# ---- design 1 ----
### Routed metal, one color a layer, design 1

Bar = 20 µm.
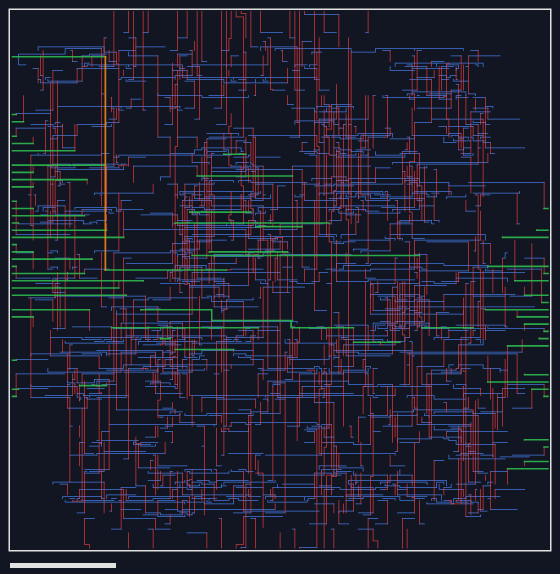

## src/rtl/complex_mac_acc_if.sv

```systemverilog
// rtl/complex_mac_acc_if.sv - operand stream and multiplier handshake bundle for complex_mac_acc
interface complex_mac_acc_if;
    logic        op_valid;
    logic [7:0]  op_a;
    logic [7:0]  op_b;
    logic        op_ready;
    logic [7:0]  mult_a;
    logic [7:0]  mult_b;
    logic        mult_start;
    logic        mult_ready;
    logic [15:0] mult_out;

    // Environment side: requester plus multiplier
    modport master (
        output op_valid, op_a, op_b, mult_ready, mult_out,
        input  op_ready, mult_a, mult_b, mult_start
    );

    // Accumulator side
    modport slave (
        input  op_valid, op_a, op_b, mult_ready, mult_out,
        output op_ready, mult_a, mult_b, mult_start
    );
endinterface

```

## src/rtl/complex_mac_acc.sv

```systemverilog
// rtl/complex_mac_acc.sv - complex product accumulator driving a start/ready multiplier
module complex_mac_acc #(
    parameter int ACC_W   = 12,
    parameter int LEN_W   = 8,
    parameter int TIMEOUT = 64
) (
    input  logic             clk,
    input  logic             rst,
    input  logic             acc_start,
    input  logic [LEN_W-1:0] len,
    complex_mac_acc_if.slave bus,
    output logic [ACC_W-1:0] acc_re,
    output logic [ACC_W-1:0] acc_im,
    output logic             busy,
    output logic             done,
    output logic             ovf,
    output logic             timeout_err
);
    localparam int WD_W = $clog2(TIMEOUT + 1);

    typedef enum logic [2:0] {
        S_IDLE,
        S_GET,
        S_ISSUE,
        S_WAIT_LOW,
        S_WAIT_HIGH,
        S_DONE
    } state_t;

    state_t           state_q;
    state_t           state_d;
    logic [LEN_W-1:0] cnt_q;
    logic [WD_W-1:0]  wd_q;
    logic [7:0]       mult_a_q;
    logic [7:0]       mult_b_q;
    logic             zero_done_q;

    logic             wd_expired;
    logic             timeout_hit;
    logic             accept_start;
    logic             op_fire;
    logic             capture;
    logic [ACC_W-1:0] prod_re;
    logic [ACC_W-1:0] prod_im;
    logic [ACC_W-1:0] sum_re;
    logic [ACC_W-1:0] sum_im;
    logic             ovf_re;
    logic             ovf_im;

    assign wd_expired   = (wd_q == WD_W'(TIMEOUT - 1));
    assign accept_start = (state_q == S_IDLE) && acc_start;
    assign op_fire      = (state_q == S_GET) && bus.op_valid;
    assign capture      = (state_q == S_WAIT_HIGH) && bus.mult_ready;

    // Product halves are 8-bit two's complement; widen before accumulating
    assign prod_re = {{(ACC_W-8){bus.mult_out[15]}}, bus.mult_out[15:8]};
    assign prod_im = {{(ACC_W-8){bus.mult_out[7]}},  bus.mult_out[7:0]};
    assign sum_re  = acc_re + prod_re;
    assign sum_im  = acc_im + prod_im;
    assign ovf_re  = (acc_re[ACC_W-1] == prod_re[ACC_W-1]) && (sum_re[ACC_W-1] != acc_re[ACC_W-1]);
    assign ovf_im  = (acc_im[ACC_W-1] == prod_im[ACC_W-1]) && (sum_im[ACC_W-1] != acc_im[ACC_W-1]);

    assign bus.mult_a = mult_a_q;
    assign bus.mult_b = mult_b_q;

    // State register
    always_ff @(posedge clk) begin
        if (!rst) begin
            state_q <= S_IDLE;
        end else begin
            state_q <= state_d;
        end
    end

    // Next-state logic; a stuck multiplier handshake is abandoned through DONE
    always_comb begin
        state_d     = state_q;
        timeout_hit = 1'b0;
        case (state_q)
            S_IDLE: begin
                if (acc_start && (len != '0)) begin
                    state_d = S_GET;
                end
            end
            S_GET: begin
                if (bus.op_valid) begin
                    state_d = S_ISSUE;
                end
            end
            S_ISSUE: begin
                if (bus.mult_ready) begin
                    state_d = S_WAIT_LOW;
                end else if (wd_expired) begin
                    state_d     = S_DONE;
                    timeout_hit = 1'b1;
                end
            end
            S_WAIT_LOW: begin
                if (!bus.mult_ready) begin
                    state_d = S_WAIT_HIGH;
                end else if (wd_expired) begin
                    state_d     = S_DONE;
                    timeout_hit = 1'b1;
                end
            end
            S_WAIT_HIGH: begin
                if (bus.mult_ready) begin
                    state_d = (cnt_q == LEN_W'(1)) ? S_DONE : S_GET;
                end else if (wd_expired) begin
                    state_d     = S_DONE;
                    timeout_hit = 1'b1;
                end
            end
            S_DONE: begin
                state_d = S_IDLE;
            end
            default: begin
                state_d = S_IDLE;
            end
        endcase
    end

    // Handshake and status outputs decoded from the current state
    always_comb begin
        bus.op_ready   = 1'b0;
        bus.mult_start = 1'b0;
        busy           = 1'b1;
        done           = zero_done_q;
        case (state_q)
            S_IDLE:  busy           = 1'b0;
            S_GET:   bus.op_ready   = 1'b1;
            S_ISSUE: bus.mult_start = bus.mult_ready;
            S_DONE:  done           = 1'b1;
            default: ;
        endcase
    end

    // Watchdog restarts on every state change and saturates so it never wraps
    always_ff @(posedge clk) begin
        if (!rst) begin
            wd_q <= '0;
        end else if (state_d != state_q) begin
            wd_q <= '0;
        end else if (!wd_expired) begin
            wd_q <= wd_q + WD_W'(1);
        end
    end

    // Operand latch, term counter, accumulators and sticky flags
    always_ff @(posedge clk) begin
        if (!rst) begin
            cnt_q       <= '0;
            mult_a_q    <= '0;
            mult_b_q    <= '0;
            acc_re      <= '0;
            acc_im      <= '0;
            ovf         <= 1'b0;
            timeout_err <= 1'b0;
            zero_done_q <= 1'b0;
        end else begin
            zero_done_q <= 1'b0;
            if (accept_start) begin
                acc_re      <= '0;
                acc_im      <= '0;
                ovf         <= 1'b0;
                timeout_err <= 1'b0;
                cnt_q       <= len;
                zero_done_q <= (len == '0);
            end
            if (op_fire) begin
                mult_a_q <= bus.op_a;
                mult_b_q <= bus.op_b;
            end
            if (capture) begin
                acc_re <= sum_re;
                acc_im <= sum_im;
                cnt_q  <= cnt_q - LEN_W'(1);
                if (ovf_re || ovf_im) begin
                    ovf <= 1'b1;
                end
            end
            if (timeout_hit) begin
                timeout_err <= 1'b1;
            end
        end
    end
endmodule
```

## src/flat_wrapper.sv

```systemverilog
// flat-port wrapper written by rule: the top's interface ports become plain ports
module complex_mac_acc_flat 
#(
    parameter int ACC_W   = 12,
    parameter int LEN_W   = 8,
    parameter int TIMEOUT = 64
)
  (clk, rst, acc_start, len, acc_re, acc_im, busy, done, ovf, timeout_err, bus_op_valid, bus_op_a, bus_op_b, bus_mult_ready, bus_mult_out, bus_op_ready, bus_mult_a, bus_mult_b, bus_mult_start);
  complex_mac_acc_if bus_i ();
  input  logic clk;
  input  logic rst;
  input  logic acc_start;
  input  logic [LEN_W-1:0] len;
  output logic [ACC_W-1:0] acc_re;
  output logic [ACC_W-1:0] acc_im;
  output logic busy;
  output logic done;
  output logic ovf;
  output logic timeout_err;
  input wire logic [$bits(bus_i.op_valid)-1:0] bus_op_valid;
  input wire logic [$bits(bus_i.op_a)-1:0] bus_op_a;
  input wire logic [$bits(bus_i.op_b)-1:0] bus_op_b;
  input wire logic [$bits(bus_i.mult_ready)-1:0] bus_mult_ready;
  input wire logic [$bits(bus_i.mult_out)-1:0] bus_mult_out;
  output wire logic [$bits(bus_i.op_ready)-1:0] bus_op_ready;
  output wire logic [$bits(bus_i.mult_a)-1:0] bus_mult_a;
  output wire logic [$bits(bus_i.mult_b)-1:0] bus_mult_b;
  output wire logic [$bits(bus_i.mult_start)-1:0] bus_mult_start;
  assign bus_i.op_valid = bus_op_valid;
  assign bus_i.op_a = bus_op_a;
  assign bus_i.op_b = bus_op_b;
  assign bus_i.mult_ready = bus_mult_ready;
  assign bus_i.mult_out = bus_mult_out;
  assign bus_op_ready = bus_i.op_ready;
  assign bus_mult_a = bus_i.mult_a;
  assign bus_mult_b = bus_i.mult_b;
  assign bus_mult_start = bus_i.mult_start;
  complex_mac_acc #(.ACC_W(ACC_W), .LEN_W(LEN_W), .TIMEOUT(TIMEOUT)) u_core (.clk(clk), .rst(rst), .acc_start(acc_start), .len(len), .bus(bus_i), .acc_re(acc_re), .acc_im(acc_im), .busy(busy), .done(done), .ovf(ovf), .timeout_err(timeout_err));
endmodule
```

## config.mk

```make
export PLATFORM = sky130hd
export DESIGN_NAME = complex_mac_acc_flat
export DESIGN_NICKNAME = d
export VERILOG_FILES = /design/src/rtl/complex_mac_acc_if.sv /design/src/rtl/complex_mac_acc.sv /design/src/flat_wrapper.sv
export SDC_FILE = /design/constraint.sdc
export NUM_CORES = 1
export LEC_CHECK = 0
export ABC_CLOCK_PERIOD_IN_PS = 3060
export CELL_PAD_IN_SITES_DETAIL_PLACEMENT = 0
export CELL_PAD_IN_SITES_GLOBAL_PLACEMENT = 1
export CORE_MARGIN = 1.5
export CORE_UTILIZATION = 36
export DETAILED_ROUTE_END_ITERATION = 10
export GPL_ROUTABILITY_DRIVEN = 1
export PLACE_DENSITY_LB_ADDON = 0.1
export RECOVER_POWER = 25
export SYNTH_ARGS = -nofsm -noshare
export SYNTH_HDL_FRONTEND = slang
export SYNTH_SLANG_ARGS = --single-unit
export TNS_END_PERCENT = 50
```

## constraint.sdc

```tcl
create_clock -name clk -period 3.06 [get_ports clk]
set_input_delay 0.612 -clock clk [delete_from_list [all_inputs] [get_ports clk]]
set_output_delay 0.612 -clock clk [all_outputs]
set_load 0.005 [all_outputs]
```

# ---- design 2 ----
File: src/rtl/pipe_mux_tree_if.sv
// Beat interface of the pipelined select tree: capture-side handshake, data and
// select in, selected word with its sel/tag out.
interface pipe_mux_tree_if #(
   parameter int NUM_INPUTS = 16,
   parameter int DATA_WIDTH = 16,
   parameter int TAG_WIDTH  = 4
);
   localparam int SEL_WIDTH = $clog2(NUM_INPUTS);

   logic                             valid_i;
   logic                             ready_o;
   logic [SEL_WIDTH-1:0]             sel;
   logic [TAG_WIDTH-1:0]             tag_i;
   logic [NUM_INPUTS*DATA_WIDTH-1:0] input_word;
   logic                             valid_o;
   logic                             ready_i;
   logic [SEL_WIDTH-1:0]             sel_o;
   logic [TAG_WIDTH-1:0]             tag_o;
   logic [DATA_WIDTH-1:0]            output_word;

   modport master (
      output valid_i, sel, tag_i, input_word, ready_i,
      input  ready_o, valid_o, sel_o, tag_o, output_word
   );

   modport slave (
      input  valid_i, sel, tag_i, input_word, ready_i,
      output ready_o, valid_o, sel_o, tag_o, output_word
   );
endinterface

File: src/rtl/pipe_mux_tree.sv
// Pipelined N:1 word select: input capture stage followed by one registered
// radix-RADIX mux level per sel digit, with valid/ready and bubble collapse.
module pipe_mux_tree #(
   parameter int NUM_INPUTS = 16,
   parameter int DATA_WIDTH = 16,
   parameter int RADIX      = 4,
   parameter int TAG_WIDTH  = 4
) (
   input logic            clk,
   input logic            async_reset_n,
   pipe_mux_tree_if.slave bus
);
   localparam int SEL_WIDTH = $clog2(NUM_INPUTS);
   localparam int DIGIT_W   = $clog2(RADIX);
   localparam int LEVELS    = (SEL_WIDTH + DIGIT_W - 1) / DIGIT_W;

   logic [LEVELS:0]      vld_q;
   logic [LEVELS:0]      load;
   logic [SEL_WIDTH-1:0] sel_q [0:LEVELS];
   logic [TAG_WIDTH-1:0] tag_q [0:LEVELS];

   // A stage may load when empty or when its successor loads; the chain is
   // built from ready_i backwards so valid_i never reaches ready_o.
   always_comb begin : load_chain
      logic chain;
      load         = '0;
      chain        = !vld_q[LEVELS] || bus.ready_i;
      load[LEVELS] = chain;
      for (int k = LEVELS - 1; k >= 0; k--) begin
         chain   = !vld_q[k] || chain;
         load[k] = chain;
      end
   end

   always_ff @(posedge clk or negedge async_reset_n) begin
      if (!async_reset_n) begin
         vld_q <= '0;
         for (int k = 0; k <= LEVELS; k++) begin
            sel_q[k] <= '0;
            tag_q[k] <= '0;
         end
      end else begin
         if (load[0]) begin
            vld_q[0] <= bus.valid_i;
            if (bus.valid_i) begin
               sel_q[0] <= bus.sel;
               tag_q[0] <= bus.tag_i;
            end
         end
         for (int k = 1; k <= LEVELS; k++) begin
            if (load[k]) begin
               vld_q[k] <= vld_q[k-1];
               if (vld_q[k-1]) begin
                  sel_q[k] <= sel_q[k-1];
                  tag_q[k] <= tag_q[k-1];
               end
            end
         end
      end
   end

   // Stage j holds RADIX**(LEVELS-j) words; stage 0 zero-pads the inputs.
   genvar j;
   generate
      for (j = 0; j <= LEVELS; j++) begin : g_st
         localparam int WORDS = RADIX ** (LEVELS - j);
         logic [WORDS*DATA_WIDTH-1:0] data_q;
         logic [WORDS*DATA_WIDTH-1:0] data_d;
         logic                        pred_vld;

         if (j == 0) begin : g_cap
            assign data_d   = (WORDS*DATA_WIDTH)'(bus.input_word);
            assign pred_vld = bus.valid_i;
         end else begin : g_tree
            logic [DIGIT_W-1:0] digit;
            assign digit    = DIGIT_W'(sel_q[j-1] >> ((j - 1) * DIGIT_W));
            assign pred_vld = vld_q[j-1];
            always_comb begin
               data_d = '0;
               for (int w = 0; w < WORDS; w++) begin
                  data_d[w*DATA_WIDTH +: DATA_WIDTH] =
                     g_st[j-1].data_q[(w*RADIX + int'(digit))*DATA_WIDTH +: DATA_WIDTH];
               end
            end
         end

         always_ff @(posedge clk or negedge async_reset_n) begin
            if (!async_reset_n) begin
               data_q <= '0;
            end else if (load[j] && pred_vld) begin
               data_q <= data_d;
            end
         end
      end
   endgenerate

   assign bus.ready_o     = load[0];
   assign bus.valid_o     = vld_q[LEVELS];
   assign bus.sel_o       = sel_q[LEVELS];
   assign bus.tag_o       = tag_q[LEVELS];
   assign bus.output_word = g_st[LEVELS].data_q;
endmodule

File: src/flat_wrapper.sv
// flat-port wrapper written by rule: the top's interface ports become plain ports
module pipe_mux_tree_flat 
#(
   parameter int NUM_INPUTS = 16,
   parameter int DATA_WIDTH = 16,
   parameter int RADIX      = 4,
   parameter int TAG_WIDTH  = 4
)
  (clk, async_reset_n, bus_valid_i, bus_sel, bus_tag_i, bus_input_word, bus_ready_i, bus_ready_o, bus_valid_o, bus_sel_o, bus_tag_o, bus_output_word);
  pipe_mux_tree_if #(.NUM_INPUTS(NUM_INPUTS), .DATA_WIDTH(DATA_WIDTH), .TAG_WIDTH(TAG_WIDTH)) bus_i ();
  input logic clk;
  input logic async_reset_n;
  input wire logic [$bits(bus_i.valid_i)-1:0] bus_valid_i;
  input wire logic [$bits(bus_i.sel)-1:0] bus_sel;
  input wire logic [$bits(bus_i.tag_i)-1:0] bus_tag_i;
  input wire logic [$bits(bus_i.input_word)-1:0] bus_input_word;
  input wire logic [$bits(bus_i.ready_i)-1:0] bus_ready_i;
  output wire logic [$bits(bus_i.ready_o)-1:0] bus_ready_o;
  output wire logic [$bits(bus_i.valid_o)-1:0] bus_valid_o;
  output wire logic [$bits(bus_i.sel_o)-1:0] bus_sel_o;
  output wire logic [$bits(bus_i.tag_o)-1:0] bus_tag_o;
  output wire logic [$bits(bus_i.output_word)-1:0] bus_output_word;
  assign bus_i.valid_i = bus_valid_i;
  assign bus_i.sel = bus_sel;
  assign bus_i.tag_i = bus_tag_i;
  assign bus_i.input_word = bus_input_word;
  assign bus_i.ready_i = bus_ready_i;
  assign bus_ready_o = bus_i.ready_o;
  assign bus_valid_o = bus_i.valid_o;
  assign bus_sel_o = bus_i.sel_o;
  assign bus_tag_o = bus_i.tag_o;
  assign bus_output_word = bus_i.output_word;
  pipe_mux_tree #(.NUM_INPUTS(NUM_INPUTS), .DATA_WIDTH(DATA_WIDTH), .RADIX(RADIX), .TAG_WIDTH(TAG_WIDTH)) u_core (.clk(clk), .async_reset_n(async_reset_n), .bus(bus_i));
endmodule
File: config.mk
export PLATFORM = sky130hd
export DESIGN_NAME = pipe_mux_tree_flat
export DESIGN_NICKNAME = d
export VERILOG_FILES = /design/src/rtl/pipe_mux_tree_if.sv /design/src/rtl/pipe_mux_tree.sv /design/src/flat_wrapper.sv
export SDC_FILE = /design/constraint.sdc
export NUM_CORES = 1
export LEC_CHECK = 0
export CORE_MARGIN = 2
export CORE_UTILIZATION = 47
export CTS_CLUSTER_SIZE = 40
export DETAILED_ROUTE_END_ITERATION = 8
export PLACE_DENSITY_LB_ADDON = 0.1
export SETUP_SLACK_MARGIN = 0.1
export SYNTH_ARGS = -nofsm -noshare
export SYNTH_HDL_FRONTEND = slang
export SYNTH_SLANG_ARGS = --single-unit
File: constraint.sdc
create_clock -name clk -period 1.54 [get_ports clk]
set_input_delay 0.385 -clock clk [delete_from_list [all_inputs] [get_ports clk]]
set_output_delay 0.385 -clock clk [all_outputs]
set_load 0.02 [all_outputs]
# ---- design 3 ----
$ cat config.mk
export PLATFORM = sky130hd
export DESIGN_NAME = top_arb
export DESIGN_NICKNAME = d
export VERILOG_FILES = /design/src/rtl/top_arb.sv
export SDC_FILE = /design/constraint.sdc
export NUM_CORES = 1
export LEC_CHECK = 0
export CAP_MARGIN = 0
export CORE_MARGIN = 4
export CORE_UTILIZATION = 48
export CTS_CLUSTER_SIZE = 24
export DETAILED_ROUTE_END_ITERATION = 8
export GPL_ROUTABILITY_DRIVEN = 0
export PLACE_DENSITY_LB_ADDON = 0.08
export SYNTH_ARGS = -nofsm -noshare
export SYNTH_HDL_FRONTEND = slang
export SYNTH_SLANG_ARGS = --single-unit
$ cat constraint.sdc
create_clock -name clk_i -period 4.6 [get_ports clk_i]
set_clock_uncertainty 0.05 [all_clocks]
set_input_delay 1.15 -clock clk_i [delete_from_list [all_inputs] [get_ports clk_i]]
set_output_delay 1.15 -clock clk_i [all_outputs]
set_load 0.01 [all_outputs]
$ cat src/rtl/top_arb.sv
// top_arb: two-level round-robin pixel-event arbiter for a DVS-style array.
// Grants one active pixel per cycle; emits {row, col, pol} for event packing.

package arbiter_pkg;
    localparam int ROWS     = 4;
    localparam int COLS     = 4;
    localparam int POLARITY = 2;
    localparam int ROW_W    = $clog2(ROWS);
    localparam int COL_W    = $clog2(COLS);
    localparam int WIDTH    = ROW_W + COL_W + POLARITY;
endpackage

module top_arb
    import arbiter_pkg::*;
(
    input  logic                                 clk_i,
    input  logic                                 reset_i,
    input  logic [COLS-1:0][POLARITY-1:0]        req_i [ROWS],
    input  logic                                 enable_i,
    output logic [ROWS-1:0][COLS-1:0]            gnt_o,
    output logic [WIDTH-1:0]                     data_out_o
);

    logic [ROWS-1:0][COLS-1:0]  gnt_q, gnt_d;
    logic [WIDTH-1:0]           data_q, data_d;
    logic [ROW_W-1:0]           row_ptr_q, row_ptr_d;
    logic [ROWS-1:0][COL_W-1:0] col_ptr_q, col_ptr_d;

    logic [ROWS-1:0][COLS-1:0]  act;
    logic [ROWS-1:0]            row_any;
    logic                       row_hit;
    logic [ROW_W-1:0]           row_sel;
    logic [ROW_W-1:0]           row_idx;
    logic                       col_hit;
    logic [COL_W-1:0]           col_sel;
    logic [COL_W-1:0]           col_idx;

    // Active pixels; last cycle's grant is masked since its requester is still clearing.
    always_comb begin
        act     = '0;
        row_any = '0;
        for (int r = 0; r < ROWS; r++) begin
            for (int c = 0; c < COLS; c++) begin
                act[r][c] = (|req_i[r][c]) & ~gnt_q[r][c];
            end
            row_any[r] = |act[r];
        end
    end

    // Row pick: first row with an active pixel, searching upward from row_ptr.
    always_comb begin
        row_hit = 1'b0;
        row_sel = '0;
        row_idx = '0;
        for (int i = 0; i < ROWS; i++) begin
            row_idx = ROW_W'((int'(row_ptr_q) + i) % ROWS);
            if (!row_hit && row_any[row_idx]) begin
                row_hit = 1'b1;
                row_sel = row_idx;
            end
        end
    end

    // Column pick inside the chosen row, searching upward from that row's pointer.
    always_comb begin
        col_hit = 1'b0;
        col_sel = '0;
        col_idx = '0;
        for (int j = 0; j < COLS; j++) begin
            col_idx = COL_W'((int'(col_ptr_q[row_sel]) + j) % COLS);
            if (!col_hit && act[row_sel][col_idx]) begin
                col_hit = 1'b1;
                col_sel = col_idx;
            end
        end
    end

    // Next state: grant and advance pointers, or drop grant and hold everything else.
    always_comb begin
        gnt_d     = '0;
        data_d    = data_q;
        row_ptr_d = row_ptr_q;
        col_ptr_d = col_ptr_q;
        if (enable_i && row_hit && col_hit) begin
            gnt_d[row_sel][col_sel] = 1'b1;
            data_d = {row_sel, col_sel, req_i[row_sel][col_sel]};
            row_ptr_d = ROW_W'((int'(row_sel) + 1) % ROWS);
            col_ptr_d[row_sel] = COL_W'((int'(col_sel) + 1) % COLS);
        end
    end

    // State registers with synchronous reset.
    always_ff @(posedge clk_i) begin
        if (reset_i) begin
            gnt_q     <= '0;
            data_q    <= '0;
            row_ptr_q <= '0;
            col_ptr_q <= '0;
        end else begin
            gnt_q     <= gnt_d;
            data_q    <= data_d;
            row_ptr_q <= row_ptr_d;
            col_ptr_q <= col_ptr_d;
        end
    end

    assign gnt_o      = gnt_q;
    assign data_out_o = data_q;

endmodule


==> layout pictures side by side <==
Power grid.
panel A
Bar = 20 µm. Pins as bars on the die edge.
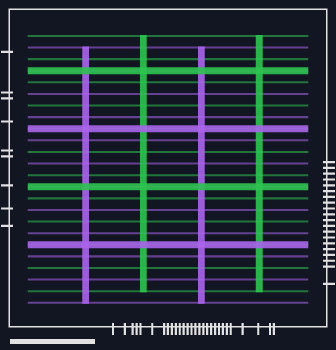
panel B
Bar = 20 µm. Pins as bars on the die edge.
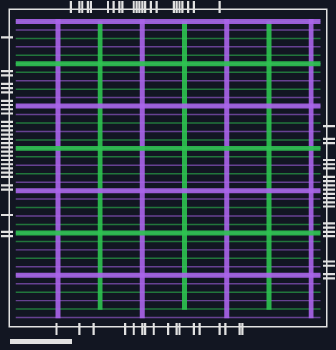
panel C
Bar = 50 µm. Pins as bars on the die edge.
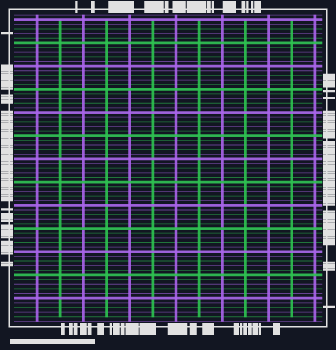
panel A -> design 3
panel B -> design 1
panel C -> design 2
Of these, fewest pins: panel A

Key to panel A:
color	net
purple	VSS
green	VDD
rows	23
signal pins	57
met1 rails	24
met4 straps	4
met5 straps	4

### Clock network drawn from the DEF, design 2

Bar = 50 µm.
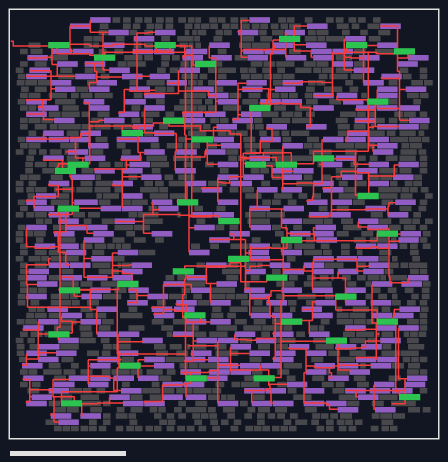
[purple] flip-flops | count: 363
[green] cells driving clock nets | count: 39
[red] clock wires | length: 4530 µm
flops lie	widely spread
routed clock nets	40

==> flow_summary.rst, design 2 <==
Run summary
-----------

.. list-table::
   :header-rows: 1

   * - Metric
     - Value
   * - Area of the die
     - 0.0343 mm²
   * - Combinational gate area
     - 0.00667 mm²
   * - Flip-flop and latch area
     - 0.00909 mm²
   * - CP arrival
     - 2.14 ns
   * - Antenna Cells
     - 0
   * - # nets final
     - 1542
   * - Layer with the highest usage after global routing
     - met2
   * - Initial antenna violation count
     - 0
   * - Pre-antenna DRT Iters
     - 4
   * - Met1 Usage GRT
     - 31.4%
   * - Flop and latch count out of synthesis
     - 363
   * - Run status
     - finished, violations left
   * - Initial detailed-routing violation count
     - 389
   * - Y dimension of the die
     - 185 µm
   * - Fin worst setup slack
     - -0.205 ns
   * - Number of distinct standard cells referenced by the synthesized netlist
     - 11
   * - Root cell of the clock tree
     - clkbuf_16
   * - Ratio of routed vias to standard cells
     - 5.31
   * - Failing checks
     - setup timing
   * - Transition time of the tightest slew-check pin
     - 0.373 ns
   * - Final core area utilization
     - 69.8%
   * - Layout inverter count without the clock tree
     - 0
   * - Crit path DRT
     - 1.94 ns
   * - Proportion of synthesized chip area in sequential cells
     - 58.9%
   * - ClkCell Share
     - 5.52%
   * - Buffers outside the clock class
     - 421
   * - Final Hold Slack
     - 0.311 ns
   * - Hold buffer count at cts
     - 1
   * - CTS tree
     - built
   * - # Post-CTS Setup Buffers
     - 23
   * - Synth-to-layout area growth
     - 46.8%
   * - Group with the largest share of power
     - registers
   * - Crit Path Class
     - flop to flop
   * - Max frequency
     - 573 MHz
   * - Total of fill cells in the finished design
     - 2192
   * - Final wirelength
     - 41100 µm
   * - Highest routing layer actually used
     - met4
   * - Final-report setup violation count
     - 325
   * - Largest type area fraction
     - 58.9%
   * - Wire length per cell after detailed routing
     - 23.6 µm
   * - Global-route total usage across every layer
     - 22.9%
   * - Critical path, cell by cell
     - buf_12, buf_16, mux4_2, mux2_2
   * - Metal3 WL
     - 2270 µm
   * - Total non-filler cell area in the finished layout
     - 0.0227 mm²
   * - Gate family responsible for the most delay along the worst path
     - multiplexers
   * - Cell area after synthesis
     - 0.0154 mm²
   * - Max FO, Critical Path
     - 7
   * - Leak pwr
     - 9.96 nW
   * - Cell total in the yosys stat output
     - 876
   * - Met3 track utilization from global routing
     - 4.29%
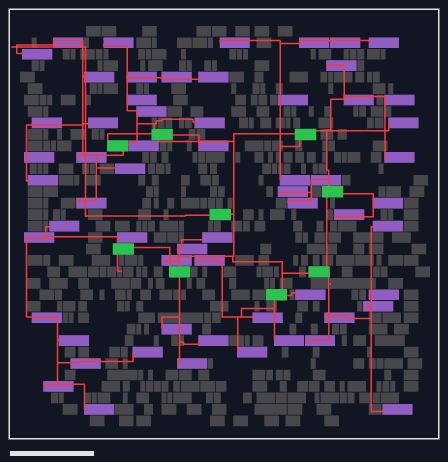
*Clock network drawn from the DEF, design 1*
Bar = 20 µm.
[purple] flip-flops | count: 61
[green] cells driving clock nets | count: 9
[red] clock wires | length: 981 µm
flops lie	widely spread
routed clock nets	10

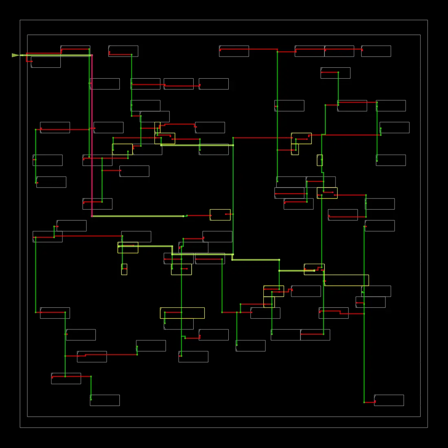
*Clock wiring as the flow saved it, design 1*
clock sink count: 61
clock-net power: 0.785 mW
worst clock skew: 0.0114 ns
sequential cell count: 61
number of buffers created by CTS: 9

## Picture notes: 'Routed metal, one color a layer' of design 1
color	layer	wire length
orange	met4	40.1 µm
blue	met1	4540 µm
green	met3	617 µm
red	met2	4260 µm

==> flow_summary.rst, design 1 <==
Run summary
-----------

.. list-table::
   :header-rows: 1

   * - Metric
     - Value
   * - Run status
     - finished, final reports clean
   * - Layout inverter count without the clock tree
     - 12
   * - Tcrit/Tclk final
     - 91.6%
   * - Type of element launching the critical path
     - input pin
   * - Hold buffer count at cts
     - 0
   * - # Post-CTS Setup Buffers
     - 0
   * - Post-CTS resize count
     - 0
   * - Crit. Startpoint
     - bus_mult_out[0]
   * - Unrepaired setup endpoints after global routing
     - no
   * - Startpoint of the most critical register-to-register path
     - u_core.acc_im[0]$_SDFFE_PN0P_
   * - Num ports
     - 91
   * - Antenna Cells
     - 0
   * - Share of the core filled by cells before placement
     - 37.5%
   * - Synthesized-area fraction occupied by adder cells
     - 10.1%
   * - Capturing point of the worst reg2reg path
     - u_core.acc_im[8]$_SDFFE_PN0P_
   * - Simple share
     - 22.7%
   * - Tmin final
     - 2.80 ns
   * - Worst IR Drop VDD
     - 0.000202 V
   * - Worst slew margin relative to its limit
     - 42.6%
   * - Root cell of the clock tree
     - clkbuf_8
   * - Multi-input combinational cell count
     - 350
   * - Cell type taking the most area
     - multi-input combinational cells
   * - Number of placed instances with taps included
     - 653
   * - Slowest cell on the critical path
     - clkdlybuf4s50_1
   * - CTS tree
     - built
   * - Final Hold Slack
     - 0.450 ns
   * - Clock edge transition at the registers on the reported setup and hold paths
     - 0.07 ns
   * - CP Capture Type
     - flop
   * - GR Util met2
     - 30.4%
   * - Most instantiated cells after synthesis
     - nand2_1 (74), dfxtp_1 (61), a21oi_1 (57)
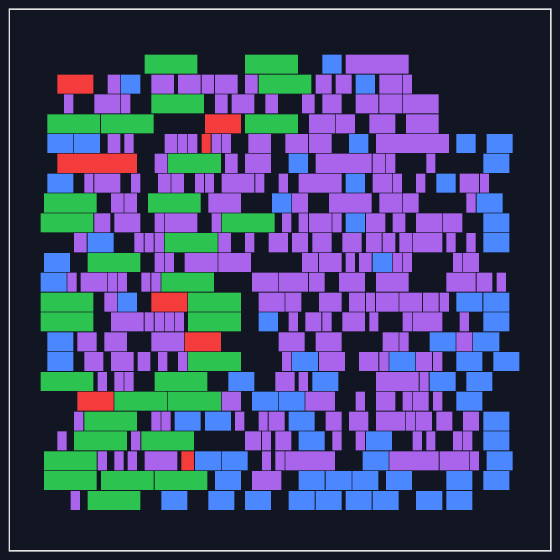
*Placed cells, one color a class, design 3*
color	class	cells
blue	other buffers and delay cells	69
purple	all other logic	215
green	flip-flops	32
red	clock drivers and dummy loads	8

==> flow_summary.rst, design 3 <==
Run summary
-----------

.. list-table::
   :header-rows: 1

   * - Metric
     - Value
   * - Multi-input combinational cell count
     - 207
   * - PortBufs
     - 56
   * - Antenna Cells
     - 0
   * - Max FO, Critical Path
     - 13
   * - Detailed placement HPWL
     - 5240 µm
   * - Startpoint of the most critical register-to-register path
     - gnt_o[3]$_SDFF_PP0_
   * - Layer with the highest usage after global routing
     - met2
   * - Share of the core filled by cells before placement
     - 50.9%
   * - Most instantiated cells after synthesis
     - nand2_1 (52), dfxtp_1 (32), nor2_1 (30)
   * - Leak pwr
     - 1.12 nW
   * - # Post-CTS Setup Buffers
     - 0
   * - Xor+xnor area frac
     - 0%
   * - Proportion of power drawn by the clock network
     - 22.2%
   * - CTS tree
     - built
   * - Average footprint of a synthesized cell
     - 8.15 µm²
   * - Register-to-register path setup slack
     - 1.25 ns
   * - Synth-to-layout area growth
     - 38.3%
   * - Total non-filler cell area in the finished layout
     - 0.00290 mm²
   * - Run status
     - finished, final reports clean
   * - Clock edge transition at the registers on the reported setup and hold paths
     - 0.07 ns
   * - ClkCell Share
     - 3.71%
   * - Count of mapped cells out of synthesis
     - 257
   * - Cell type taking the most area
     - multi-input combinational cells
   * - Initial detailed-routing violation count
     - 196
   * - Highest routing layer actually used
     - met4
   * - Hold buffer count at cts
     - 0
   * - Ratio of routed vias to standard cells
     - 5.96
   * - PD cells
     - 405 mW/mm²
   * - Met2 wire length
     - 3060 µm
   * - GR Util met2
     - 41.6%
   * - Crit path DRT
     - 4.76 ns
   * - Die Span X
     - 74.1 µm
   * - Number of placed instances with taps included
     - 363
   * - Wire length per cell after detailed routing
     - 18.0 µm
   * - Cell total in the yosys stat output
     - 257
   * - Post-place instance area
     - 0.00274 mm²
   * - Unrepaired setup endpoints after global routing
     - no
   * - Buffers outside the clock class
     - 69

# ---- design 4 ----
### Clock wiring as the flow saved it, design 4

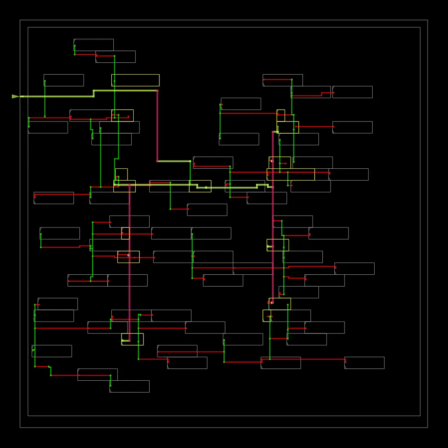

### src/rtl/tap_ir_dr_ctrl_if.sv
// Pad-side bundle between the half TAP controller and the IR/DR stage.
// The controller (master) drives the state code and TDI; the IR/DR stage (slave) drives the rest.
interface tap_ir_dr_ctrl_if #(
  parameter int IR_W   = 4,
  parameter int USER_W = 8
);
  logic [3:0]        state_obs;
  logic              TDI_Pad;
  logic              TDO_Pad;
  logic [IR_W-1:0]   ir_q;
  logic [USER_W-1:0] user_q;
  logic              user_upd;
  logic              shift_act;

  modport master (
    output state_obs, TDI_Pad,
    input  TDO_Pad, ir_q, user_q, user_upd, shift_act
  );

  modport slave (
    input  state_obs, TDI_Pad,
    output TDO_Pad, ir_q, user_q, user_upd, shift_act
  );
endinterface

### src/rtl/tap_ir_dr_ctrl.sv
// Instruction register plus BYPASS / IDCODE / USER data registers, sequenced by the
// 1149.1 state code observed from the upstream TAP controller.
//
// code | meaning
// F    | Test-Logic-Reset: re-select IDCODE
// C    | Run-Test/Idle: hold
// 6    | Capture-DR
// 2    | Shift-DR
// 5    | Update-DR
// E    | Capture-IR
// A    | Shift-IR
// D    | Update-IR
// else | hold
module tap_ir_dr_ctrl #(
  parameter int                IR_W       = 4,
  parameter logic [31:0]       IDCODE_VAL = 32'h1A2B3C4D,
  parameter int                USER_W     = 8,
  parameter logic [USER_W-1:0] USER_RST   = '0
) (
  input logic GCLK_Pad,
  input logic TRST_Pad,
  tap_ir_dr_ctrl_if.slave tap
);

  localparam logic [3:0] ST_TLR   = 4'hF;
  localparam logic [3:0] ST_CAPDR = 4'h6;
  localparam logic [3:0] ST_SHDR  = 4'h2;
  localparam logic [3:0] ST_UPDDR = 4'h5;
  localparam logic [3:0] ST_CAPIR = 4'hE;
  localparam logic [3:0] ST_SHIR  = 4'hA;
  localparam logic [3:0] ST_UPDIR = 4'hD;

  localparam logic [IR_W-1:0] INS_IDCODE = IR_W'(1);
  localparam logic [IR_W-1:0] INS_USER   = IR_W'(2);

  logic [IR_W-1:0]   r_ir_sr;
  logic [IR_W-1:0]   r_ir_q;
  logic              r_byp;
  logic [31:0]       r_id_sr;
  logic [USER_W-1:0] r_user_sr;
  logic [USER_W-1:0] r_user_q;
  logic              r_user_upd;

  logic w_sel_id;
  logic w_sel_user;
  logic w_tdo;

  // Anything not explicitly decoded falls through to BYPASS.
  assign w_sel_id   = (r_ir_q == INS_IDCODE);
  assign w_sel_user = (r_ir_q == INS_USER);

  always_ff @(posedge GCLK_Pad or negedge TRST_Pad) begin
    if (!TRST_Pad) begin
      r_ir_sr    <= '0;
      r_ir_q     <= INS_IDCODE;
      r_byp      <= 1'b0;
      r_id_sr    <= '0;
      r_user_sr  <= USER_RST;
      r_user_q   <= USER_RST;
      r_user_upd <= 1'b0;
    end else begin
      r_user_upd <= 1'b0;
      case (tap.state_obs)
        ST_TLR:   r_ir_q  <= INS_IDCODE;
        ST_CAPIR: r_ir_sr <= INS_IDCODE;
        ST_SHIR:  r_ir_sr <= {tap.TDI_Pad, r_ir_sr[IR_W-1:1]};
        ST_UPDIR: r_ir_q  <= r_ir_sr;
        ST_CAPDR: begin
          if (w_sel_id)        r_id_sr   <= IDCODE_VAL;
          else if (w_sel_user) r_user_sr <= r_user_q;
          else                 r_byp     <= 1'b0;
        end
        ST_SHDR: begin
          if (w_sel_id)        r_id_sr   <= {tap.TDI_Pad, r_id_sr[31:1]};
          else if (w_sel_user) r_user_sr <= {tap.TDI_Pad, r_user_sr[USER_W-1:1]};
          else                 r_byp     <= tap.TDI_Pad;
        end
        ST_UPDDR: begin
          if (w_sel_user) begin
            r_user_q   <= r_user_sr;
            r_user_upd <= 1'b1;
          end
        end
        default: ;
      endcase
    end
  end

  always_comb begin
    w_tdo = 1'b0;
    if (tap.state_obs == ST_SHIR) begin
      w_tdo = r_ir_sr[0];
    end else if (tap.state_obs == ST_SHDR) begin
      if (w_sel_id)        w_tdo = r_id_sr[0];
      else if (w_sel_user) w_tdo = r_user_sr[0];
      else                 w_tdo = r_byp;
    end
  end

  assign tap.TDO_Pad   = w_tdo;
  assign tap.shift_act = (tap.state_obs == ST_SHDR) || (tap.state_obs == ST_SHIR);
  assign tap.ir_q      = r_ir_q;
  assign tap.user_q    = r_user_q;
  assign tap.user_upd  = r_user_upd;

endmodule

### src/flat_wrapper.sv
// flat-port wrapper written by rule: the top's interface ports become plain ports
module tap_ir_dr_ctrl_flat 
#(
  parameter int                IR_W       = 4,
  parameter logic [31:0]       IDCODE_VAL = 32'h1A2B3C4D,
  parameter int                USER_W     = 8,
  parameter logic [USER_W-1:0] USER_RST   = '0
)
  (GCLK_Pad, TRST_Pad, tap_state_obs, tap_TDI_Pad, tap_TDO_Pad, tap_ir_q, tap_user_q, tap_user_upd, tap_shift_act);
  tap_ir_dr_ctrl_if #(.IR_W(IR_W), .USER_W(USER_W)) tap_i ();
  input logic GCLK_Pad;
  input logic TRST_Pad;
  input wire logic [$bits(tap_i.state_obs)-1:0] tap_state_obs;
  input wire logic [$bits(tap_i.TDI_Pad)-1:0] tap_TDI_Pad;
  output wire logic [$bits(tap_i.TDO_Pad)-1:0] tap_TDO_Pad;
  output wire logic [$bits(tap_i.ir_q)-1:0] tap_ir_q;
  output wire logic [$bits(tap_i.user_q)-1:0] tap_user_q;
  output wire logic [$bits(tap_i.user_upd)-1:0] tap_user_upd;
  output wire logic [$bits(tap_i.shift_act)-1:0] tap_shift_act;
  assign tap_i.state_obs = tap_state_obs;
  assign tap_i.TDI_Pad = tap_TDI_Pad;
  assign tap_TDO_Pad = tap_i.TDO_Pad;
  assign tap_ir_q = tap_i.ir_q;
  assign tap_user_q = tap_i.user_q;
  assign tap_user_upd = tap_i.user_upd;
  assign tap_shift_act = tap_i.shift_act;
  tap_ir_dr_ctrl #(.IR_W(IR_W), .IDCODE_VAL(IDCODE_VAL), .USER_W(USER_W), .USER_RST(USER_RST)) u_core (.GCLK_Pad(GCLK_Pad), .TRST_Pad(TRST_Pad), .tap(tap_i));
endmodule
### config.mk
export PLATFORM = sky130hd
export DESIGN_NAME = tap_ir_dr_ctrl_flat
export DESIGN_NICKNAME = d
export VERILOG_FILES = /design/src/rtl/tap_ir_dr_ctrl_if.sv /design/src/rtl/tap_ir_dr_ctrl.sv /design/src/flat_wrapper.sv
export SDC_FILE = /design/constraint.sdc
export NUM_CORES = 1
export LEC_CHECK = 0
export CAP_MARGIN = 40
export CORE_MARGIN = 1.5
export CORE_UTILIZATION = 30
export DETAILED_ROUTE_END_ITERATION = 7
export PLACE_DENSITY = 0.48
export SYNTH_ARGS = -nofsm -noshare
export SYNTH_HDL_FRONTEND = slang
export SYNTH_SLANG_ARGS = --single-unit
### constraint.sdc
create_clock -name GCLK_Pad -period 1.8 [get_ports GCLK_Pad]
set_input_delay 0.18 -clock GCLK_Pad [delete_from_list [all_inputs] [get_ports GCLK_Pad]]
set_output_delay 0.18 -clock GCLK_Pad [all_outputs]
set_load 0.005 [all_outputs]
# ---- design 5 ----
$ cat src/rtl/scan_decoder_pkg.sv
// Shared types and constants for the scan decoder block.
package decoder_pkg;

  typedef enum logic [1:0] {
    IDLE,
    DIRECT,
    SCAN
  } state_t;

  localparam logic MODE_DIRECT = 1'b0;
  localparam logic MODE_SCAN   = 1'b1;

endpackage

$ cat src/rtl/scan_decoder_if.sv
// Control/status bundle for scan_decoder: select inputs and registered decode outputs.
interface scan_decoder_if #(
  parameter int N = 2
);
  logic             en;
  logic             mode;
  logic [N-1:0]     sel;
  logic [2**N-1:0]  out;
  logic [N-1:0]     code;
  logic             wrap;

  modport master (output en, mode, sel, input out, code, wrap);
  modport slave  (input en, mode, sel, output out, code, wrap);
endinterface

$ cat src/rtl/scan_decoder_decoder_n.sv
// Combinational N-to-2^N one-hot decoder; code k drives bit 2^N-1-k, all zeros when disabled.
module decoder_n #(
  parameter int N = 2
) (
  input  logic              en_i,
  input  logic [N-1:0]      code_i,
  output logic [2**N-1:0]   dec_o
);

  always_comb begin
    dec_o = '0;
    for (int k = 0; k < 2**N; k++) begin
      dec_o[2**N-1-k] = en_i && (code_i == N'(k));
    end
  end

endmodule

$ cat src/rtl/scan_decoder.sv
// Registered one-hot decoder with direct and auto-scan modes and a per-sweep wrap pulse.
module scan_decoder
  import decoder_pkg::*;
#(
  parameter int N          = 2,
  parameter int DIV        = 4,
  parameter bit ACTIVE_LOW = 1'b0
) (
  input  logic        clk,
  input  logic        reset,
  scan_decoder_if.slave bus
);

  localparam int             W        = 2**N;
  localparam int             PW       = (DIV > 1) ? $clog2(DIV) : 1;
  localparam logic [PW-1:0]  PRE_LAST = PW'(DIV - 1);
  localparam logic [W-1:0]   OUT_IDLE = {W{ACTIVE_LOW}};

  state_t          state_q, state_d;
  logic [N-1:0]    code_q, code_d;
  logic [PW-1:0]   pre_q, pre_d;
  logic [W-1:0]    out_q, out_d, dec;
  logic            wrap_q, wrap_d;

  // Any mode change (or entry from IDLE) reloads from sel, so it beats a terminal count.
  always_comb begin
    state_d = state_q;
    code_d  = code_q;
    pre_d   = pre_q;
    wrap_d  = 1'b0;
    if (!bus.en) begin
      state_d = IDLE;
    end else if (bus.mode == MODE_DIRECT) begin
      state_d = DIRECT;
      code_d  = bus.sel;
      pre_d   = '0;
    end else if (state_q != SCAN) begin
      state_d = SCAN;
      code_d  = bus.sel;
      pre_d   = '0;
    end else begin
      state_d = SCAN;
      if (pre_q == PRE_LAST) begin
        code_d = code_q + N'(1);
        pre_d  = '0;
        wrap_d = (code_q == {N{1'b1}});
      end else begin
        pre_d  = pre_q + PW'(1);
      end
    end
  end

  // Decoding the next code keeps out and code in the same register stage.
  decoder_n #(.N(N)) u_dec (
    .en_i   (bus.en),
    .code_i (code_d),
    .dec_o  (dec)
  );

  assign out_d = ACTIVE_LOW ? ~dec : dec;

  always_ff @(posedge clk) begin
    if (reset) begin
      state_q <= IDLE;
      code_q  <= '0;
      pre_q   <= '0;
      out_q   <= OUT_IDLE;
      wrap_q  <= 1'b0;
    end else begin
      state_q <= state_d;
      code_q  <= code_d;
      pre_q   <= pre_d;
      out_q   <= out_d;
      wrap_q  <= wrap_d;
    end
  end

  assign bus.out  = out_q;
  assign bus.code = code_q;
  assign bus.wrap = wrap_q;

endmodule

$ cat src/flat_wrapper.sv
// flat-port wrapper written by rule: the top's interface ports become plain ports
module scan_decoder_flat import decoder_pkg::*;
#(
  parameter int N          = 2,
  parameter int DIV        = 4,
  parameter bit ACTIVE_LOW = 1'b0
)
  (clk, reset, bus_en, bus_mode, bus_sel, bus_out, bus_code, bus_wrap);
  scan_decoder_if #(.N(N)) bus_i ();
  input  logic clk;
  input  logic reset;
  input wire logic [$bits(bus_i.en)-1:0] bus_en;
  input wire logic [$bits(bus_i.mode)-1:0] bus_mode;
  input wire logic [$bits(bus_i.sel)-1:0] bus_sel;
  output wire logic [$bits(bus_i.out)-1:0] bus_out;
  output wire logic [$bits(bus_i.code)-1:0] bus_code;
  output wire logic [$bits(bus_i.wrap)-1:0] bus_wrap;
  assign bus_i.en = bus_en;
  assign bus_i.mode = bus_mode;
  assign bus_i.sel = bus_sel;
  assign bus_out = bus_i.out;
  assign bus_code = bus_i.code;
  assign bus_wrap = bus_i.wrap;
  scan_decoder #(.N(N), .DIV(DIV), .ACTIVE_LOW(ACTIVE_LOW)) u_core (.clk(clk), .reset(reset), .bus(bus_i));
endmodule
$ cat config.mk
export PLATFORM = sky130hd
export DESIGN_NAME = scan_decoder_flat
export DESIGN_NICKNAME = d
export VERILOG_FILES = /design/src/rtl/scan_decoder_pkg.sv /design/src/rtl/scan_decoder_if.sv /design/src/rtl/scan_decoder_decoder_n.sv /design/src/rtl/scan_decoder.sv /design/src/flat_wrapper.sv
export SDC_FILE = /design/constraint.sdc
export NUM_CORES = 1
export LEC_CHECK = 0
export CORE_AREA = 5 5 42 44
export DETAILED_ROUTE_END_ITERATION = 10
export DIE_AREA = 0 0 47 49
export PLACE_DENSITY_LB_ADDON = 0.05
export SKIP_LAST_GASP = 1
export SYNTH_ARGS = -nofsm -noshare
export SYNTH_HDL_FRONTEND = slang
export SYNTH_HIERARCHICAL = 1
export SYNTH_SLANG_ARGS = --single-unit
$ cat constraint.sdc
create_clock -name clk -period 1.9 [get_ports clk]
set_clock_uncertainty 0.05 [all_clocks]
set_input_delay 0.38 -clock clk [delete_from_list [all_inputs] [get_ports clk]]
set_output_delay 0.38 -clock clk [all_outputs]
set_load 0.01 [all_outputs]
# ---- design 6 ----
File: src/rtl/stream_pool2x2_pkg.sv
// Shared constants and helpers for the streaming 2x2 pooler.
// Build option: AVG_ROUND_EN widens the accumulator by one guard bit so the
// round-half-up bias can be added without overflow.
package stream_pool2x2_pkg;

    localparam int MODE_AVG = 0;
    localparam int MODE_MAX = 1;

    // Width of the vertical (final) combine result for a given sample width.
    function automatic int acc_width(input int data_width);
`ifdef AVG_ROUND_EN
        return data_width + 3;
`else
        return data_width + 2;
`endif
    endfunction

endpackage

File: src/rtl/stream_pool2x2_combine.sv
// Per-channel combine of two signed operands: sign-extended sum (average
// mode) or signed maximum (max mode), widened to OUT_W bits.
module pool_combine
    import stream_pool2x2_pkg::*;
#(
    parameter int IN_W  = 16,
    parameter int OUT_W = 17,
    parameter int MODE  = MODE_AVG
) (
    input  logic signed [IN_W-1:0]  a_i,
    input  logic signed [IN_W-1:0]  b_i,
    output logic signed [OUT_W-1:0] y_o
);

    localparam int EXT_W = OUT_W - IN_W;

    if (EXT_W < 1) begin : g_bad_width
        $error("pool_combine: OUT_W must exceed IN_W");
    end

    if (MODE == MODE_MAX) begin : g_max
        logic signed [IN_W-1:0] max_s;
        assign max_s = (a_i > b_i) ? a_i : b_i;
        assign y_o   = {{EXT_W{max_s[IN_W-1]}}, max_s};
    end else begin : g_avg
        assign y_o = {{EXT_W{a_i[IN_W-1]}}, a_i} + {{EXT_W{b_i[IN_W-1]}}, b_i};
    end

endmodule

File: src/rtl/stream_pool2x2.sv
// Streaming 2x2 / stride-2 pooling (average or max) over a raster-order
// pixel stream, Depth channels per beat. A half-width line buffer holds the
// horizontal pair results of each even row until the odd row completes them.
// Build option: AVG_ROUND_EN selects round-half-up instead of floor in
// average mode.
module stream_pool2x2
    import stream_pool2x2_pkg::*;
#(
    parameter int DATA_WIDTH = 16,
    parameter int InputH     = 28,
    parameter int InputW     = 28,
    parameter int Depth      = 1,
    parameter int MODE       = MODE_AVG
) (
    input  logic                          clk,
    input  logic                          reset,
    input  logic [Depth*DATA_WIDTH-1:0]   in_data,
    input  logic                          in_valid,
    output logic                          in_ready,
    output logic [Depth*DATA_WIDTH-1:0]   out_data,
    output logic                          out_valid,
    input  logic                          out_ready,
    output logic                          out_last
);

    localparam int H_W      = DATA_WIDTH + 1;
    localparam int ACC_W    = acc_width(DATA_WIDTH);
    localparam int COL_W    = (InputW > 1) ? $clog2(InputW) : 1;
    localparam int ROW_W    = (InputH > 1) ? $clog2(InputH) : 1;
    localparam int LB_DEPTH = InputW / 2;
    localparam int LB_AW    = (LB_DEPTH > 1) ? $clog2(LB_DEPTH) : 1;

    localparam logic [COL_W-1:0] COL_LAST = COL_W'(InputW - 1);
    localparam logic [ROW_W-1:0] ROW_LAST = ROW_W'(InputH - 1);

    if ((InputH % 2) != 0 || (InputW % 2) != 0 || InputH < 2 || InputW < 2) begin : g_bad_frame
        $error("stream_pool2x2: InputH and InputW must be even and >= 2");
    end

    logic [COL_W-1:0]               col_q, col_d;
    logic [ROW_W-1:0]               row_q, row_d;
    logic [Depth*DATA_WIDTH-1:0]    hold_q, hold_d;
    logic [Depth*DATA_WIDTH-1:0]    out_data_q, out_data_d;
    logic                           out_valid_q, out_valid_d;
    logic                           out_last_q, out_last_d;
    logic [Depth*H_W-1:0]           linebuf_q [LB_DEPTH];
    logic                           lb_we_s;
    logic [LB_AW-1:0]               lb_idx_s;
    logic [Depth*H_W-1:0]           lb_rd_s;
    logic [Depth*H_W-1:0]           h_s;
    logic [Depth*DATA_WIDTH-1:0]    res_s;
    logic                           accept_s;

    assign in_ready  = ~out_valid_q | out_ready;
    assign accept_s  = in_valid & in_ready;
    assign lb_idx_s  = LB_AW'(col_q >> 1);
    assign lb_rd_s   = linebuf_q[lb_idx_s];

    assign out_data  = out_data_q;
    assign out_valid = out_valid_q;
    assign out_last  = out_last_q;

    // Per-channel datapath: horizontal pair, vertical combine, final scaling.
    for (genvar c = 0; c < Depth; c++) begin : g_ch
        logic signed [H_W-1:0]   h_ch_s;
        logic signed [ACC_W-1:0] v_ch_s;

        pool_combine #(
            .IN_W  (DATA_WIDTH),
            .OUT_W (H_W),
            .MODE  (MODE)
        ) u_h (
            .a_i (hold_q[c*DATA_WIDTH +: DATA_WIDTH]),
            .b_i (in_data[c*DATA_WIDTH +: DATA_WIDTH]),
            .y_o (h_ch_s)
        );

        pool_combine #(
            .IN_W  (H_W),
            .OUT_W (ACC_W),
            .MODE  (MODE)
        ) u_v (
            .a_i (lb_rd_s[c*H_W +: H_W]),
            .b_i (h_ch_s),
            .y_o (v_ch_s)
        );

        assign h_s[c*H_W +: H_W] = h_ch_s;

        if (MODE == MODE_MAX) begin : g_max_res
            // The max of inputs is an exact input value, so truncation is lossless.
            assign res_s[c*DATA_WIDTH +: DATA_WIDTH] = DATA_WIDTH'(v_ch_s);
        end else begin : g_avg_res
            logic signed [ACC_W-1:0] sum_s;
`ifdef AVG_ROUND_EN
            assign sum_s = v_ch_s + ACC_W'(2);
`else
            assign sum_s = v_ch_s;
`endif
            // Divide by four with floor; the quotient always fits DATA_WIDTH.
            assign res_s[c*DATA_WIDTH +: DATA_WIDTH] = DATA_WIDTH'(sum_s >>> 2);
        end
    end

    // Next-state logic: raster counters, hold register, line-buffer write, output load/drain.
    always_comb begin
        col_d       = col_q;
        row_d       = row_q;
        hold_d      = hold_q;
        out_data_d  = out_data_q;
        out_last_d  = out_last_q;
        out_valid_d = out_valid_q;
        lb_we_s     = 1'b0;

        if (out_ready) begin
            out_valid_d = 1'b0;
        end else begin
            out_valid_d = out_valid_q;
        end

        if (accept_s) begin
            if (col_q == COL_LAST) begin
                col_d = '0;
                if (row_q == ROW_LAST) begin
                    row_d = '0;
                end else begin
                    row_d = row_q + ROW_W'(1);
                end
            end else begin
                col_d = col_q + COL_W'(1);
            end

            if (!col_q[0]) begin
                hold_d = in_data;
            end else if (!row_q[0]) begin
                lb_we_s = 1'b1;
            end else begin
                out_valid_d = 1'b1;
                out_data_d  = res_s;
                out_last_d  = (row_q == ROW_LAST) && (col_q == COL_LAST);
            end
        end else begin
            col_d = col_q;
        end
    end

    // Control and output registers with asynchronous reset.
    always_ff @(posedge clk or posedge reset) begin
        if (reset) begin
            col_q       <= '0;
            row_q       <= '0;
            hold_q      <= '0;
            out_data_q  <= '0;
            out_valid_q <= 1'b0;
            out_last_q  <= 1'b0;
        end else begin
            col_q       <= col_d;
            row_q       <= row_d;
            hold_q      <= hold_d;
            out_data_q  <= out_data_d;
            out_valid_q <= out_valid_d;
            out_last_q  <= out_last_d;
        end
    end

    // Line buffer storage; contents are don't-care after reset.
    always_ff @(posedge clk) begin
        if (lb_we_s) begin
            linebuf_q[lb_idx_s] <= h_s;
        end
    end

endmodule
File: config.mk
export PLATFORM = sky130hd
export DESIGN_NAME = stream_pool2x2
export DESIGN_NICKNAME = d
export VERILOG_FILES = /design/src/rtl/stream_pool2x2_pkg.sv /design/src/rtl/stream_pool2x2_combine.sv /design/src/rtl/stream_pool2x2.sv
export SDC_FILE = /design/constraint.sdc
export NUM_CORES = 1
export LEC_CHECK = 0
export ABC_AREA = 1
export CAP_MARGIN = 40
export CORE_MARGIN = 5
export CORE_UTILIZATION = 55
export DETAILED_ROUTE_END_ITERATION = 6
export PLACE_DENSITY = 0.82
export SLEW_MARGIN = 20
export SYNTH_ARGS = -nofsm -noshare
export SYNTH_HDL_FRONTEND = slang
export SYNTH_HIERARCHICAL = 1
export SYNTH_SLANG_ARGS = --single-unit
export TNS_END_PERCENT = 20
File: constraint.sdc
create_clock -name clk -period 8.2 [get_ports clk]
set_clock_uncertainty 0.1 [all_clocks]
set_input_delay 2.05 -clock clk [delete_from_list [all_inputs] [get_ports clk]]
set_output_delay 2.05 -clock clk [all_outputs]
set_load 0.01 [all_outputs]
# ---- design 7 ----
===== src/rtl/fsm_req_issuer.sv =====
// Command queue feeding fsm_controller: one wr_en/rd_en pulse per queued
// command, issued only while the controller sits in IDLE, with timeout tracking.
module fsm_req_issuer #(
    parameter int         DEPTH     = 4,
    parameter logic [2:0] IDLE_CODE = 3'b000,
    parameter int         TIMEOUT   = 15
) (
    input  logic                     clock,
    input  logic                     reset,
    input  logic                     enable,
    input  logic                     cmd_valid,
    input  logic                     cmd_is_rd,
    output logic                     cmd_ready,
    input  logic [2:0]               state,
    output logic                     wr_en,
    output logic                     rd_en,
    output logic                     busy,
    output logic [$clog2(DEPTH):0]   pending,
    output logic                     timeout_err
);

    localparam int AW = $clog2(DEPTH);
    localparam int CW = AW + 1;
    localparam int TW = $clog2(TIMEOUT + 1);

    typedef enum logic [1:0] {
        ARM  = 2'd0,
        ACK  = 2'd1,
        DONE = 2'd2
    } st_t;

    st_t              r_st;
    st_t              w_st_nxt;
    logic [DEPTH-1:0] r_mem;
    logic [AW-1:0]    r_wr_ptr;
    logic [AW-1:0]    r_rd_ptr;
    logic [CW-1:0]    r_count;
    logic [TW-1:0]    r_timer;
    logic [TW-1:0]    w_timer_nxt;
    logic             r_wr_en;
    logic             r_rd_en;
    logic             r_busy;
    logic             r_timeout_err;

    logic             w_idle;
    logic             w_full;
    logic             w_push;
    logic             w_pop;
    logic             w_head;
    logic             w_fire_wr;
    logic             w_fire_rd;
    logic             w_timeout;

    assign w_idle    = (state == IDLE_CODE);
    assign w_full    = (r_count == CW'(DEPTH));
    assign w_push    = cmd_valid && !w_full;
    assign w_head    = r_mem[r_rd_ptr];

    assign cmd_ready   = !w_full;
    assign pending     = r_count;
    assign wr_en       = r_wr_en;
    assign rd_en       = r_rd_en;
    assign busy        = r_busy;
    assign timeout_err = r_timeout_err;

    always_comb begin
        w_st_nxt    = r_st;
        w_timer_nxt = r_timer;
        w_pop       = 1'b0;
        w_fire_wr   = 1'b0;
        w_fire_rd   = 1'b0;
        w_timeout   = 1'b0;
        unique case (r_st)
            ARM: begin
                if (r_count != '0 && enable && w_idle) begin
                    w_pop       = 1'b1;
                    w_fire_rd   = w_head;
                    w_fire_wr   = !w_head;
                    w_timer_nxt = '0;
                    w_st_nxt    = ACK;
                end
            end
            ACK: begin
                if (!w_idle) begin
                    w_st_nxt = DONE;
                end else begin
                    w_timer_nxt = r_timer + 1'b1;
                    // Controller never left IDLE: drop the command, no retry.
                    if (w_timer_nxt == TW'(TIMEOUT)) begin
                        w_timeout = 1'b1;
                        w_st_nxt  = ARM;
                    end
                end
            end
            DONE: begin
                if (w_idle) begin
                    w_st_nxt = ARM;
                end
            end
            default: begin
                w_st_nxt = ARM;
            end
        endcase
    end

    always_ff @(posedge clock) begin
        if (reset) begin
            r_st          <= ARM;
            r_timer       <= '0;
            r_wr_en       <= 1'b0;
            r_rd_en       <= 1'b0;
            r_busy        <= 1'b0;
            r_timeout_err <= 1'b0;
            r_wr_ptr      <= '0;
            r_rd_ptr      <= '0;
            r_count       <= '0;
        end else begin
            r_st    <= w_st_nxt;
            r_timer <= w_timer_nxt;
            r_wr_en <= w_fire_wr;
            r_rd_en <= w_fire_rd;
            r_busy  <= (w_st_nxt != ARM);
            if (w_timeout) begin
                r_timeout_err <= 1'b1;
            end
            if (w_push) begin
                r_wr_ptr <= r_wr_ptr + 1'b1;
            end
            if (w_pop) begin
                r_rd_ptr <= r_rd_ptr + 1'b1;
            end
            unique case ({w_push, w_pop})
                2'b10:   r_count <= r_count + 1'b1;
                2'b01:   r_count <= r_count - 1'b1;
                default: r_count <= r_count;
            endcase
        end
    end

    always_ff @(posedge clock) begin
        if (w_push) begin
            r_mem[r_wr_ptr] <= cmd_is_rd;
        end
    end

endmodule


===== config.mk =====
export PLATFORM = sky130hd
export DESIGN_NAME = fsm_req_issuer
export DESIGN_NICKNAME = d
export VERILOG_FILES = /design/src/rtl/fsm_req_issuer.sv
export SDC_FILE = /design/constraint.sdc
export NUM_CORES = 1
export LEC_CHECK = 0
export ABC_AREA = 1
export CORE_ASPECT_RATIO = 1.2
export CORE_UTILIZATION = 25
export DETAILED_ROUTE_END_ITERATION = 16
export GPL_ROUTABILITY_DRIVEN = 0
export SLEW_MARGIN = 20
export SYNTH_ARGS = -nofsm -noshare
export SYNTH_HDL_FRONTEND = slang
export SYNTH_SLANG_ARGS = --single-unit

===== constraint.sdc =====
create_clock -name clock -period 3.95 [get_ports clock]
set_clock_uncertainty 0.1 [all_clocks]
set_input_delay 0.79 -clock clock [delete_from_list [all_inputs] [get_ports clock]]
set_output_delay 0.79 -clock clock [all_outputs]
set_load 0.05 [all_outputs]

# ---- design 8 ----
`config.mk`:
```
export PLATFORM = sky130hd
export DESIGN_NAME = regfile_mp
export DESIGN_NICKNAME = d
export VERILOG_FILES = /design/src/rtl/regfile_mp.sv
export SDC_FILE = /design/constraint.sdc
export NUM_CORES = 2
export LEC_CHECK = 0
export ABC_AREA = 1
export CORE_MARGIN = 4
export CORE_UTILIZATION = 32
export DETAILED_ROUTE_END_ITERATION = 16
export HOLD_SLACK_MARGIN = 0.03
export PLACE_DENSITY_LB_ADDON = 0.1
export SLEW_MARGIN = 5
export SYNTH_ARGS = -nofsm -noshare
export SYNTH_HDL_FRONTEND = slang
export SYNTH_SLANG_ARGS = --single-unit
```
`constraint.sdc`:
```
create_clock -name clk -period 2.87 [get_ports clk]
set_input_delay 0.287 -clock clk [delete_from_list [all_inputs] [get_ports clk]]
set_output_delay 0.287 -clock clk [all_outputs]
set_load 0.05 [all_outputs]
```
`src/rtl/regfile_mp.sv`:
```
// Parameterised two-write / two-read register file with a post-reset clear sweep and a ready flag.
// Optional same-cycle write-to-read forwarding is enabled by defining REGFILE_BYPASS_EN.
module regfile_mp #(
  parameter int DWIDTH   = 32,
  parameter int AWIDTH   = 5,
  parameter int ZERO_REG = 1
) (
  input  logic              clk,
  input  logic              rst_n,
  input  logic              we0,
  input  logic [AWIDTH-1:0] wa0,
  input  logic [DWIDTH-1:0] wd0,
  input  logic              we1,
  input  logic [AWIDTH-1:0] wa1,
  input  logic [DWIDTH-1:0] wd1,
  input  logic [AWIDTH-1:0] ra1,
  input  logic [AWIDTH-1:0] ra2,
  output logic [DWIDTH-1:0] rd1,
  output logic [DWIDTH-1:0] rd2,
  output logic              ready
);

  localparam int DEPTH    = 2 ** AWIDTH;
  localparam bit HAS_ZERO = (ZERO_REG != 0);

  typedef enum logic {
    ST_CLEAR,
    ST_READY
  } state_e;

  state_e            state_q, state_d;
  logic [AWIDTH-1:0] clr_cnt_q, clr_cnt_d;
  logic [DWIDTH-1:0] mem_q [DEPTH];

  logic clr_we;
  logic wr_en0;
  logic wr_en1;

  function automatic logic is_zero_reg(input logic [AWIDTH-1:0] addr);
    return HAS_ZERO && (addr == '0);
  endfunction

  always_comb begin
    state_d   = state_q;
    clr_cnt_d = clr_cnt_q;
    clr_we    = 1'b0;
    wr_en0    = 1'b0;
    wr_en1    = 1'b0;
    if (state_q == ST_CLEAR) begin
      clr_we    = 1'b1;
      clr_cnt_d = clr_cnt_q + AWIDTH'(1);
      if (clr_cnt_q == AWIDTH'(DEPTH - 1)) state_d = ST_READY;
    end else begin
      wr_en0 = we0 && !is_zero_reg(wa0);
      wr_en1 = we1 && !is_zero_reg(wa1);
    end
  end

  // NOTE: sequential state uses non-blocking assignments only; the reset is sampled on the clock edge.
  always_ff @(posedge clk) begin
    if (!rst_n) begin
      state_q   <= ST_CLEAR;
      clr_cnt_q <= '0;
    end else begin
      state_q   <= state_d;
      clr_cnt_q <= clr_cnt_d;
    end
  end

  // NOTE: the array has no reset branch so it maps onto plain storage; the clear sweep zeroes it.
  // When both ports hit one address the later assignment (port 1) wins.
  always_ff @(posedge clk) begin
    if (rst_n) begin
      if (clr_we) mem_q[clr_cnt_q] <= '0;
      if (wr_en0) mem_q[wa0]       <= wd0;
      if (wr_en1) mem_q[wa1]       <= wd1;
    end
  end

  // NOTE: every combinational output gets a default first so no latch is inferred.
  always_comb begin
    rd1 = '0;
    rd2 = '0;
    if (state_q == ST_READY) begin
      if (!is_zero_reg(ra1)) rd1 = mem_q[ra1];
      if (!is_zero_reg(ra2)) rd2 = mem_q[ra2];
`ifdef REGFILE_BYPASS_EN
      if (wr_en0 && (wa0 == ra1)) rd1 = wd0;
      if (wr_en0 && (wa0 == ra2)) rd2 = wd0;
      if (wr_en1 && (wa1 == ra1)) rd1 = wd1;
      if (wr_en1 && (wa1 == ra2)) rd2 = wd1;
`endif
    end
  end

  assign ready = (state_q == ST_READY);

endmodule

```
### Clock wiring as the flow saved it, design 7

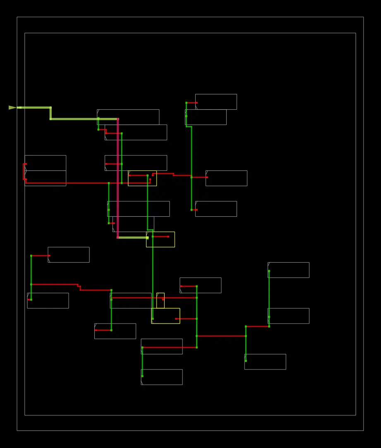
sequential cell count: 21
clock sink count: 21

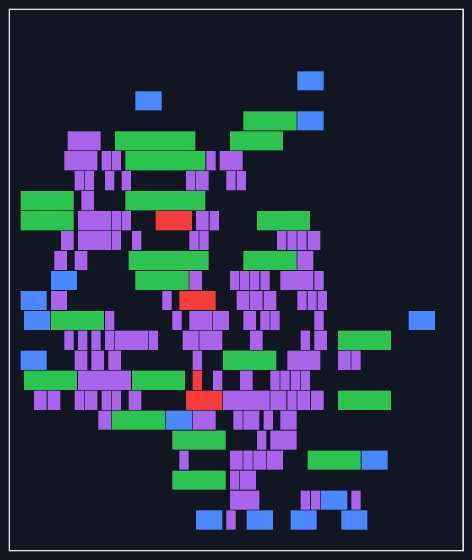
*Placed cells, one color a class, design 7*
color	class	cells
purple	all other logic	113
blue	other buffers and delay cells	15
red	clock drivers and dummy loads	4
green	flip-flops	21

==> flow_summary.rst, design 7 <==
Run summary
-----------

.. list-table::
   :header-rows: 1

   * - Metric
     - Value
   * - Worst hold path stage count
     - 2
   * - Critical path, cell by cell
     - clkdlybuf4s50_1, nor2_1, nand2_1, inv_2, nand3_4, clkinv_4, ha_1, inv_1, fa_1, a21oi_1, o21ai_0, nand2_1, nand2_1, nor2_1
   * - Part of the power in combinational logic
     - 14.6%
   * - Area of the die
     - 0.00454 mm²
   * - Fraction of standard cell area that is sequential
     - 34.6%
   * - Most instantiated cells after synthesis
     - inv_1 (22), nand2_1 (19), dfxtp_1 (17)
   * - Post-synthesis mux area share
     - 0%
   * - Nets in the synthesized netlist
     - 150
   * - Met3 track utilization from global routing
     - 2.11%
   * - End point of the critical path
     - pending[2]$_SDFFE_PP0P_
   * - Number of levels in the clock H-tree
     - 1
   * - Buffers outside the clock class
     - 15
   * - Number of synthesized flops with an enable pin
     - 4
   * - Most popular library cell in the synthesized design by count
     - inv_1
   * - Clock-net power
     - 0.141 mW
   * - Cell type with the largest total area
     - dfxtp_1
   * - Slowest cell on the critical path
     - clkdlybuf4s50_1
   * - Clock edge transition at the registers on the reported setup and hold paths
     - 0.08 ns
   * - Maximum number of pins on one net before global-route repair
     - 12
   * - Number of warning messages in the yosys log
     - 0
   * - Crit path DRT
     - 4.05 ns
   * - Top area cells in the synthesized netlist
     - dfxtp_1 (32%), edfxtp_1 (11%), ha_1 (8.2%)
   * - Logic share of the area
     - 37.3%
   * - Cell total in the yosys stat output
     - 134
   * - Run status
     - finished, final reports clean
   * - Area of the core
     - 0.00400 mm²
   * - Top cell excl fill/tap
     - inv_1
   * - Fin worst setup slack
     - 1.30 ns
   * - Remaining antenna violation count
     - 0
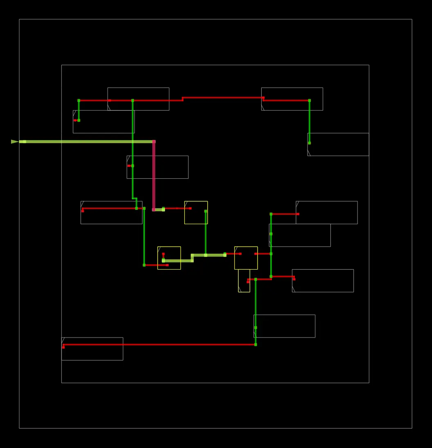
*Clock wiring as the flow saved it, design 5*
clock-net power: 0.161 mW
clock sink count: 11
number of buffers created by CTS: 3
Latency at later pin: 0.26 ns

==> flow_summary.rst, design 5 <==
Run summary
-----------

.. list-table::
   :header-rows: 1

   * - Metric
     - Value
   * - Number of distinct standard cells referenced by the synthesized netlist
     - 25
   * - Average footprint of a synthesized cell
     - 10.3 µm²
   * - Top cell excl fill/tap
     - dfxtp_1
   * - Unrepaired setup endpoints after global routing
     - no
   * - # nets final
     - 83
   * - Worst slew margin relative to its limit
     - 80.0%
   * - End point of the critical path
     - u_core/bus.out[0]$_SDFF_PP0_
   * - Share of the core filled by cells before placement
     - 36.6%
   * - Cell type taking the most area
     - multi-input combinational cells
   * - Sequential-cell power consumption
     - 0.243 mW
   * - Detailed placement HPWL
     - 754 µm
   * - PortBufs
     - 12
   * - Number of levels in the clock H-tree
     - 1
   * - Root cell of the clock tree
     - clkbuf_4
   * - Type of element launching the critical path
     - flop
   * - Top area cells in the synthesized netlist
     - dfxtp_1 (43%), ha_1 (7.3%), nor2b_1 (6.1%)
   * - Gate family responsible for the most delay along the worst path
     - simple AND/OR/NAND/NOR gates
   * - Number of cells on the worst reg-to-reg path
     - 6
   * - Initial detailed-routing violation count
     - 3
   * - Wire length of the first global-routing pass
     - 1610 µm
   * - Flip-flop and latch area
     - 220 µm²
   * - Final Hold Slack
     - 0.465 ns
   * - Number of synthesized flops with an enable pin
     - 0
   * - ClkCell Share
     - 3.54%
   * - Largest type area fraction
     - 42.9%
   * - Initial antenna violation count
     - 0
   * - Max FFs per register
     - 4
   * - Count of mapped cells out of synthesis
     - 50
   * - Num ports
     - 13
   * - Met3 track utilization from global routing
     - 3.32%
   * - Met2 wire length
     - 427 µm
   * - Wire length per cell after detailed routing
     - 10.7 µm
   * - Run status
     - finished, final reports clean
   * - CTS tree
     - built
   * - Logic share of the area
     - 37.2%
   * - Comb pwr
     - 0.0707 mW
   * - M1 wire length
     - 451 µm
   * - Fraction of standard cell area that is sequential
     - 29.6%
   * - Maximum capacitance violations
     - 0
   * - Proportion of power drawn by the clock network
     - 33.9%
   * - Share of post-route cells with drive strength above 1
     - 26.0%
   * - Sequential fraction of design power
     - 51.2%
   * - Max FO, Critical Path
     - 4
   * - GR Util met2
     - 14.0%
   * - Worst IR Drop VDD
     - 0.000381 V
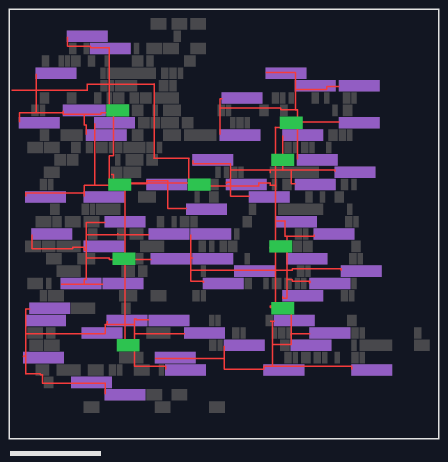
*Clock network drawn from the DEF, design 4*
Bar = 20 µm.
[red] clock wires | length: 789 µm
[purple] flip-flops | count: 58
[green] cells driving clock nets | count: 9
flops lie	widely spread

About 'Clock wiring as the flow saved it' of design 4:
clock-net power: 1.28 mW
number of buffers created by CTS: 9
worst clock skew: 0.00653 ns

==> flow_summary.rst, design 4 <==
Run summary
-----------

.. list-table::
   :header-rows: 1

   * - Metric
     - Value
   * - Worst path buffer plus inverter count
     - 2
   * - Via count of the first global-routing pass
     - 1858
   * - Metal3 WL
     - 123 µm
   * - Max Buffers Root-to-Sink
     - 2
   * - Combinational gate area
     - 0.00105 mm²
   * - Sequential-cell power consumption
     - 1.71 mW
   * - Final wirelength
     - 5170 µm
   * - Y dimension of the die
     - 94.2 µm
   * - Total non-filler cell area in the finished layout
     - 0.00323 mm²
   * - Count of mapped cells out of synthesis
     - 250
   * - Top area cells in the synthesized netlist
     - dfrtp_1 (57%), o21ai_0 (9.6%), nand2_1 (7.5%)
   * - Non-filler cells in the finished layout
     - 394
   * - Part of the power in combinational logic
     - 14.1%
   * - Flip-flop and latch area
     - 0.00145 mm²
   * - Prevailing logic family in the synthesized netlist
     - simple AND/OR/NAND/NOR gates
   * - Post-CTS resize count
     - 22
   * - Cell type taking the most area
     - registers
   * - Cell area after synthesis
     - 0.00249 mm²
   * - Wire length of the first global-routing pass
     - 8980 µm
   * - Flop and latch count out of synthesis
     - 58
   * - Largest type area fraction
     - 57.2%
   * - Layout inverter count without the clock tree
     - 2
   * - Final-report setup violation count
     - 41
   * - Final Hold Slack
     - 0.393 ns
   * - Failing checks
     - setup timing
   * - DRC violations left
     - 0
   * - Cell type with the largest total area
     - dfrtp_1
   * - Clock buffers
     - 9
   * - Xor+xnor area frac
     - 0%
   * - Multi-input combinational cell count
     - 176
   * - Fin worst setup slack
     - -0.193 ns
   * - Buffers outside the clock class
     - 38
   * - Worst IR Drop VDD
     - 0.000508 V
   * - Sequential cell count
     - 58
   * - Total count of hold-check failures in the final report
     - 0
   * - Number of levels in the clock H-tree
     - 3
   * - Critical path, cell by cell
     - or4b_4, buf_6, or3_4, buf_12, nand2_1, o21ai_0
   * - Switching power of the nets
     - 0.908 mW
   * - Maximum number of pins on one net before global-route repair
     - 59
   * - Area of the core
     - 0.00813 mm²
   * - Cell total in the yosys stat output
     - 250
   * - Global-route total usage across every layer
     - 13.1%
   * - Yosys aoi share
     - 10.6%
   * - Max FO, Critical Path
     - 32
   * - Met3 track utilization from global routing
     - 2.59%
   * - Total of fill cells in the finished design
     - 786
   * - Run status
     - finished, violations left
   * - PnR Total Power
     - 3.48 mW
   * - GR Util met2
     - 19.7%
   * - ClkCell Share
     - 6.39%
   * - Highest-count cells in the layout ignoring fill and taps
     - dfrtp_1 (57), nand2_1 (45), o21ai_0 (34)
   * - Final Max Tran Viols
     - 0
   * - Layer with the highest usage after global routing
     - met2
   * - Area of the die
     - 0.00887 mm²
   * - Remaining antenna violation count
     - 0
   * - Type of element launching the critical path
     - flop
   * - Tcrit/Tclk final
     - 111%
   * - Tmin final
     - 1.99 ns
   * - Initial antenna violation count
     - 0
   * - Most instantiated cells after synthesis
     - dfrtp_1 (57), nand2_1 (50), o21ai_0 (48)
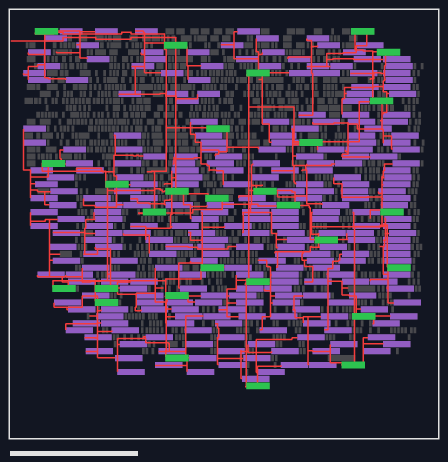
*Clock network drawn from the DEF, design 6*
Bar = 50 µm.
[purple] flip-flops | count: 282
[green] cells driving clock nets | count: 28
[red] clock wires | length: 3180 µm
routed clock nets	29

==> flow_summary.rst, design 6 <==
Run summary
-----------

.. list-table::
   :header-rows: 1

   * - Metric
     - Value
   * - Max FO, Critical Path
     - 3
   * - Area of the core
     - 0.0244 mm²
   * - End point of the critical path
     - in_ready
   * - Y dimension of the die
     - 167 µm
   * - Logic depth of the worst setup path including buffers
     - 4
   * - Flip-flop and latch area
     - 0.00825 mm²
   * - Run status
     - finished, final reports clean
   * - DRC violations left
     - 0
   * - Total of fill cells in the finished design
     - 1878
   * - Maximum capacitance violations
     - 0
   * - Group with the largest share of power
     - combinational logic
   * - Leak pwr
     - 7.00 nW
   * - Data-path buffer share of cell area in the final layout
     - 4.49%
   * - Metal3 WL
     - 2840 µm
   * - Number of levels in the clock H-tree
     - 1
   * - PD cells
     - 450 mW/mm²
   * - Proportion of power drawn by the clock network
     - 18.8%
   * - Post-place instance area
     - 0.0145 mm²
   * - Crit path DRT
     - 6.05 ns
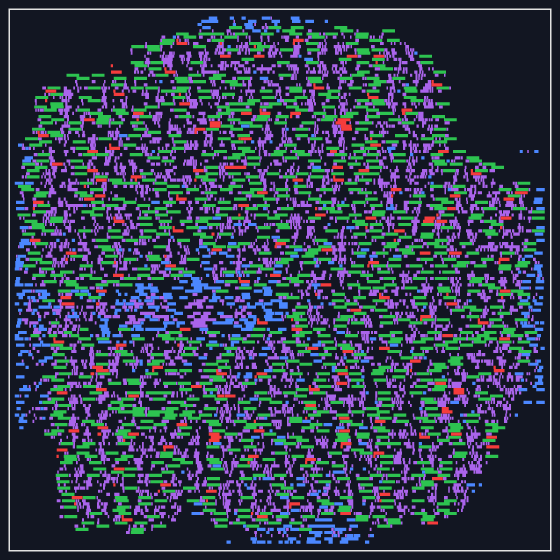
*Placed cells, one color a class, design 8*
color	class	cells
blue	other buffers and delay cells	571
green	flip-flops	1030
purple	all other logic	7262
red	clock drivers and dummy loads	239

==> flow_summary.rst, design 8 <==
Run summary
-----------

.. list-table::
   :header-rows: 1

   * - Metric
     - Value
   * - Run status
     - finished, final reports clean
   * - Combinational gate area
     - 0.0284 mm²
   * - Initial detailed-routing violation count
     - 8290
   * - Simple share
     - 32.7%
   * - Pre-antenna DRT Iters
     - 8
   * - Most flops, register
     - mem_q
   * - Critical Path Max Stage Delay
     - 0.35 ns
   * - M1 wire length
     - 128000 µm
   * - Fraction of standard cell area that is sequential
     - 39.4%
   * - Share of the core filled by cells before placement
     - 32.3%
   * - Crit path top cell by count
     - buf_12
   * - Fin worst setup slack
     - 0.0359 ns
   * - Average footprint of a synthesized cell
     - 7.23 µm²
   * - Y dimension of the die
     - 463 µm
   * - Post-synthesis mux area share
     - 0%
   * - Maximum capacitance violations
     - 0
   * - Flip-flop and latch area
     - 0.0309 mm²
   * - Detailed placement HPWL
     - 190000 µm
   * - Final core area utilization
     - 38.3%
   * - Group with the largest share of power
     - clock
   * - Initial antenna violation count
     - 6
   * - Cell internal pwr
     - 27.0 mW
   * - Total non-filler cell area in the finished layout
     - 0.0784 mm²
   * - Worst path buffer plus inverter count
     - 4
   * - Startpoint of the most critical hold path
     - wd0[31]
   * - Final wirelength
     - 305000 µm
   * - Total count of hold-check failures in the final report
     - 0
   * - Count of mapped cells out of synthesis
     - 9151
   * - Clock sink count
     - 1030
   * - Layer with the highest usage after global routing
     - met2
   * - Sequential-cell power consumption
     - 16.4 mW
   * - Max FFs per register
     - 1024
   * - Comb pwr
     - 3.86 mW
   * - Max frequency
     - 353 MHz
   * - Met2 wire length
     - 137000 µm
   * - Non-filler cells in the finished layout
     - 11793
   * - Number of levels in the clock H-tree
     - 4
   * - Via count of the first global-routing pass
     - 60149
   * - Final Max Tran Viols
     - 0
   * - Final weighted congestion in routability-driven placement
     - 0.862
   * - Antenna Cells
     - 3
   * - Area of the die
     - 0.214 mm²
   * - Max Buffers Root-to-Sink
     - 3
   * - Number of synthesized flops with an enable pin
     - 1024

# ---- design 9 ----
[src/rtl/axi_rd_slv_pkg.sv]
// Shared AXI define block plus the request type and address/response helpers
// used by the AXI read slave.
`ifndef AXI_DEFINES_SVH
`define AXI_DEFINES_SVH
`define AXI_ID_WIDTH    4
`define AXI_ADDR_WIDTH  32
`define AXI_DATA_WIDTH  32
`define AXI_LEN_WIDTH   8
`define AXI_SIZE_WIDTH  3
`define AXI_BURST_WIDTH 2
`define AXI_RESP_WIDTH  2
`define AXI_BURST_FIXED 2'b00
`define AXI_BURST_INCR  2'b01
`define AXI_BURST_WRAP  2'b10
`define AXI_RESP_OKAY   2'b00
`define AXI_RESP_EXOKAY 2'b01
`define AXI_RESP_SLVERR 2'b10
`define AXI_RESP_DECERR 2'b11
`endif

package axi_rd_slv_pkg;

  localparam int ID_W    = `AXI_ID_WIDTH;
  localparam int ADDR_W  = `AXI_ADDR_WIDTH;
  localparam int DATA_W  = `AXI_DATA_WIDTH;
  localparam int LEN_W   = `AXI_LEN_WIDTH;
  localparam int SIZE_W  = `AXI_SIZE_WIDTH;
  localparam int BURST_W = `AXI_BURST_WIDTH;
  localparam int RESP_W  = `AXI_RESP_WIDTH;

  localparam logic [BURST_W-1:0] BURST_FIXED = `AXI_BURST_FIXED;
  localparam logic [BURST_W-1:0] BURST_INCR  = `AXI_BURST_INCR;
  localparam logic [BURST_W-1:0] BURST_WRAP  = `AXI_BURST_WRAP;
  localparam logic [RESP_W-1:0]  RESP_OKAY   = `AXI_RESP_OKAY;
  localparam logic [RESP_W-1:0]  RESP_SLVERR = `AXI_RESP_SLVERR;
  localparam logic [RESP_W-1:0]  RESP_DECERR = `AXI_RESP_DECERR;

  localparam logic [ADDR_W-1:0] ADDR_ONE = ADDR_W'(1);

  typedef enum logic [0:0] {
    ST_IDLE  = 1'b0,
    ST_BURST = 1'b1
  } state_e;

  typedef struct packed {
    logic [ID_W-1:0]    id;
    logic [ADDR_W-1:0]  addr;
    logic [LEN_W-1:0]   len;
    logic [SIZE_W-1:0]  size;
    logic [BURST_W-1:0] burst;
  } ar_req_t;

  function automatic logic [ADDR_W-1:0] beat_bytes(input logic [SIZE_W-1:0] size);
    return ADDR_ONE << size;
  endfunction

  function automatic logic [ADDR_W-1:0] next_addr(
    input logic [ADDR_W-1:0]  addr,
    input logic [LEN_W-1:0]   len,
    input logic [SIZE_W-1:0]  size,
    input logic [BURST_W-1:0] burst
  );
    logic [ADDR_W-1:0] bytes;
    logic [ADDR_W-1:0] wb;
    bytes = beat_bytes(size);
    wb    = (ADDR_W'(len) + ADDR_ONE) * bytes;
    case (burst)
      BURST_FIXED: next_addr = addr;
      BURST_INCR:  next_addr = (addr & ~(bytes - ADDR_ONE)) + bytes;
      BURST_WRAP:  next_addr = (addr & ~(wb - ADDR_ONE)) | ((addr + bytes) & (wb - ADDR_ONE));
      default:     next_addr = addr;
    endcase
  endfunction

  // Decode error wins over protocol errors so an out-of-range beat is always DECERR.
  function automatic logic [RESP_W-1:0] beat_resp(
    input logic [ADDR_W-1:0]  addr,
    input logic [LEN_W-1:0]   len,
    input logic [SIZE_W-1:0]  size,
    input logic [BURST_W-1:0] burst,
    input int unsigned        mem_bytes
  );
    logic bad_wrap;
    bad_wrap = (burst == BURST_WRAP) &&
               !((len == 8'd1) || (len == 8'd3) || (len == 8'd7) || (len == 8'd15));
    if (addr >= ADDR_W'(mem_bytes)) begin
      beat_resp = RESP_DECERR;
    end else if ((burst == 2'b11) || bad_wrap ||
                 (beat_bytes(size) > ADDR_W'(DATA_W / 8))) begin
      beat_resp = RESP_SLVERR;
    end else begin
      beat_resp = RESP_OKAY;
    end
  endfunction

endpackage

[src/rtl/axi_sync_fifo.sv]
// In-order synchronous FIFO with full/empty/count outputs; DEPTH must be a
// power of two so the pointers wrap naturally.
module axi_sync_fifo #(
  parameter int WIDTH = 8,
  parameter int DEPTH = 4
) (
  input  logic                     clk,
  input  logic                     rst_n,
  input  logic                     push_i,
  input  logic [WIDTH-1:0]         wdata_i,
  input  logic                     pop_i,
  output logic [WIDTH-1:0]         rdata_o,
  output logic                     full_o,
  output logic                     empty_o,
  output logic [$clog2(DEPTH):0]   count_o
);

  localparam int PTR_W = $clog2(DEPTH);
  localparam int CNT_W = PTR_W + 1;

  logic [WIDTH-1:0] mem_q [DEPTH];
  logic [PTR_W-1:0] wr_ptr_q, wr_ptr_d;
  logic [PTR_W-1:0] rd_ptr_q, rd_ptr_d;
  logic [CNT_W-1:0] count_q, count_d;
  logic             push_ok_s, pop_ok_s;

  assign full_o    = (count_q == CNT_W'(DEPTH));
  assign empty_o   = (count_q == {CNT_W{1'b0}});
  assign count_o   = count_q;
  assign push_ok_s = push_i & ~full_o;
  assign pop_ok_s  = pop_i & ~empty_o;
  assign rdata_o   = mem_q[rd_ptr_q];

  // Pointer and occupancy next-state.
  always_comb begin
    wr_ptr_d = wr_ptr_q;
    rd_ptr_d = rd_ptr_q;
    count_d  = count_q;
    if (push_ok_s) begin
      wr_ptr_d = wr_ptr_q + PTR_W'(1);
    end else begin
      wr_ptr_d = wr_ptr_q;
    end
    if (pop_ok_s) begin
      rd_ptr_d = rd_ptr_q + PTR_W'(1);
    end else begin
      rd_ptr_d = rd_ptr_q;
    end
    case ({push_ok_s, pop_ok_s})
      2'b10:   count_d = count_q + CNT_W'(1);
      2'b01:   count_d = count_q - CNT_W'(1);
      default: count_d = count_q;
    endcase
  end

  // Pointer and occupancy registers.
  always_ff @(posedge clk or negedge rst_n) begin
    if (!rst_n) begin
      wr_ptr_q <= {PTR_W{1'b0}};
      rd_ptr_q <= {PTR_W{1'b0}};
      count_q  <= {CNT_W{1'b0}};
    end else begin
      wr_ptr_q <= wr_ptr_d;
      rd_ptr_q <= rd_ptr_d;
      count_q  <= count_d;
    end
  end

  // Storage array.
  always_ff @(posedge clk or negedge rst_n) begin
    if (!rst_n) begin
      for (int i = 0; i < DEPTH; i++) begin
        mem_q[i] <= {WIDTH{1'b0}};
      end
    end else if (push_ok_s) begin
      mem_q[wr_ptr_q] <= wdata_i;
    end
  end

endmodule

[src/rtl/axi_rd_slv.sv]
// AXI read slave: queues AR requests in order and returns each burst's beat
// address as read data, with per-beat decode/protocol response.
module axi_rd_slv
  import axi_rd_slv_pkg::*;
#(
  parameter int AR_DEPTH  = 4,
  parameter int MEM_BYTES = 256
) (
  input  logic               clk,
  input  logic               rst_n,
  input  logic [ID_W-1:0]    axi_slv_arid,
  input  logic [ADDR_W-1:0]  axi_slv_araddr,
  input  logic [LEN_W-1:0]   axi_slv_arlen,
  input  logic [SIZE_W-1:0]  axi_slv_arsize,
  input  logic [BURST_W-1:0] axi_slv_arburst,
  input  logic               axi_slv_arvalid,
  output logic               axi_slv_arready,
  output logic [ID_W-1:0]    axi_slv_rid,
  output logic [DATA_W-1:0]  axi_slv_rdata,
  output logic [RESP_W-1:0]  axi_slv_rresp,
  output logic               axi_slv_rlast,
  output logic               axi_slv_rvalid,
  input  logic               axi_slv_rready
);

  localparam int CNT_W = $clog2(AR_DEPTH) + 1;

  state_e             state_q, state_d;
  ar_req_t            ar_req_s, head_s;
  logic               full_s, empty_s;
  logic [CNT_W-1:0]   count_s;
  logic               avail_q, head_avail_s;
  logic               push_s, pop_s, r_hs_s;
  logic               rvalid_s, rlast_s;
  logic [RESP_W-1:0]  rresp_s;
  logic [ID_W-1:0]    id_q;
  logic [ADDR_W-1:0]  addr_q;
  logic [LEN_W-1:0]   len_q, beats_q;
  logic [SIZE_W-1:0]  size_q;
  logic [BURST_W-1:0] burst_q;

  assign ar_req_s = {axi_slv_arid, axi_slv_araddr, axi_slv_arlen, axi_slv_arsize, axi_slv_arburst};
  assign push_s   = axi_slv_arvalid & ~full_s;
  assign axi_slv_arready = ~full_s;

  axi_sync_fifo #(
    .WIDTH ($bits(ar_req_t)),
    .DEPTH (AR_DEPTH)
  ) u_ar_fifo (
    .clk     (clk),
    .rst_n   (rst_n),
    .push_i  (push_s),
    .wdata_i (ar_req_s),
    .pop_i   (pop_s),
    .rdata_o (head_s),
    .full_o  (full_s),
    .empty_o (empty_s),
    .count_o (count_s)
  );

  // A freshly written entry becomes eligible one cycle later, which keeps the
  // AR push path out of the R-side load path.
  assign head_avail_s = avail_q & (count_s != {CNT_W{1'b0}});
  assign r_hs_s       = rvalid_s & axi_slv_rready;

  // Registered view of queue occupancy.
  always_ff @(posedge clk or negedge rst_n) begin
    if (!rst_n) begin
      avail_q <= 1'b0;
    end else begin
      avail_q <= ~empty_s;
    end
  end

  // FSM state register.
  always_ff @(posedge clk or negedge rst_n) begin
    if (!rst_n) begin
      state_q <= ST_IDLE;
    end else begin
      state_q <= state_d;
    end
  end

  // FSM next-state logic.
  always_comb begin
    state_d = state_q;
    case (state_q)
      ST_IDLE: begin
        if (head_avail_s) begin
          state_d = ST_BURST;
        end else begin
          state_d = ST_IDLE;
        end
      end
      ST_BURST: begin
        if (r_hs_s && rlast_s && !head_avail_s) begin
          state_d = ST_IDLE;
        end else begin
          state_d = ST_BURST;
        end
      end
      default: state_d = ST_IDLE;
    endcase
  end

  // FSM outputs: R handshake qualifiers and the queue pop strobe.
  always_comb begin
    rvalid_s = 1'b0;
    rlast_s  = 1'b0;
    rresp_s  = RESP_OKAY;
    pop_s    = 1'b0;
    if (state_q == ST_BURST) begin
      rvalid_s = 1'b1;
      rlast_s  = (beats_q == {LEN_W{1'b0}});
      rresp_s  = beat_resp(addr_q, len_q, size_q, burst_q, MEM_BYTES);
      pop_s    = axi_slv_rready & rlast_s & head_avail_s;
    end else begin
      pop_s    = head_avail_s;
    end
  end

  // Burst registers: load on pop, advance on each non-last beat.
  always_ff @(posedge clk or negedge rst_n) begin
    if (!rst_n) begin
      id_q    <= {ID_W{1'b0}};
      addr_q  <= {ADDR_W{1'b0}};
      len_q   <= {LEN_W{1'b0}};
      beats_q <= {LEN_W{1'b0}};
      size_q  <= {SIZE_W{1'b0}};
      burst_q <= {BURST_W{1'b0}};
    end else if (pop_s) begin
      id_q    <= head_s.id;
      addr_q  <= head_s.addr;
      len_q   <= head_s.len;
      beats_q <= head_s.len;
      size_q  <= head_s.size;
      burst_q <= head_s.burst;
    end else if (r_hs_s && !rlast_s) begin
      addr_q  <= next_addr(addr_q, len_q, size_q, burst_q);
      beats_q <= beats_q - LEN_W'(1);
    end
  end

  assign axi_slv_rvalid = rvalid_s;
  assign axi_slv_rlast  = rlast_s;
  assign axi_slv_rresp  = rresp_s;
  assign axi_slv_rid    = rvalid_s ? id_q : {ID_W{1'b0}};
  assign axi_slv_rdata  = rvalid_s ? DATA_W'(addr_q) : {DATA_W{1'b0}};

endmodule

[config.mk]
export PLATFORM = sky130hd
export DESIGN_NAME = axi_rd_slv
export DESIGN_NICKNAME = d
export VERILOG_FILES = /design/src/rtl/axi_rd_slv_pkg.sv /design/src/rtl/axi_sync_fifo.sv /design/src/rtl/axi_rd_slv.sv
export SDC_FILE = /design/constraint.sdc
export NUM_CORES = 1
export LEC_CHECK = 0
export ABC_AREA = 1
export ABC_CLOCK_PERIOD_IN_PS = 7000
export CORE_MARGIN = 4
export CORE_UTILIZATION = 60
export DETAILED_ROUTE_END_ITERATION = 10
export PLACE_DENSITY = 0.83
export SETUP_SLACK_MARGIN = 0.5
export SLEW_MARGIN = 30
export SYNTH_ARGS = -nofsm -noshare
export SYNTH_HDL_FRONTEND = slang
export SYNTH_HIERARCHICAL = 1
export SYNTH_SLANG_ARGS = --single-unit
[constraint.sdc]
create_clock -name clk -period 7 [get_ports clk]
set_input_delay 0.7 -clock clk [delete_from_list [all_inputs] [get_ports clk]]
set_output_delay 0.7 -clock clk [all_outputs]
set_load 0.02 [all_outputs]
# ---- design 10 ----
===== config.mk =====
export PLATFORM = sky130hd
export DESIGN_NAME = dmem_access
export DESIGN_NICKNAME = d
export VERILOG_FILES = /design/src/rtl/rv32_pkg.sv /design/src/rtl/lsu_align.sv /design/src/rtl/dmem_access.sv
export SDC_FILE = /design/constraint.sdc
export NUM_CORES = 1
export LEC_CHECK = 0
export ABC_AREA = 1
export CORE_MARGIN = 5
export CORE_UTILIZATION = 45
export DETAILED_ROUTE_END_ITERATION = 16
export GPL_TIMING_DRIVEN = 0
export PLACE_DENSITY = 0.84
export REMOVE_ABC_BUFFERS = 1
export SETUP_SLACK_MARGIN = 0.3
export SYNTH_ARGS = -nofsm -noshare
export SYNTH_HDL_FRONTEND = slang
export SYNTH_SLANG_ARGS = --single-unit

===== constraint.sdc =====
create_clock -name clk -period 2.96 [get_ports clk]
set_input_delay 0.296 -clock clk [delete_from_list [all_inputs] [get_ports clk]]
set_output_delay 0.296 -clock clk [all_outputs]
set_load 0.01 [all_outputs]

===== src/rtl/rv32_pkg.sv =====
// rv32_pkg: constants and types shared by the rv32 memory stage.
//   - major opcodes for loads and stores
//   - load/store funct3 encodings
//   - dmem_state_t: state of the single-outstanding memory access FSM
package rv32_pkg;

    localparam logic [6:0] OP_LOAD  = 7'b0000011;
    localparam logic [6:0] OP_STORE = 7'b0100011;

    localparam logic [2:0] F3_LB  = 3'b000;
    localparam logic [2:0] F3_LH  = 3'b001;
    localparam logic [2:0] F3_LW  = 3'b010;
    localparam logic [2:0] F3_LBU = 3'b100;
    localparam logic [2:0] F3_LHU = 3'b101;

    localparam logic [2:0] F3_SB  = 3'b000;
    localparam logic [2:0] F3_SH  = 3'b001;
    localparam logic [2:0] F3_SW  = 3'b010;

    typedef enum logic {
        IDLE = 1'b0,
        REQ  = 1'b1
    } dmem_state_t;

endpackage


===== src/rtl/lsu_align.sv =====
// lsu_align: combinational byte-lane steering for loads and stores.
// Ports:
//   is_load, is_store  in   access class being decoded
//   funct3             in   access width / signedness
//   addr_lo            in   effective address [1:0]
//   store_data         in   rs2 value for stores
//   rdata              in   raw 32-bit word returned by memory
//   be                 out  byte enables for the access
//   wdata              out  lane-replicated store data
//   load_data          out  extracted, sign/zero-extended load result
//   misaligned         out  width not naturally aligned to addr_lo
//   illegal            out  funct3 not a valid encoding for the class
module lsu_align
    import rv32_pkg::*;
(
    input  logic        is_load,
    input  logic        is_store,
    input  logic [2:0]  funct3,
    input  logic [1:0]  addr_lo,
    input  logic [31:0] store_data,
    input  logic [31:0] rdata,
    output logic [3:0]  be,
    output logic [31:0] wdata,
    output logic [31:0] load_data,
    output logic        misaligned,
    output logic        illegal
);

    logic [7:0]  rbyte;
    logic [15:0] rhalf;

    assign rbyte = rdata[{addr_lo, 3'b000} +: 8];
    assign rhalf = addr_lo[1] ? rdata[31:16] : rdata[15:0];

    always_comb begin
        be         = 4'b0000;
        wdata      = 32'h0;
        load_data  = 32'h0;
        misaligned = 1'b0;
        illegal    = 1'b0;

        if (is_store) begin
            case (funct3)
                F3_SB: begin
                    be    = 4'b0001 << addr_lo;
                    wdata = {4{store_data[7:0]}};
                end
                F3_SH: begin
                    be         = 4'b0011 << addr_lo;
                    wdata      = {2{store_data[15:0]}};
                    misaligned = addr_lo[0];
                end
                F3_SW: begin
                    be         = 4'b1111;
                    wdata      = store_data;
                    misaligned = |addr_lo;
                end
                default: illegal = 1'b1;
            endcase
        end else if (is_load) begin
            case (funct3)
                F3_LB: begin
                    be        = 4'b0001 << addr_lo;
                    load_data = {{24{rbyte[7]}}, rbyte};
                end
                F3_LBU: begin
                    be        = 4'b0001 << addr_lo;
                    load_data = {24'h0, rbyte};
                end
                F3_LH: begin
                    be         = 4'b0011 << addr_lo;
                    load_data  = {{16{rhalf[15]}}, rhalf};
                    misaligned = addr_lo[0];
                end
                F3_LHU: begin
                    be         = 4'b0011 << addr_lo;
                    load_data  = {16'h0, rhalf};
                    misaligned = addr_lo[0];
                end
                F3_LW: begin
                    be         = 4'b1111;
                    load_data  = rdata;
                    misaligned = |addr_lo;
                end
                default: illegal = 1'b1;
            endcase
        end
    end

endmodule


===== src/rtl/dmem_access.sv =====
// dmem_access: rv32 memory stage. Runs one outstanding load/store over a
// req/ack data-memory port and presents results in a writeback register.
// Ports:
//   clk, rst_n                      clock, async active-low reset
//   pc_4_acc, alu_out_acc,
//   data_b_acc, instr_acc, MemRW    registered inputs from the access stage
//   stall                           freeze upstream while an access is in flight
//   dmem_req/we/addr/be/wdata       memory request (held until ack or timeout)
//   dmem_rdata, dmem_ack            memory response, rdata valid with ack
//   wb_valid, wb_err                retired instruction / access fault
//   wb_pc_4, wb_alu_out,
//   wb_mem_data, wb_instr           writeback payload
module dmem_access
    import rv32_pkg::*;
#(
    parameter int ACK_TIMEOUT = 16
) (
    input  logic        clk,
    input  logic        rst_n,
    input  logic [31:0] pc_4_acc,
    input  logic [31:0] alu_out_acc,
    input  logic [31:0] data_b_acc,
    input  logic [31:0] instr_acc,
    input  logic        MemRW,
    output logic        stall,
    output logic        dmem_req,
    output logic        dmem_we,
    output logic [31:0] dmem_addr,
    output logic [3:0]  dmem_be,
    output logic [31:0] dmem_wdata,
    input  logic [31:0] dmem_rdata,
    input  logic        dmem_ack,
    output logic        wb_valid,
    output logic        wb_err,
    output logic [31:0] wb_pc_4,
    output logic [31:0] wb_alu_out,
    output logic [31:0] wb_mem_data,
    output logic [31:0] wb_instr
);

    localparam int CW = $clog2(ACK_TIMEOUT + 1);

    dmem_state_t state;
    logic [CW-1:0] cnt;

    // Access attributes captured at launch so load extraction does not
    // depend on the upstream registers during the wait.
    logic [2:0] f3_q;
    logic [1:0] lo_q;
    logic       ld_q;

    logic       is_load, is_store, in_req;
    logic [2:0] a_f3;
    logic [1:0] a_lo;
    logic       a_ld, a_st;
    logic [3:0] a_be;
    logic [31:0] a_wdata, a_ldata;
    logic       a_mis, a_ill;
    logic       legal_mem, fault, timeout;

    assign is_load  = (instr_acc[6:0] == OP_LOAD);
    assign is_store = (instr_acc[6:0] == OP_STORE) && MemRW;
    assign in_req   = (state == REQ);

    // In IDLE the aligner decodes the presented instruction; in REQ it
    // extracts read data using the attributes latched at launch.
    assign a_f3 = in_req ? f3_q : instr_acc[14:12];
    assign a_lo = in_req ? lo_q : alu_out_acc[1:0];
    assign a_ld = in_req ? ld_q : is_load;
    assign a_st = in_req ? 1'b0 : is_store;

    lsu_align u_align (
        .is_load    (a_ld),
        .is_store   (a_st),
        .funct3     (a_f3),
        .addr_lo    (a_lo),
        .store_data (data_b_acc),
        .rdata      (dmem_rdata),
        .be         (a_be),
        .wdata      (a_wdata),
        .load_data  (a_ldata),
        .misaligned (a_mis),
        .illegal    (a_ill)
    );

    assign legal_mem = (is_load || is_store) && !a_mis && !a_ill;
    assign fault     = (is_load || is_store) && (a_mis || a_ill);
    assign timeout   = in_req && (cnt == CW'(ACK_TIMEOUT - 1));

    // Gated by rst_n so upstream is released as soon as reset asserts,
    // even if a memory op is still sitting on the inputs.
    assign stall = rst_n && ((!in_req && legal_mem) ||
                             (in_req && !dmem_ack && !timeout));

    assign dmem_req = in_req;

    always_ff @(posedge clk or negedge rst_n) begin
        if (!rst_n) begin
            state       <= IDLE;
            cnt         <= '0;
            f3_q        <= 3'b0;
            lo_q        <= 2'b0;
            ld_q        <= 1'b0;
            dmem_we     <= 1'b0;
            dmem_addr   <= 32'h0;
            dmem_be     <= 4'b0;
            dmem_wdata  <= 32'h0;
            wb_valid    <= 1'b0;
            wb_err      <= 1'b0;
            wb_pc_4     <= 32'h0;
            wb_alu_out  <= 32'h0;
            wb_mem_data <= 32'h0;
            wb_instr    <= 32'h0;
        end else begin
            wb_valid <= 1'b0;
            case (state)
                IDLE: begin
                    if (legal_mem) begin
                        dmem_addr  <= {alu_out_acc[31:2], 2'b00};
                        dmem_be    <= a_be;
                        dmem_wdata <= a_wdata;
                        dmem_we    <= is_store;
                        f3_q       <= instr_acc[14:12];
                        lo_q       <= alu_out_acc[1:0];
                        ld_q       <= is_load;
                        cnt        <= '0;
                        state      <= REQ;
                    end else begin
                        // Non-memory op or faulting access retires directly.
                        wb_valid    <= 1'b1;
                        wb_err      <= fault;
                        wb_mem_data <= 32'h0;
                        wb_pc_4     <= pc_4_acc;
                        wb_alu_out  <= alu_out_acc;
                        wb_instr    <= instr_acc;
                    end
                end
                REQ: begin
                    if (dmem_ack || timeout) begin
                        // Ack takes priority over a coincident terminal count.
                        wb_valid    <= 1'b1;
                        wb_err      <= !dmem_ack;
                        wb_mem_data <= (dmem_ack && ld_q) ? a_ldata : 32'h0;
                        wb_pc_4     <= pc_4_acc;
                        wb_alu_out  <= alu_out_acc;
                        wb_instr    <= instr_acc;
                        state       <= IDLE;
                    end else begin
                        cnt <= cnt + 1'b1;
                    end
                end
                default: state <= IDLE;
            endcase
        end
    end

endmodule


### Clock wiring as the flow saved it, design 9

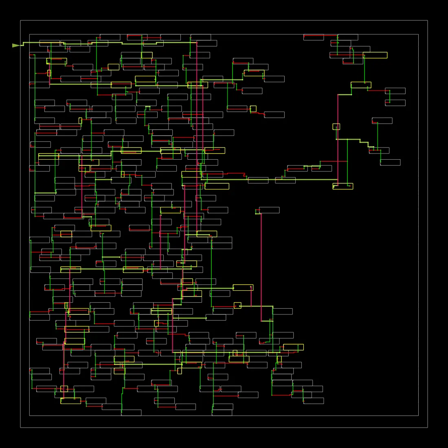
worst clock skew: 0.0220 ns
clock sink count: 262

==> flow_summary.rst, design 9 <==
Run summary
-----------

.. list-table::
   :header-rows: 1

   * - Metric
     - Value
   * - Met2 wire length
     - 26800 µm
   * - Final setup TNS
     - 0 ns
   * - Area of the die
     - 0.0346 mm²
   * - Layout inverter count without the clock tree
     - 277
   * - Fin worst setup slack
     - 0.821 ns
   * - Transition time of the tightest slew-check pin
     - 0.982 ns
   * - Initial antenna violation count
     - 2
   * - Worst-case setup slack after placement
     - 0.558 ns
   * - Multi-input combinational cell count
     - 2035
   * - Critical Path Max Stage Delay
     - 0.59 ns
   * - Buffers outside the clock class
     - 122
   * - Switching power of the nets
     - 2.86 mW
   * - Worst slew margin relative to its limit
     - 34.0%
   * - Num ports
     - 94
   * - Via count of the first global-routing pass
     - 18741
   * - Net switching fraction of the power
     - 42.3%
   * - Worst path buffer plus inverter count
     - 6
   * - Register-to-register path setup slack
     - 0.82 ns
   * - CP Capture Type
     - flop
   * - Final wirelength
     - 57700 µm
   * - Startpoint of the most critical register-to-register path
     - size_q[2]$_DFFE_PN0P_
   * - Data-path buffer share of cell area in the final layout
     - 5.61%
   * - M1 wire length
     - 22800 µm
   * - Combinational gate area
     - 0.0108 mm²
   * - Number of levels in the clock H-tree
     - 1
   * - Type of element launching the critical path
     - flop
   * - PnR Total Power
     - 6.75 mW
   * - Number of distinct standard cells referenced by the synthesized netlist
     - 50
   * - Async set or reset register ratio after synthesis
     - 100%
   * - Number of well taps
     - 396
   * - Met1 Usage GRT
     - 45.8%
   * - Latency at later pin
     - 0.55 ns
   * - Simple share
     - 35.0%
   * - PD cells
     - 321 mW/mm²
   * - Count of mapped cells out of synthesis
     - 2725
   * - Xor+xnor area frac
     - 1.85%
   * - Post-CTS resize count
     - 0
   * - Max Buffers Root-to-Sink
     - 3
   * - Clock edge transition at the registers on the reported setup and hold paths
     - 0.06 ns
   * - Logic depth of the worst setup path including buffers
     - 22
   * - Final weighted congestion in routability-driven placement
     - 1.02
   * - Maximum capacitance violations
     - 0
   * - Most instantiated cells after synthesis
     - nand2_1 (830), nor2_1 (317), inv_1 (264)
   * - Fraction of standard cell area that is sequential
     - 31.2%
   * - Prevailing logic family in the synthesized netlist
     - simple AND/OR/NAND/NOR gates
   * - Number of buffers created by CTS
     - 29
   * - Residual overflow from global routing
     - 0
   * - DRC violations left
     - 0
   * - Initial detailed-routing violation count
     - 2299
   * - Run status
     - finished, final reports clean
   * - Sequential cell count
     - 262
   * - Root cell of the clock tree
     - clkbuf_16
   * - Logic share of the area
     - 51.3%
   * - CP arrival
     - 6.66 ns
   * - Cell area after synthesis
     - 0.0190 mm²
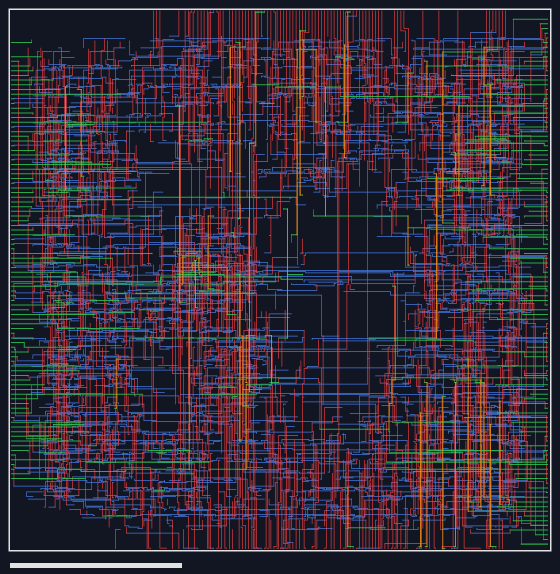
*Routed metal, one color a layer, design 10*
Bar = 50 µm.
color	layer	wire length
blue	met1	13500 µm
orange	met4	1490 µm
green	met3	3420 µm
red	met2	17900 µm

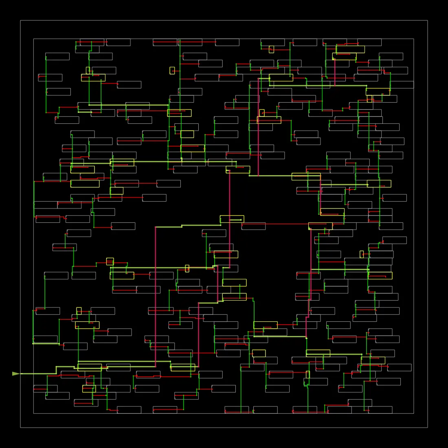
*Clock wiring as the flow saved it, design 10*
Latency at later pin: 0.51 ns
sequential cell count: 209

==> flow_summary.rst, design 10 <==
Run summary
-----------

.. list-table::
   :header-rows: 1

   * - Metric
     - Value
   * - Run status
     - finished, final reports clean
   * - PD cells
     - 498 mW/mm²
   * - Total of fill cells in the finished design
     - 1572
   * - Post-synthesis mux area share
     - 0%
   * - Global-route total usage across every layer
     - 28.2%
   * - Register-to-register path setup slack
     - 0.40 ns
   * - Number of well taps
     - 275
   * - Num ports
     - 365
   * - Prevailing logic family in the synthesized netlist
     - simple AND/OR/NAND/NOR gates
   * - Cell internal pwr
     - 5.56 mW
   * - Group with the largest share of power
     - registers
   * - Average footprint of a synthesized cell
     - 8.05 µm²
   * - Synth-to-layout area growth
     - 53.8%
   * - Die Span X
     - 157 µm
   * - Post-place instance area
     - 0.0134 mm²
   * - Clock sink count
     - 209
   * - Total vias in the final route
     - 9964
   * - Crit. Startpoint
     - dmem_req$_DFF_PN0_
   * - Met3 track utilization from global routing
     - 7.36%
   * - Crit Path Class
     - flop to output pin
   * - Clock edge transition at the registers on the reported setup and hold paths
     - 0.06 ns
   * - Type of element launching the critical path
     - flop
   * - Layer with the highest usage after global routing
     - met2
   * - CP Capture Type
     - output pin
   * - GR Util met2
     - 48.8%
   * - Clock-net power
     - 3.08 mW
   * - Worst path buffer plus inverter count
     - 5
   * - Highest-count cells in the layout ignoring fill and taps
     - nand2_1 (605), clkdlybuf4s50_1 (360), dfrtp_1 (208)
   * - Number of synthesized flops with an enable pin
     - 0
   * - Max FO, Critical Path
     - 7
   * - Number of levels in the clock H-tree
     - 1

# ---- design 11 ----
### Power grid, design 11

Bar = 50 µm. Pins as bars on the die edge.
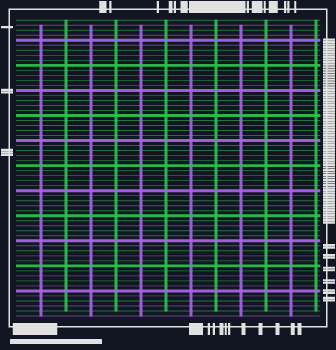

File: config.mk
export PLATFORM = sky130hd
export DESIGN_NAME = branch_resolve
export DESIGN_NICKNAME = d
export VERILOG_FILES = /design/src/rtl/branch_pkg.sv /design/src/rtl/branch_bht.sv /design/src/rtl/branch_resolve.sv
export SDC_FILE = /design/constraint.sdc
export NUM_CORES = 1
export LEC_CHECK = 0
export CELL_PAD_IN_SITES_DETAIL_PLACEMENT = 1
export CELL_PAD_IN_SITES_GLOBAL_PLACEMENT = 1
export CORE_MARGIN = 3
export CORE_UTILIZATION = 40
export CTS_BUF_LIST = sky130_fd_sc_hd__clkbuf_8
export DETAILED_ROUTE_END_ITERATION = 8
export GPL_ROUTABILITY_DRIVEN = 0
export HOLD_SLACK_MARGIN = 0.1
export PLACE_DENSITY_LB_ADDON = 0.1
export SLEW_MARGIN = 20
export SYNTH_ARGS = -nofsm -noshare
export SYNTH_HDL_FRONTEND = slang
export SYNTH_SLANG_ARGS = --single-unit
export TNS_END_PERCENT = 100
File: constraint.sdc
create_clock -name clk -period 6.5 [get_ports clk]
set_input_delay 0.65 -clock clk [delete_from_list [all_inputs] [get_ports clk]]
set_output_delay 0.65 -clock clk [all_outputs]
set_load 0.03 [all_outputs]
File: src/rtl/branch_pkg.sv
`default_nettype none
// +------------------------------------------------------------------+
// | branch_pkg : branch-class encodings and 2-bit counter constants  |
// | Rev 1.0                                                          |
// +------------------------------------------------------------------+
package branch_pkg;

  typedef enum logic [1:0] {
    CLS_EQ  = 2'b00,
    CLS_RSV = 2'b01,
    CLS_SLT = 2'b10,
    CLS_ULT = 2'b11
  } br_class_e;

  localparam logic [1:0] SNT = 2'b00;
  localparam logic [1:0] WNT = 2'b01;
  localparam logic [1:0] WT  = 2'b10;
  localparam logic [1:0] ST  = 2'b11;

  // Saturating step of a 2-bit confidence counter.
  function automatic logic [1:0] ctr_next(input logic [1:0] ctr, input logic inc);
    logic [1:0] nxt;
    if (inc) begin
      nxt = (ctr == ST) ? ST : ctr + 2'd1;
    end else begin
      nxt = (ctr == SNT) ? SNT : ctr - 2'd1;
    end
    return nxt;
  endfunction

endpackage
`default_nettype wire

File: src/rtl/branch_bht.sv
`default_nettype none
// +------------------------------------------------------------------+
// | branch_bht : table of 2-bit counters, async read / sync write    |
// | Rev 1.0                                                          |
// +------------------------------------------------------------------+
module branch_bht
  import branch_pkg::*;
#(
  parameter int PC_WIDTH  = 32,
  parameter int BHT_DEPTH = 64
) (
  input  logic                clk,
  input  logic                rst_n,
  input  logic [PC_WIDTH-1:0] rd_pc,
  output logic [1:0]          rd_ctr,
  input  logic                wr_en,
  input  logic [PC_WIDTH-1:0] wr_pc,
  input  logic                wr_taken
);

  localparam int IDX_W = $clog2(BHT_DEPTH);

  logic [IDX_W-1:0] w_rd_idx;
  logic [IDX_W-1:0] w_wr_idx;
  logic [1:0]       ctr_q [BHT_DEPTH];
  logic [1:0]       ctr_d [BHT_DEPTH];
  logic             w_unused_pc_bits;

  assign w_rd_idx = rd_pc[IDX_W+1:2];
  assign w_wr_idx = wr_pc[IDX_W+1:2];

  // Only the index field of either PC selects an entry.
  assign w_unused_pc_bits = ^{rd_pc, wr_pc};

  // Read comes straight off the flops, so a same-cycle update is never seen.
  assign rd_ctr = ctr_q[w_rd_idx];

  always_comb begin
    ctr_d = ctr_q;
    if (wr_en) begin
      ctr_d[w_wr_idx] = ctr_next(ctr_q[w_wr_idx], wr_taken);
    end
  end

  always_ff @(posedge clk) begin
    if (!rst_n) begin
      for (int i = 0; i < BHT_DEPTH; i++) begin
        ctr_q[i] <= WNT;
      end
    end else begin
      ctr_q <= ctr_d;
    end
  end

endmodule
`default_nettype wire

File: src/rtl/branch_resolve.sv
`default_nettype none
// +------------------------------------------------------------------+
// | branch_resolve : EX-stage branch compare, mispredict and BHT     |
// | Rev 1.0                                                          |
// +------------------------------------------------------------------+
module branch_resolve
  import branch_pkg::*;
#(
  parameter int DATA_WIDTH = 32,
  parameter int PC_WIDTH   = 32,
  parameter int BHT_DEPTH  = 64
) (
  input  logic                  clk,
  input  logic                  rst_n,
  input  logic                  ex_valid,
  input  logic [3:0]            branch,
  input  logic                  jalx,
  input  logic [DATA_WIDTH-1:0] rd1,
  input  logic [DATA_WIDTH-1:0] rd2,
  input  logic [PC_WIDTH-1:0]   ex_pc,
  input  logic [PC_WIDTH-1:0]   ex_target,
  input  logic                  ex_pred_taken,
  input  logic [PC_WIDTH-1:0]   if_pc,
  output logic                  if_pred_taken,
  output logic                  taken,
  output logic                  mispredict,
  output logic [PC_WIDTH-1:0]   redirect_pc
);

  localparam logic [PC_WIDTH-1:0] C_PC_STEP = PC_WIDTH'(4);

  logic [DATA_WIDTH:0]   w_sum;
  logic [DATA_WIDTH-1:0] w_diff;
  logic                  w_carry;
  logic                  w_ovf;
  logic                  w_eq;
  logic                  w_slt;
  logic                  w_ult;
  logic                  w_cond;
  logic                  w_resolved;
  logic                  w_bht_we;
  logic [1:0]            w_if_ctr;

  logic                  taken_q, taken_d;
  logic                  mispredict_q, mispredict_d;
  logic [PC_WIDTH-1:0]   redirect_pc_q, redirect_pc_d;

  // rd1 - rd2 as rd1 + ~rd2 + 1, keeping the carry-out for the unsigned test.
  assign w_sum   = {1'b0, rd1} + {1'b0, ~rd2} + {{DATA_WIDTH{1'b0}}, 1'b1};
  assign w_diff  = w_sum[DATA_WIDTH-1:0];
  assign w_carry = w_sum[DATA_WIDTH];
  assign w_ovf   = (rd1[DATA_WIDTH-1] != rd2[DATA_WIDTH-1]) &&
                   (w_diff[DATA_WIDTH-1] != rd1[DATA_WIDTH-1]);
  assign w_eq    = (w_diff == '0);
  assign w_slt   = w_ovf ^ w_diff[DATA_WIDTH-1];
  assign w_ult   = ~w_carry;

  always_comb begin
    w_cond = 1'b0;
    case (br_class_e'(branch[2:1]))
      CLS_EQ:  w_cond = w_eq  ^ branch[0];
      CLS_SLT: w_cond = w_slt ^ branch[0];
      CLS_ULT: w_cond = w_ult ^ branch[0];
      default: w_cond = 1'b0;
    endcase
  end

  assign w_resolved = jalx | (branch[3] & w_cond);
  assign w_bht_we   = ex_valid & branch[3] & ~jalx;

  always_comb begin
    taken_d       = 1'b0;
    mispredict_d  = 1'b0;
    redirect_pc_d = redirect_pc_q;
    if (ex_valid) begin
      taken_d       = w_resolved;
      mispredict_d  = (w_resolved != ex_pred_taken);
      redirect_pc_d = w_resolved ? ex_target : (ex_pc + C_PC_STEP);
    end
  end

  always_ff @(posedge clk) begin
    if (!rst_n) begin
      taken_q       <= 1'b0;
      mispredict_q  <= 1'b0;
      redirect_pc_q <= '0;
    end else begin
      taken_q       <= taken_d;
      mispredict_q  <= mispredict_d;
      redirect_pc_q <= redirect_pc_d;
    end
  end

  branch_bht #(
    .PC_WIDTH  (PC_WIDTH),
    .BHT_DEPTH (BHT_DEPTH)
  ) u_bht (
    .clk      (clk),
    .rst_n    (rst_n),
    .rd_pc    (if_pc),
    .rd_ctr   (w_if_ctr),
    .wr_en    (w_bht_we),
    .wr_pc    (ex_pc),
    .wr_taken (w_resolved)
  );

  assign if_pred_taken = w_if_ctr[1];
  assign taken         = taken_q;
  assign mispredict    = mispredict_q;
  assign redirect_pc   = redirect_pc_q;

endmodule
`default_nettype wire
# ---- design 12 ----
--- config.mk ---
export PLATFORM = sky130hd
export DESIGN_NAME = seq_shifter
export DESIGN_NICKNAME = d
export VERILOG_FILES = /design/src/rtl/seq_shifter.sv
export SDC_FILE = /design/constraint.sdc
export NUM_CORES = 1
export LEC_CHECK = 0
export CORE_MARGIN = 2
export CORE_UTILIZATION = 39
export DETAILED_ROUTE_END_ITERATION = 8
export PLACE_DENSITY = 0.69
export SYNTH_ARGS = -nofsm -noshare
export SYNTH_HDL_FRONTEND = slang
export SYNTH_SLANG_ARGS = --single-unit
--- constraint.sdc ---
create_clock -name clock -period 2.92 [get_ports clock]
set_input_delay 0.584 -clock clock [delete_from_list [all_inputs] [get_ports clock]]
set_output_delay 0.584 -clock clock [all_outputs]
set_load 0.01 [all_outputs]
--- src/rtl/seq_shifter.sv ---
// seq_shifter: multi-cycle 32-bit shifter, one bit position per clock.
// Parallel load on start, four shift modes, abort, busy/done handshake.
module seq_shifter (
  input  logic        clock,
  input  logic        resetn,
  input  logic        start,
  input  logic        abort,
  input  logic [31:0] din,
  input  logic [4:0]  shamt,
  input  logic [1:0]  mode,
  output logic [31:0] result,
  output logic        busy,
  output logic        done
);

  typedef enum logic {
    IDLE  = 1'b0,
    SHIFT = 1'b1
  } state_t;

  localparam logic [1:0] M_SLL = 2'b00;
  localparam logic [1:0] M_SRL = 2'b01;
  localparam logic [1:0] M_SRA = 2'b10;
  localparam logic [1:0] M_ROR = 2'b11;

  state_t      state;
  logic [4:0]  cnt;
  logic [1:0]  mode_q;
  logic [31:0] step;

  // single-bit move of the working register for the captured mode
  always_comb begin
    step = result;
    unique case (mode_q)
      M_SLL: step = {result[30:0], 1'b0};
      M_SRL: step = {1'b0, result[31:1]};
      M_SRA: step = {result[31], result[31:1]};
      M_ROR: step = {result[0], result[31:1]};
      default: step = result;
    endcase
  end

  always_ff @(posedge clock or negedge resetn) begin
    if (!resetn) begin
      state  <= IDLE;
      result <= '0;
      cnt    <= '0;
      mode_q <= '0;
      busy   <= 1'b0;
      done   <= 1'b0;
    end else begin
      done <= 1'b0;
      unique case (state)
        IDLE: begin
          if (start) begin
            result <= din;
            cnt    <= shamt;
            mode_q <= mode;
            busy   <= 1'b1;
            state  <= SHIFT;
          end
        end
        SHIFT: begin
          if (abort) begin
            busy  <= 1'b0;
            state <= IDLE;
          end else if (cnt == 5'd0) begin
            busy  <= 1'b0;
            done  <= 1'b1;
            state <= IDLE;
          end else begin
            result <= step;
            cnt    <= cnt - 5'd1;
          end
        end
        default: begin
          busy  <= 1'b0;
          state <= IDLE;
        end
      endcase
    end
  end

endmodule

### Clock wiring as the flow saved it, design 12

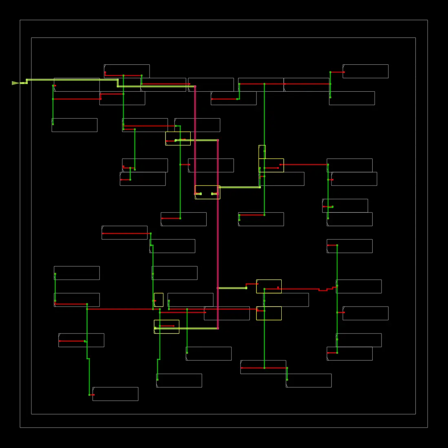
Latency at later pin: 0.30 ns
sequential cell count: 42

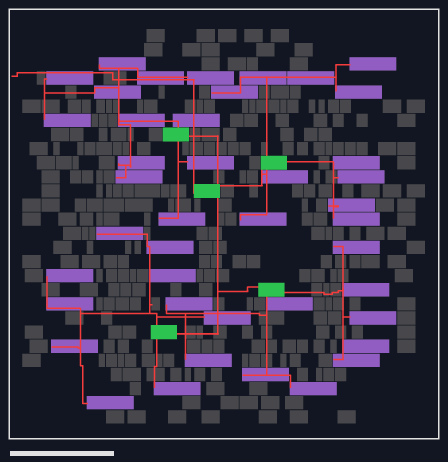
*Clock network drawn from the DEF, design 12*
Bar = 20 µm.
[purple] flip-flops | count: 42
[red] clock wires | length: 558 µm
[green] cells driving clock nets | count: 5
flops lie	widely spread

==> flow_summary.rst, design 12 <==
Run summary
-----------

.. list-table::
   :header-rows: 1

   * - Metric
     - Value
   * - Run status
     - finished, final reports clean
   * - Simple share
     - 19.6%
   * - Worst IR Drop VDD
     - 0.000382 V
   * - Met1 Usage GRT
     - 28.8%
   * - Nets in the synthesized netlist
     - 317
   * - Dominant register cell in the synthesized netlist
     - dfrtp_1
   * - Pre-antenna DRT Iters
     - 4
   * - Data-path buffer share of cell area in the final layout
     - 24.8%
   * - Ratio of routed vias to standard cells
     - 6.03
   * - Clock buffers
     - 7
   * - Remaining antenna violation count
     - 0
   * - PortBufs
     - 76
   * - Final Hold Slack
     - 0.423 ns
   * - Via count of the first global-routing pass
     - 2332
   * - Layout inverter count without the clock tree
     - 5
   * - Crit. Startpoint
     - cnt[0]$_DFFE_PN0P_
   * - Fin worst setup slack
     - 0.850 ns
   * - Hold buffer count at cts
     - 0
   * - M1 wire length
     - 3010 µm
   * - Residual overflow from global routing
     - 0
   * - Proportion of synthesized chip area in sequential cells
     - 43.8%
   * - Worst path buffer plus inverter count
     - 1
   * - Crit Path Class
     - flop to flop
   * - Logic share of the area
     - 37.1%
   * - Final Max Tran Viols
     - 0
   * - Initial antenna violation count
     - 0
   * - Met3 track utilization from global routing
     - 5.43%
   * - Crit path DRT
     - 3.11 ns
   * - Number of distinct standard cells referenced by the synthesized netlist
     - 35
   * - Combinational gate area
     - 0.00122 mm²
   * - Group with the largest share of power
     - combinational logic
   * - Buffers outside the clock class
     - 84
   * - Cell type taking the most area
     - multi-input combinational cells
   * - Flop and latch count out of synthesis
     - 42
   * - Register-to-register path setup slack
     - 0.85 ns
   * - Y dimension of the die
     - 82.5 µm
   * - Layer with the highest usage after global routing
     - met2
   * - Worst clock skew
     - 0.00373 ns
   * - Number of placed instances with taps included
     - 407
   * - Num ports
     - 77
   * - Final weighted congestion in routability-driven placement
     - 0.852
   * - CTS tree
     - built
   * - Biggest regs
     - result x32, cnt x5, mode_q x2
   * - Antenna Cells
     - 0
   * - Proportion of power drawn by the clock network
     - 13.5%
   * - Worst slew margin relative to its limit
     - 37.3%
   * - GR Util met2
     - 31.5%
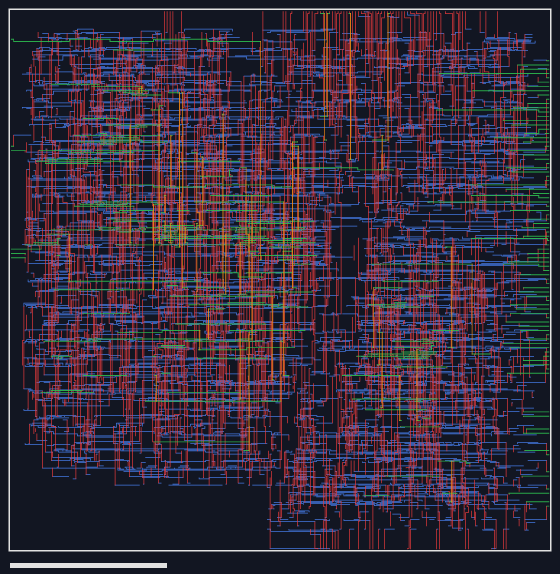
*Routed metal, one color a layer, design 11*
Bar = 50 µm.
color	layer	wire length
green	met3	2870 µm
red	met2	20.1 mm
blue	met1	18000 µm
orange	met4	1180 µm

Notes on 'Power grid' of design 11 above:
color	net
green	VDD
purple	VSS
signal pins	204
met5 straps	11
rows	59

==> flow_summary.rst, design 11 <==
Run summary
-----------

.. list-table::
   :header-rows: 1

   * - Metric
     - Value
   * - Run status
     - finished, final reports clean
   * - Dominant register cell in the synthesized netlist
     - dfxtp_1
   * - End point of the critical path
     - u_bht.ctr_q[87]$_SDFFE_PN0P_
   * - End of the worst hold path
     - u_bht.ctr_q[122]$_SDFFE_PN1P_
   * - Max FFs per register
     - 128
   * - Flop and latch count out of synthesis
     - 162
   * - Maximum number of pins on one net before global-route repair
     - 133
   * - Final core area utilization
     - 51.7%
   * - Max frequency
     - 165 MHz
   * - Group with the largest share of power
     - registers
   * - Count of mapped cells out of synthesis
     - 1390
   * - Detailed placement HPWL
     - 29200 µm
   * - Average footprint of a synthesized cell
     - 7.88 µm²
   * - Residual overflow from global routing
     - 0
   * - Highest-count cells in the layout ignoring fill and taps
     - nand2_1 (191), clkdlybuf4s50_1 (175), dfxtp_1 (162)
   * - Fin worst setup slack
     - 0.440 ns
   * - Y dimension of the die
     - 171 µm
   * - Prevailing logic family in the synthesized netlist
     - AND-OR/OR-AND gates


==> gallery <==
Placed cells, one color a class.
Plate I
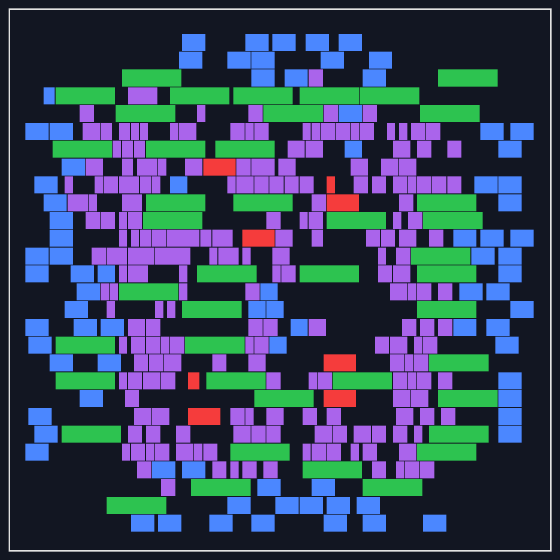
Plate II
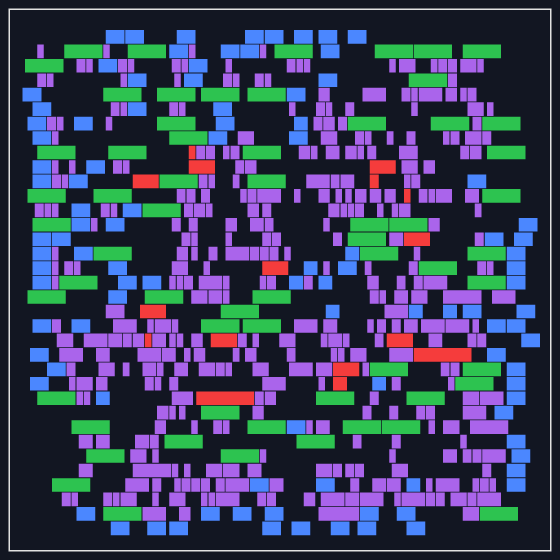
Plate III
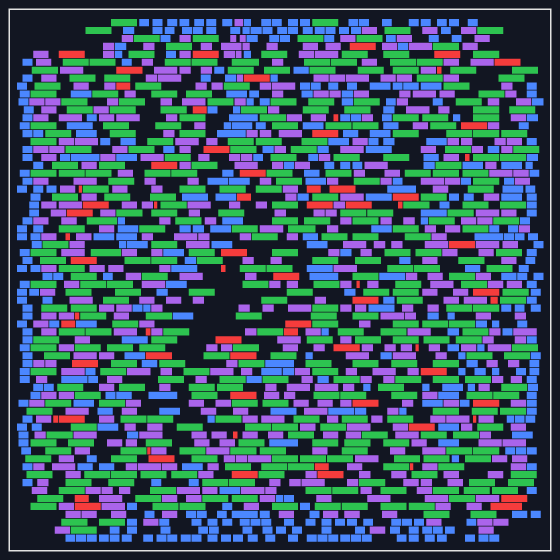
Plate IV
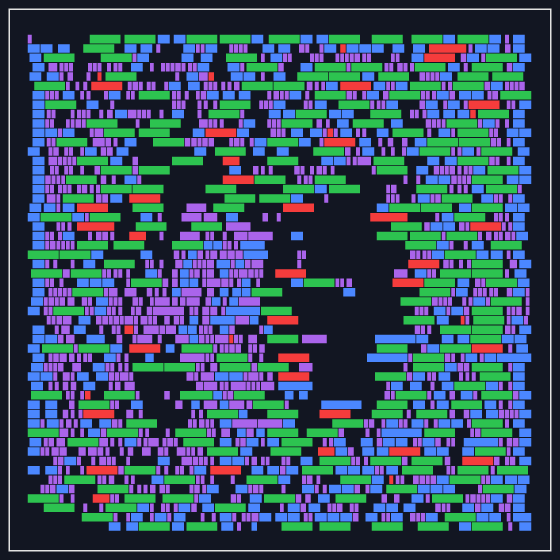
Plate V
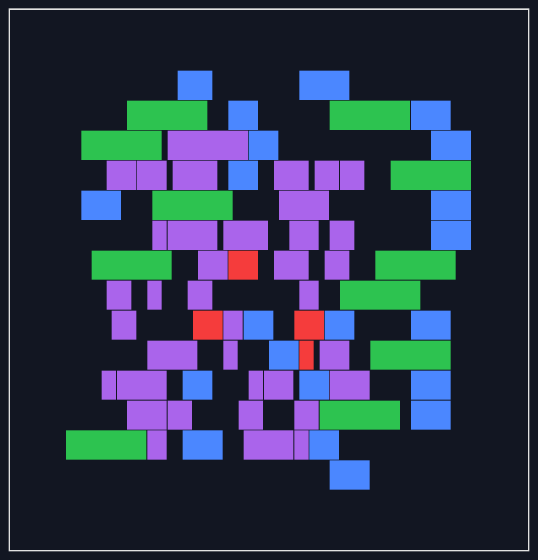
Plate VI
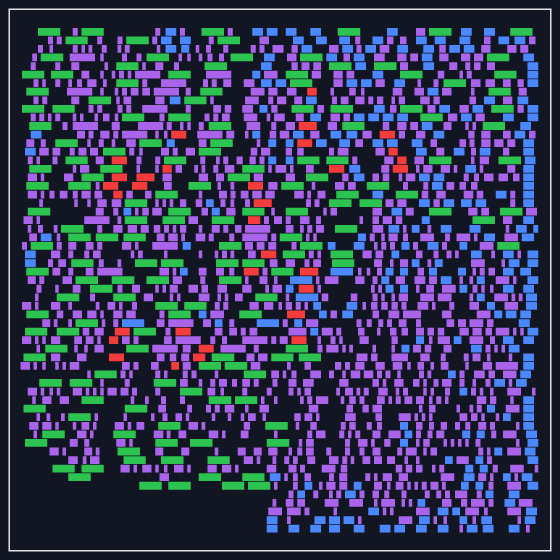
Plate VI is design 11.
Plate II is design 1.
Plate III is design 2.
Plate V is design 5.
Plate I is design 12.
Plate IV is design 10.


==> notes/layouts.md <==
Pictures saved along the way, in no particular order.

Clock network drawn from the DEF.
picture 1
Bar = 20 µm.
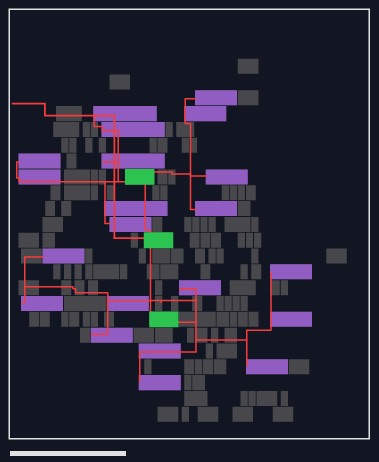
picture 2
Bar = 50 µm.
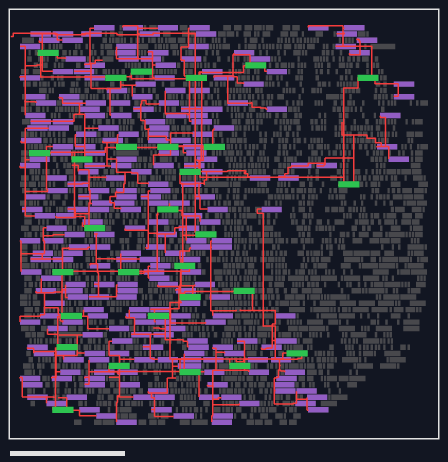
picture 3
Bar = 10 µm.
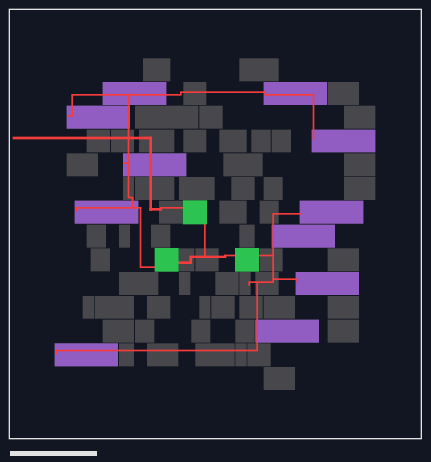
picture 4
Bar = 50 µm.
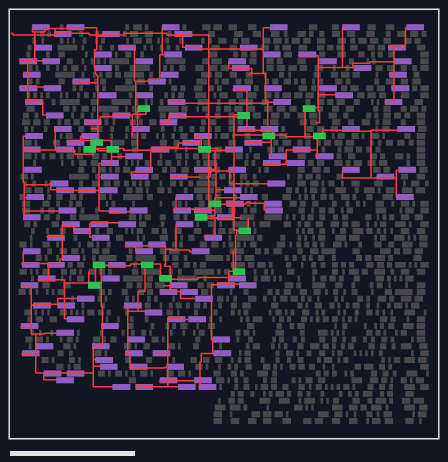
picture 5
Bar = 100 µm.
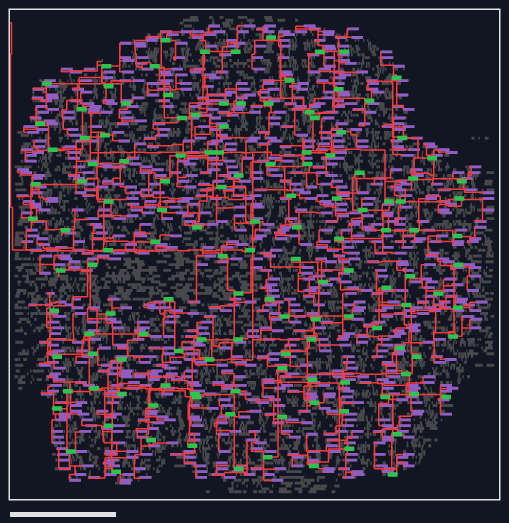
picture 6
Bar = 50 µm.
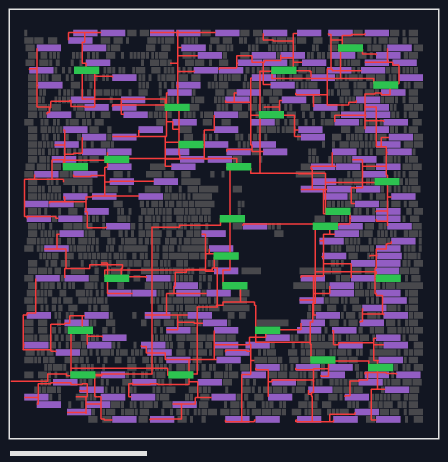
picture 3 -> design 5
picture 2 -> design 9
picture 1 -> design 7
picture 6 -> design 10
picture 5 -> design 8
picture 4 -> design 11
Of these, smallest die: picture 3
Of these, most sequential cells: picture 5

Key to picture 4:
[red] clock wires | length: 2310 µm
[purple] flip-flops | count: 162
[green] cells driving clock nets | count: 17
routed clock nets	18
flops lie	widely spread

Power and IR drop assume default switching activity.
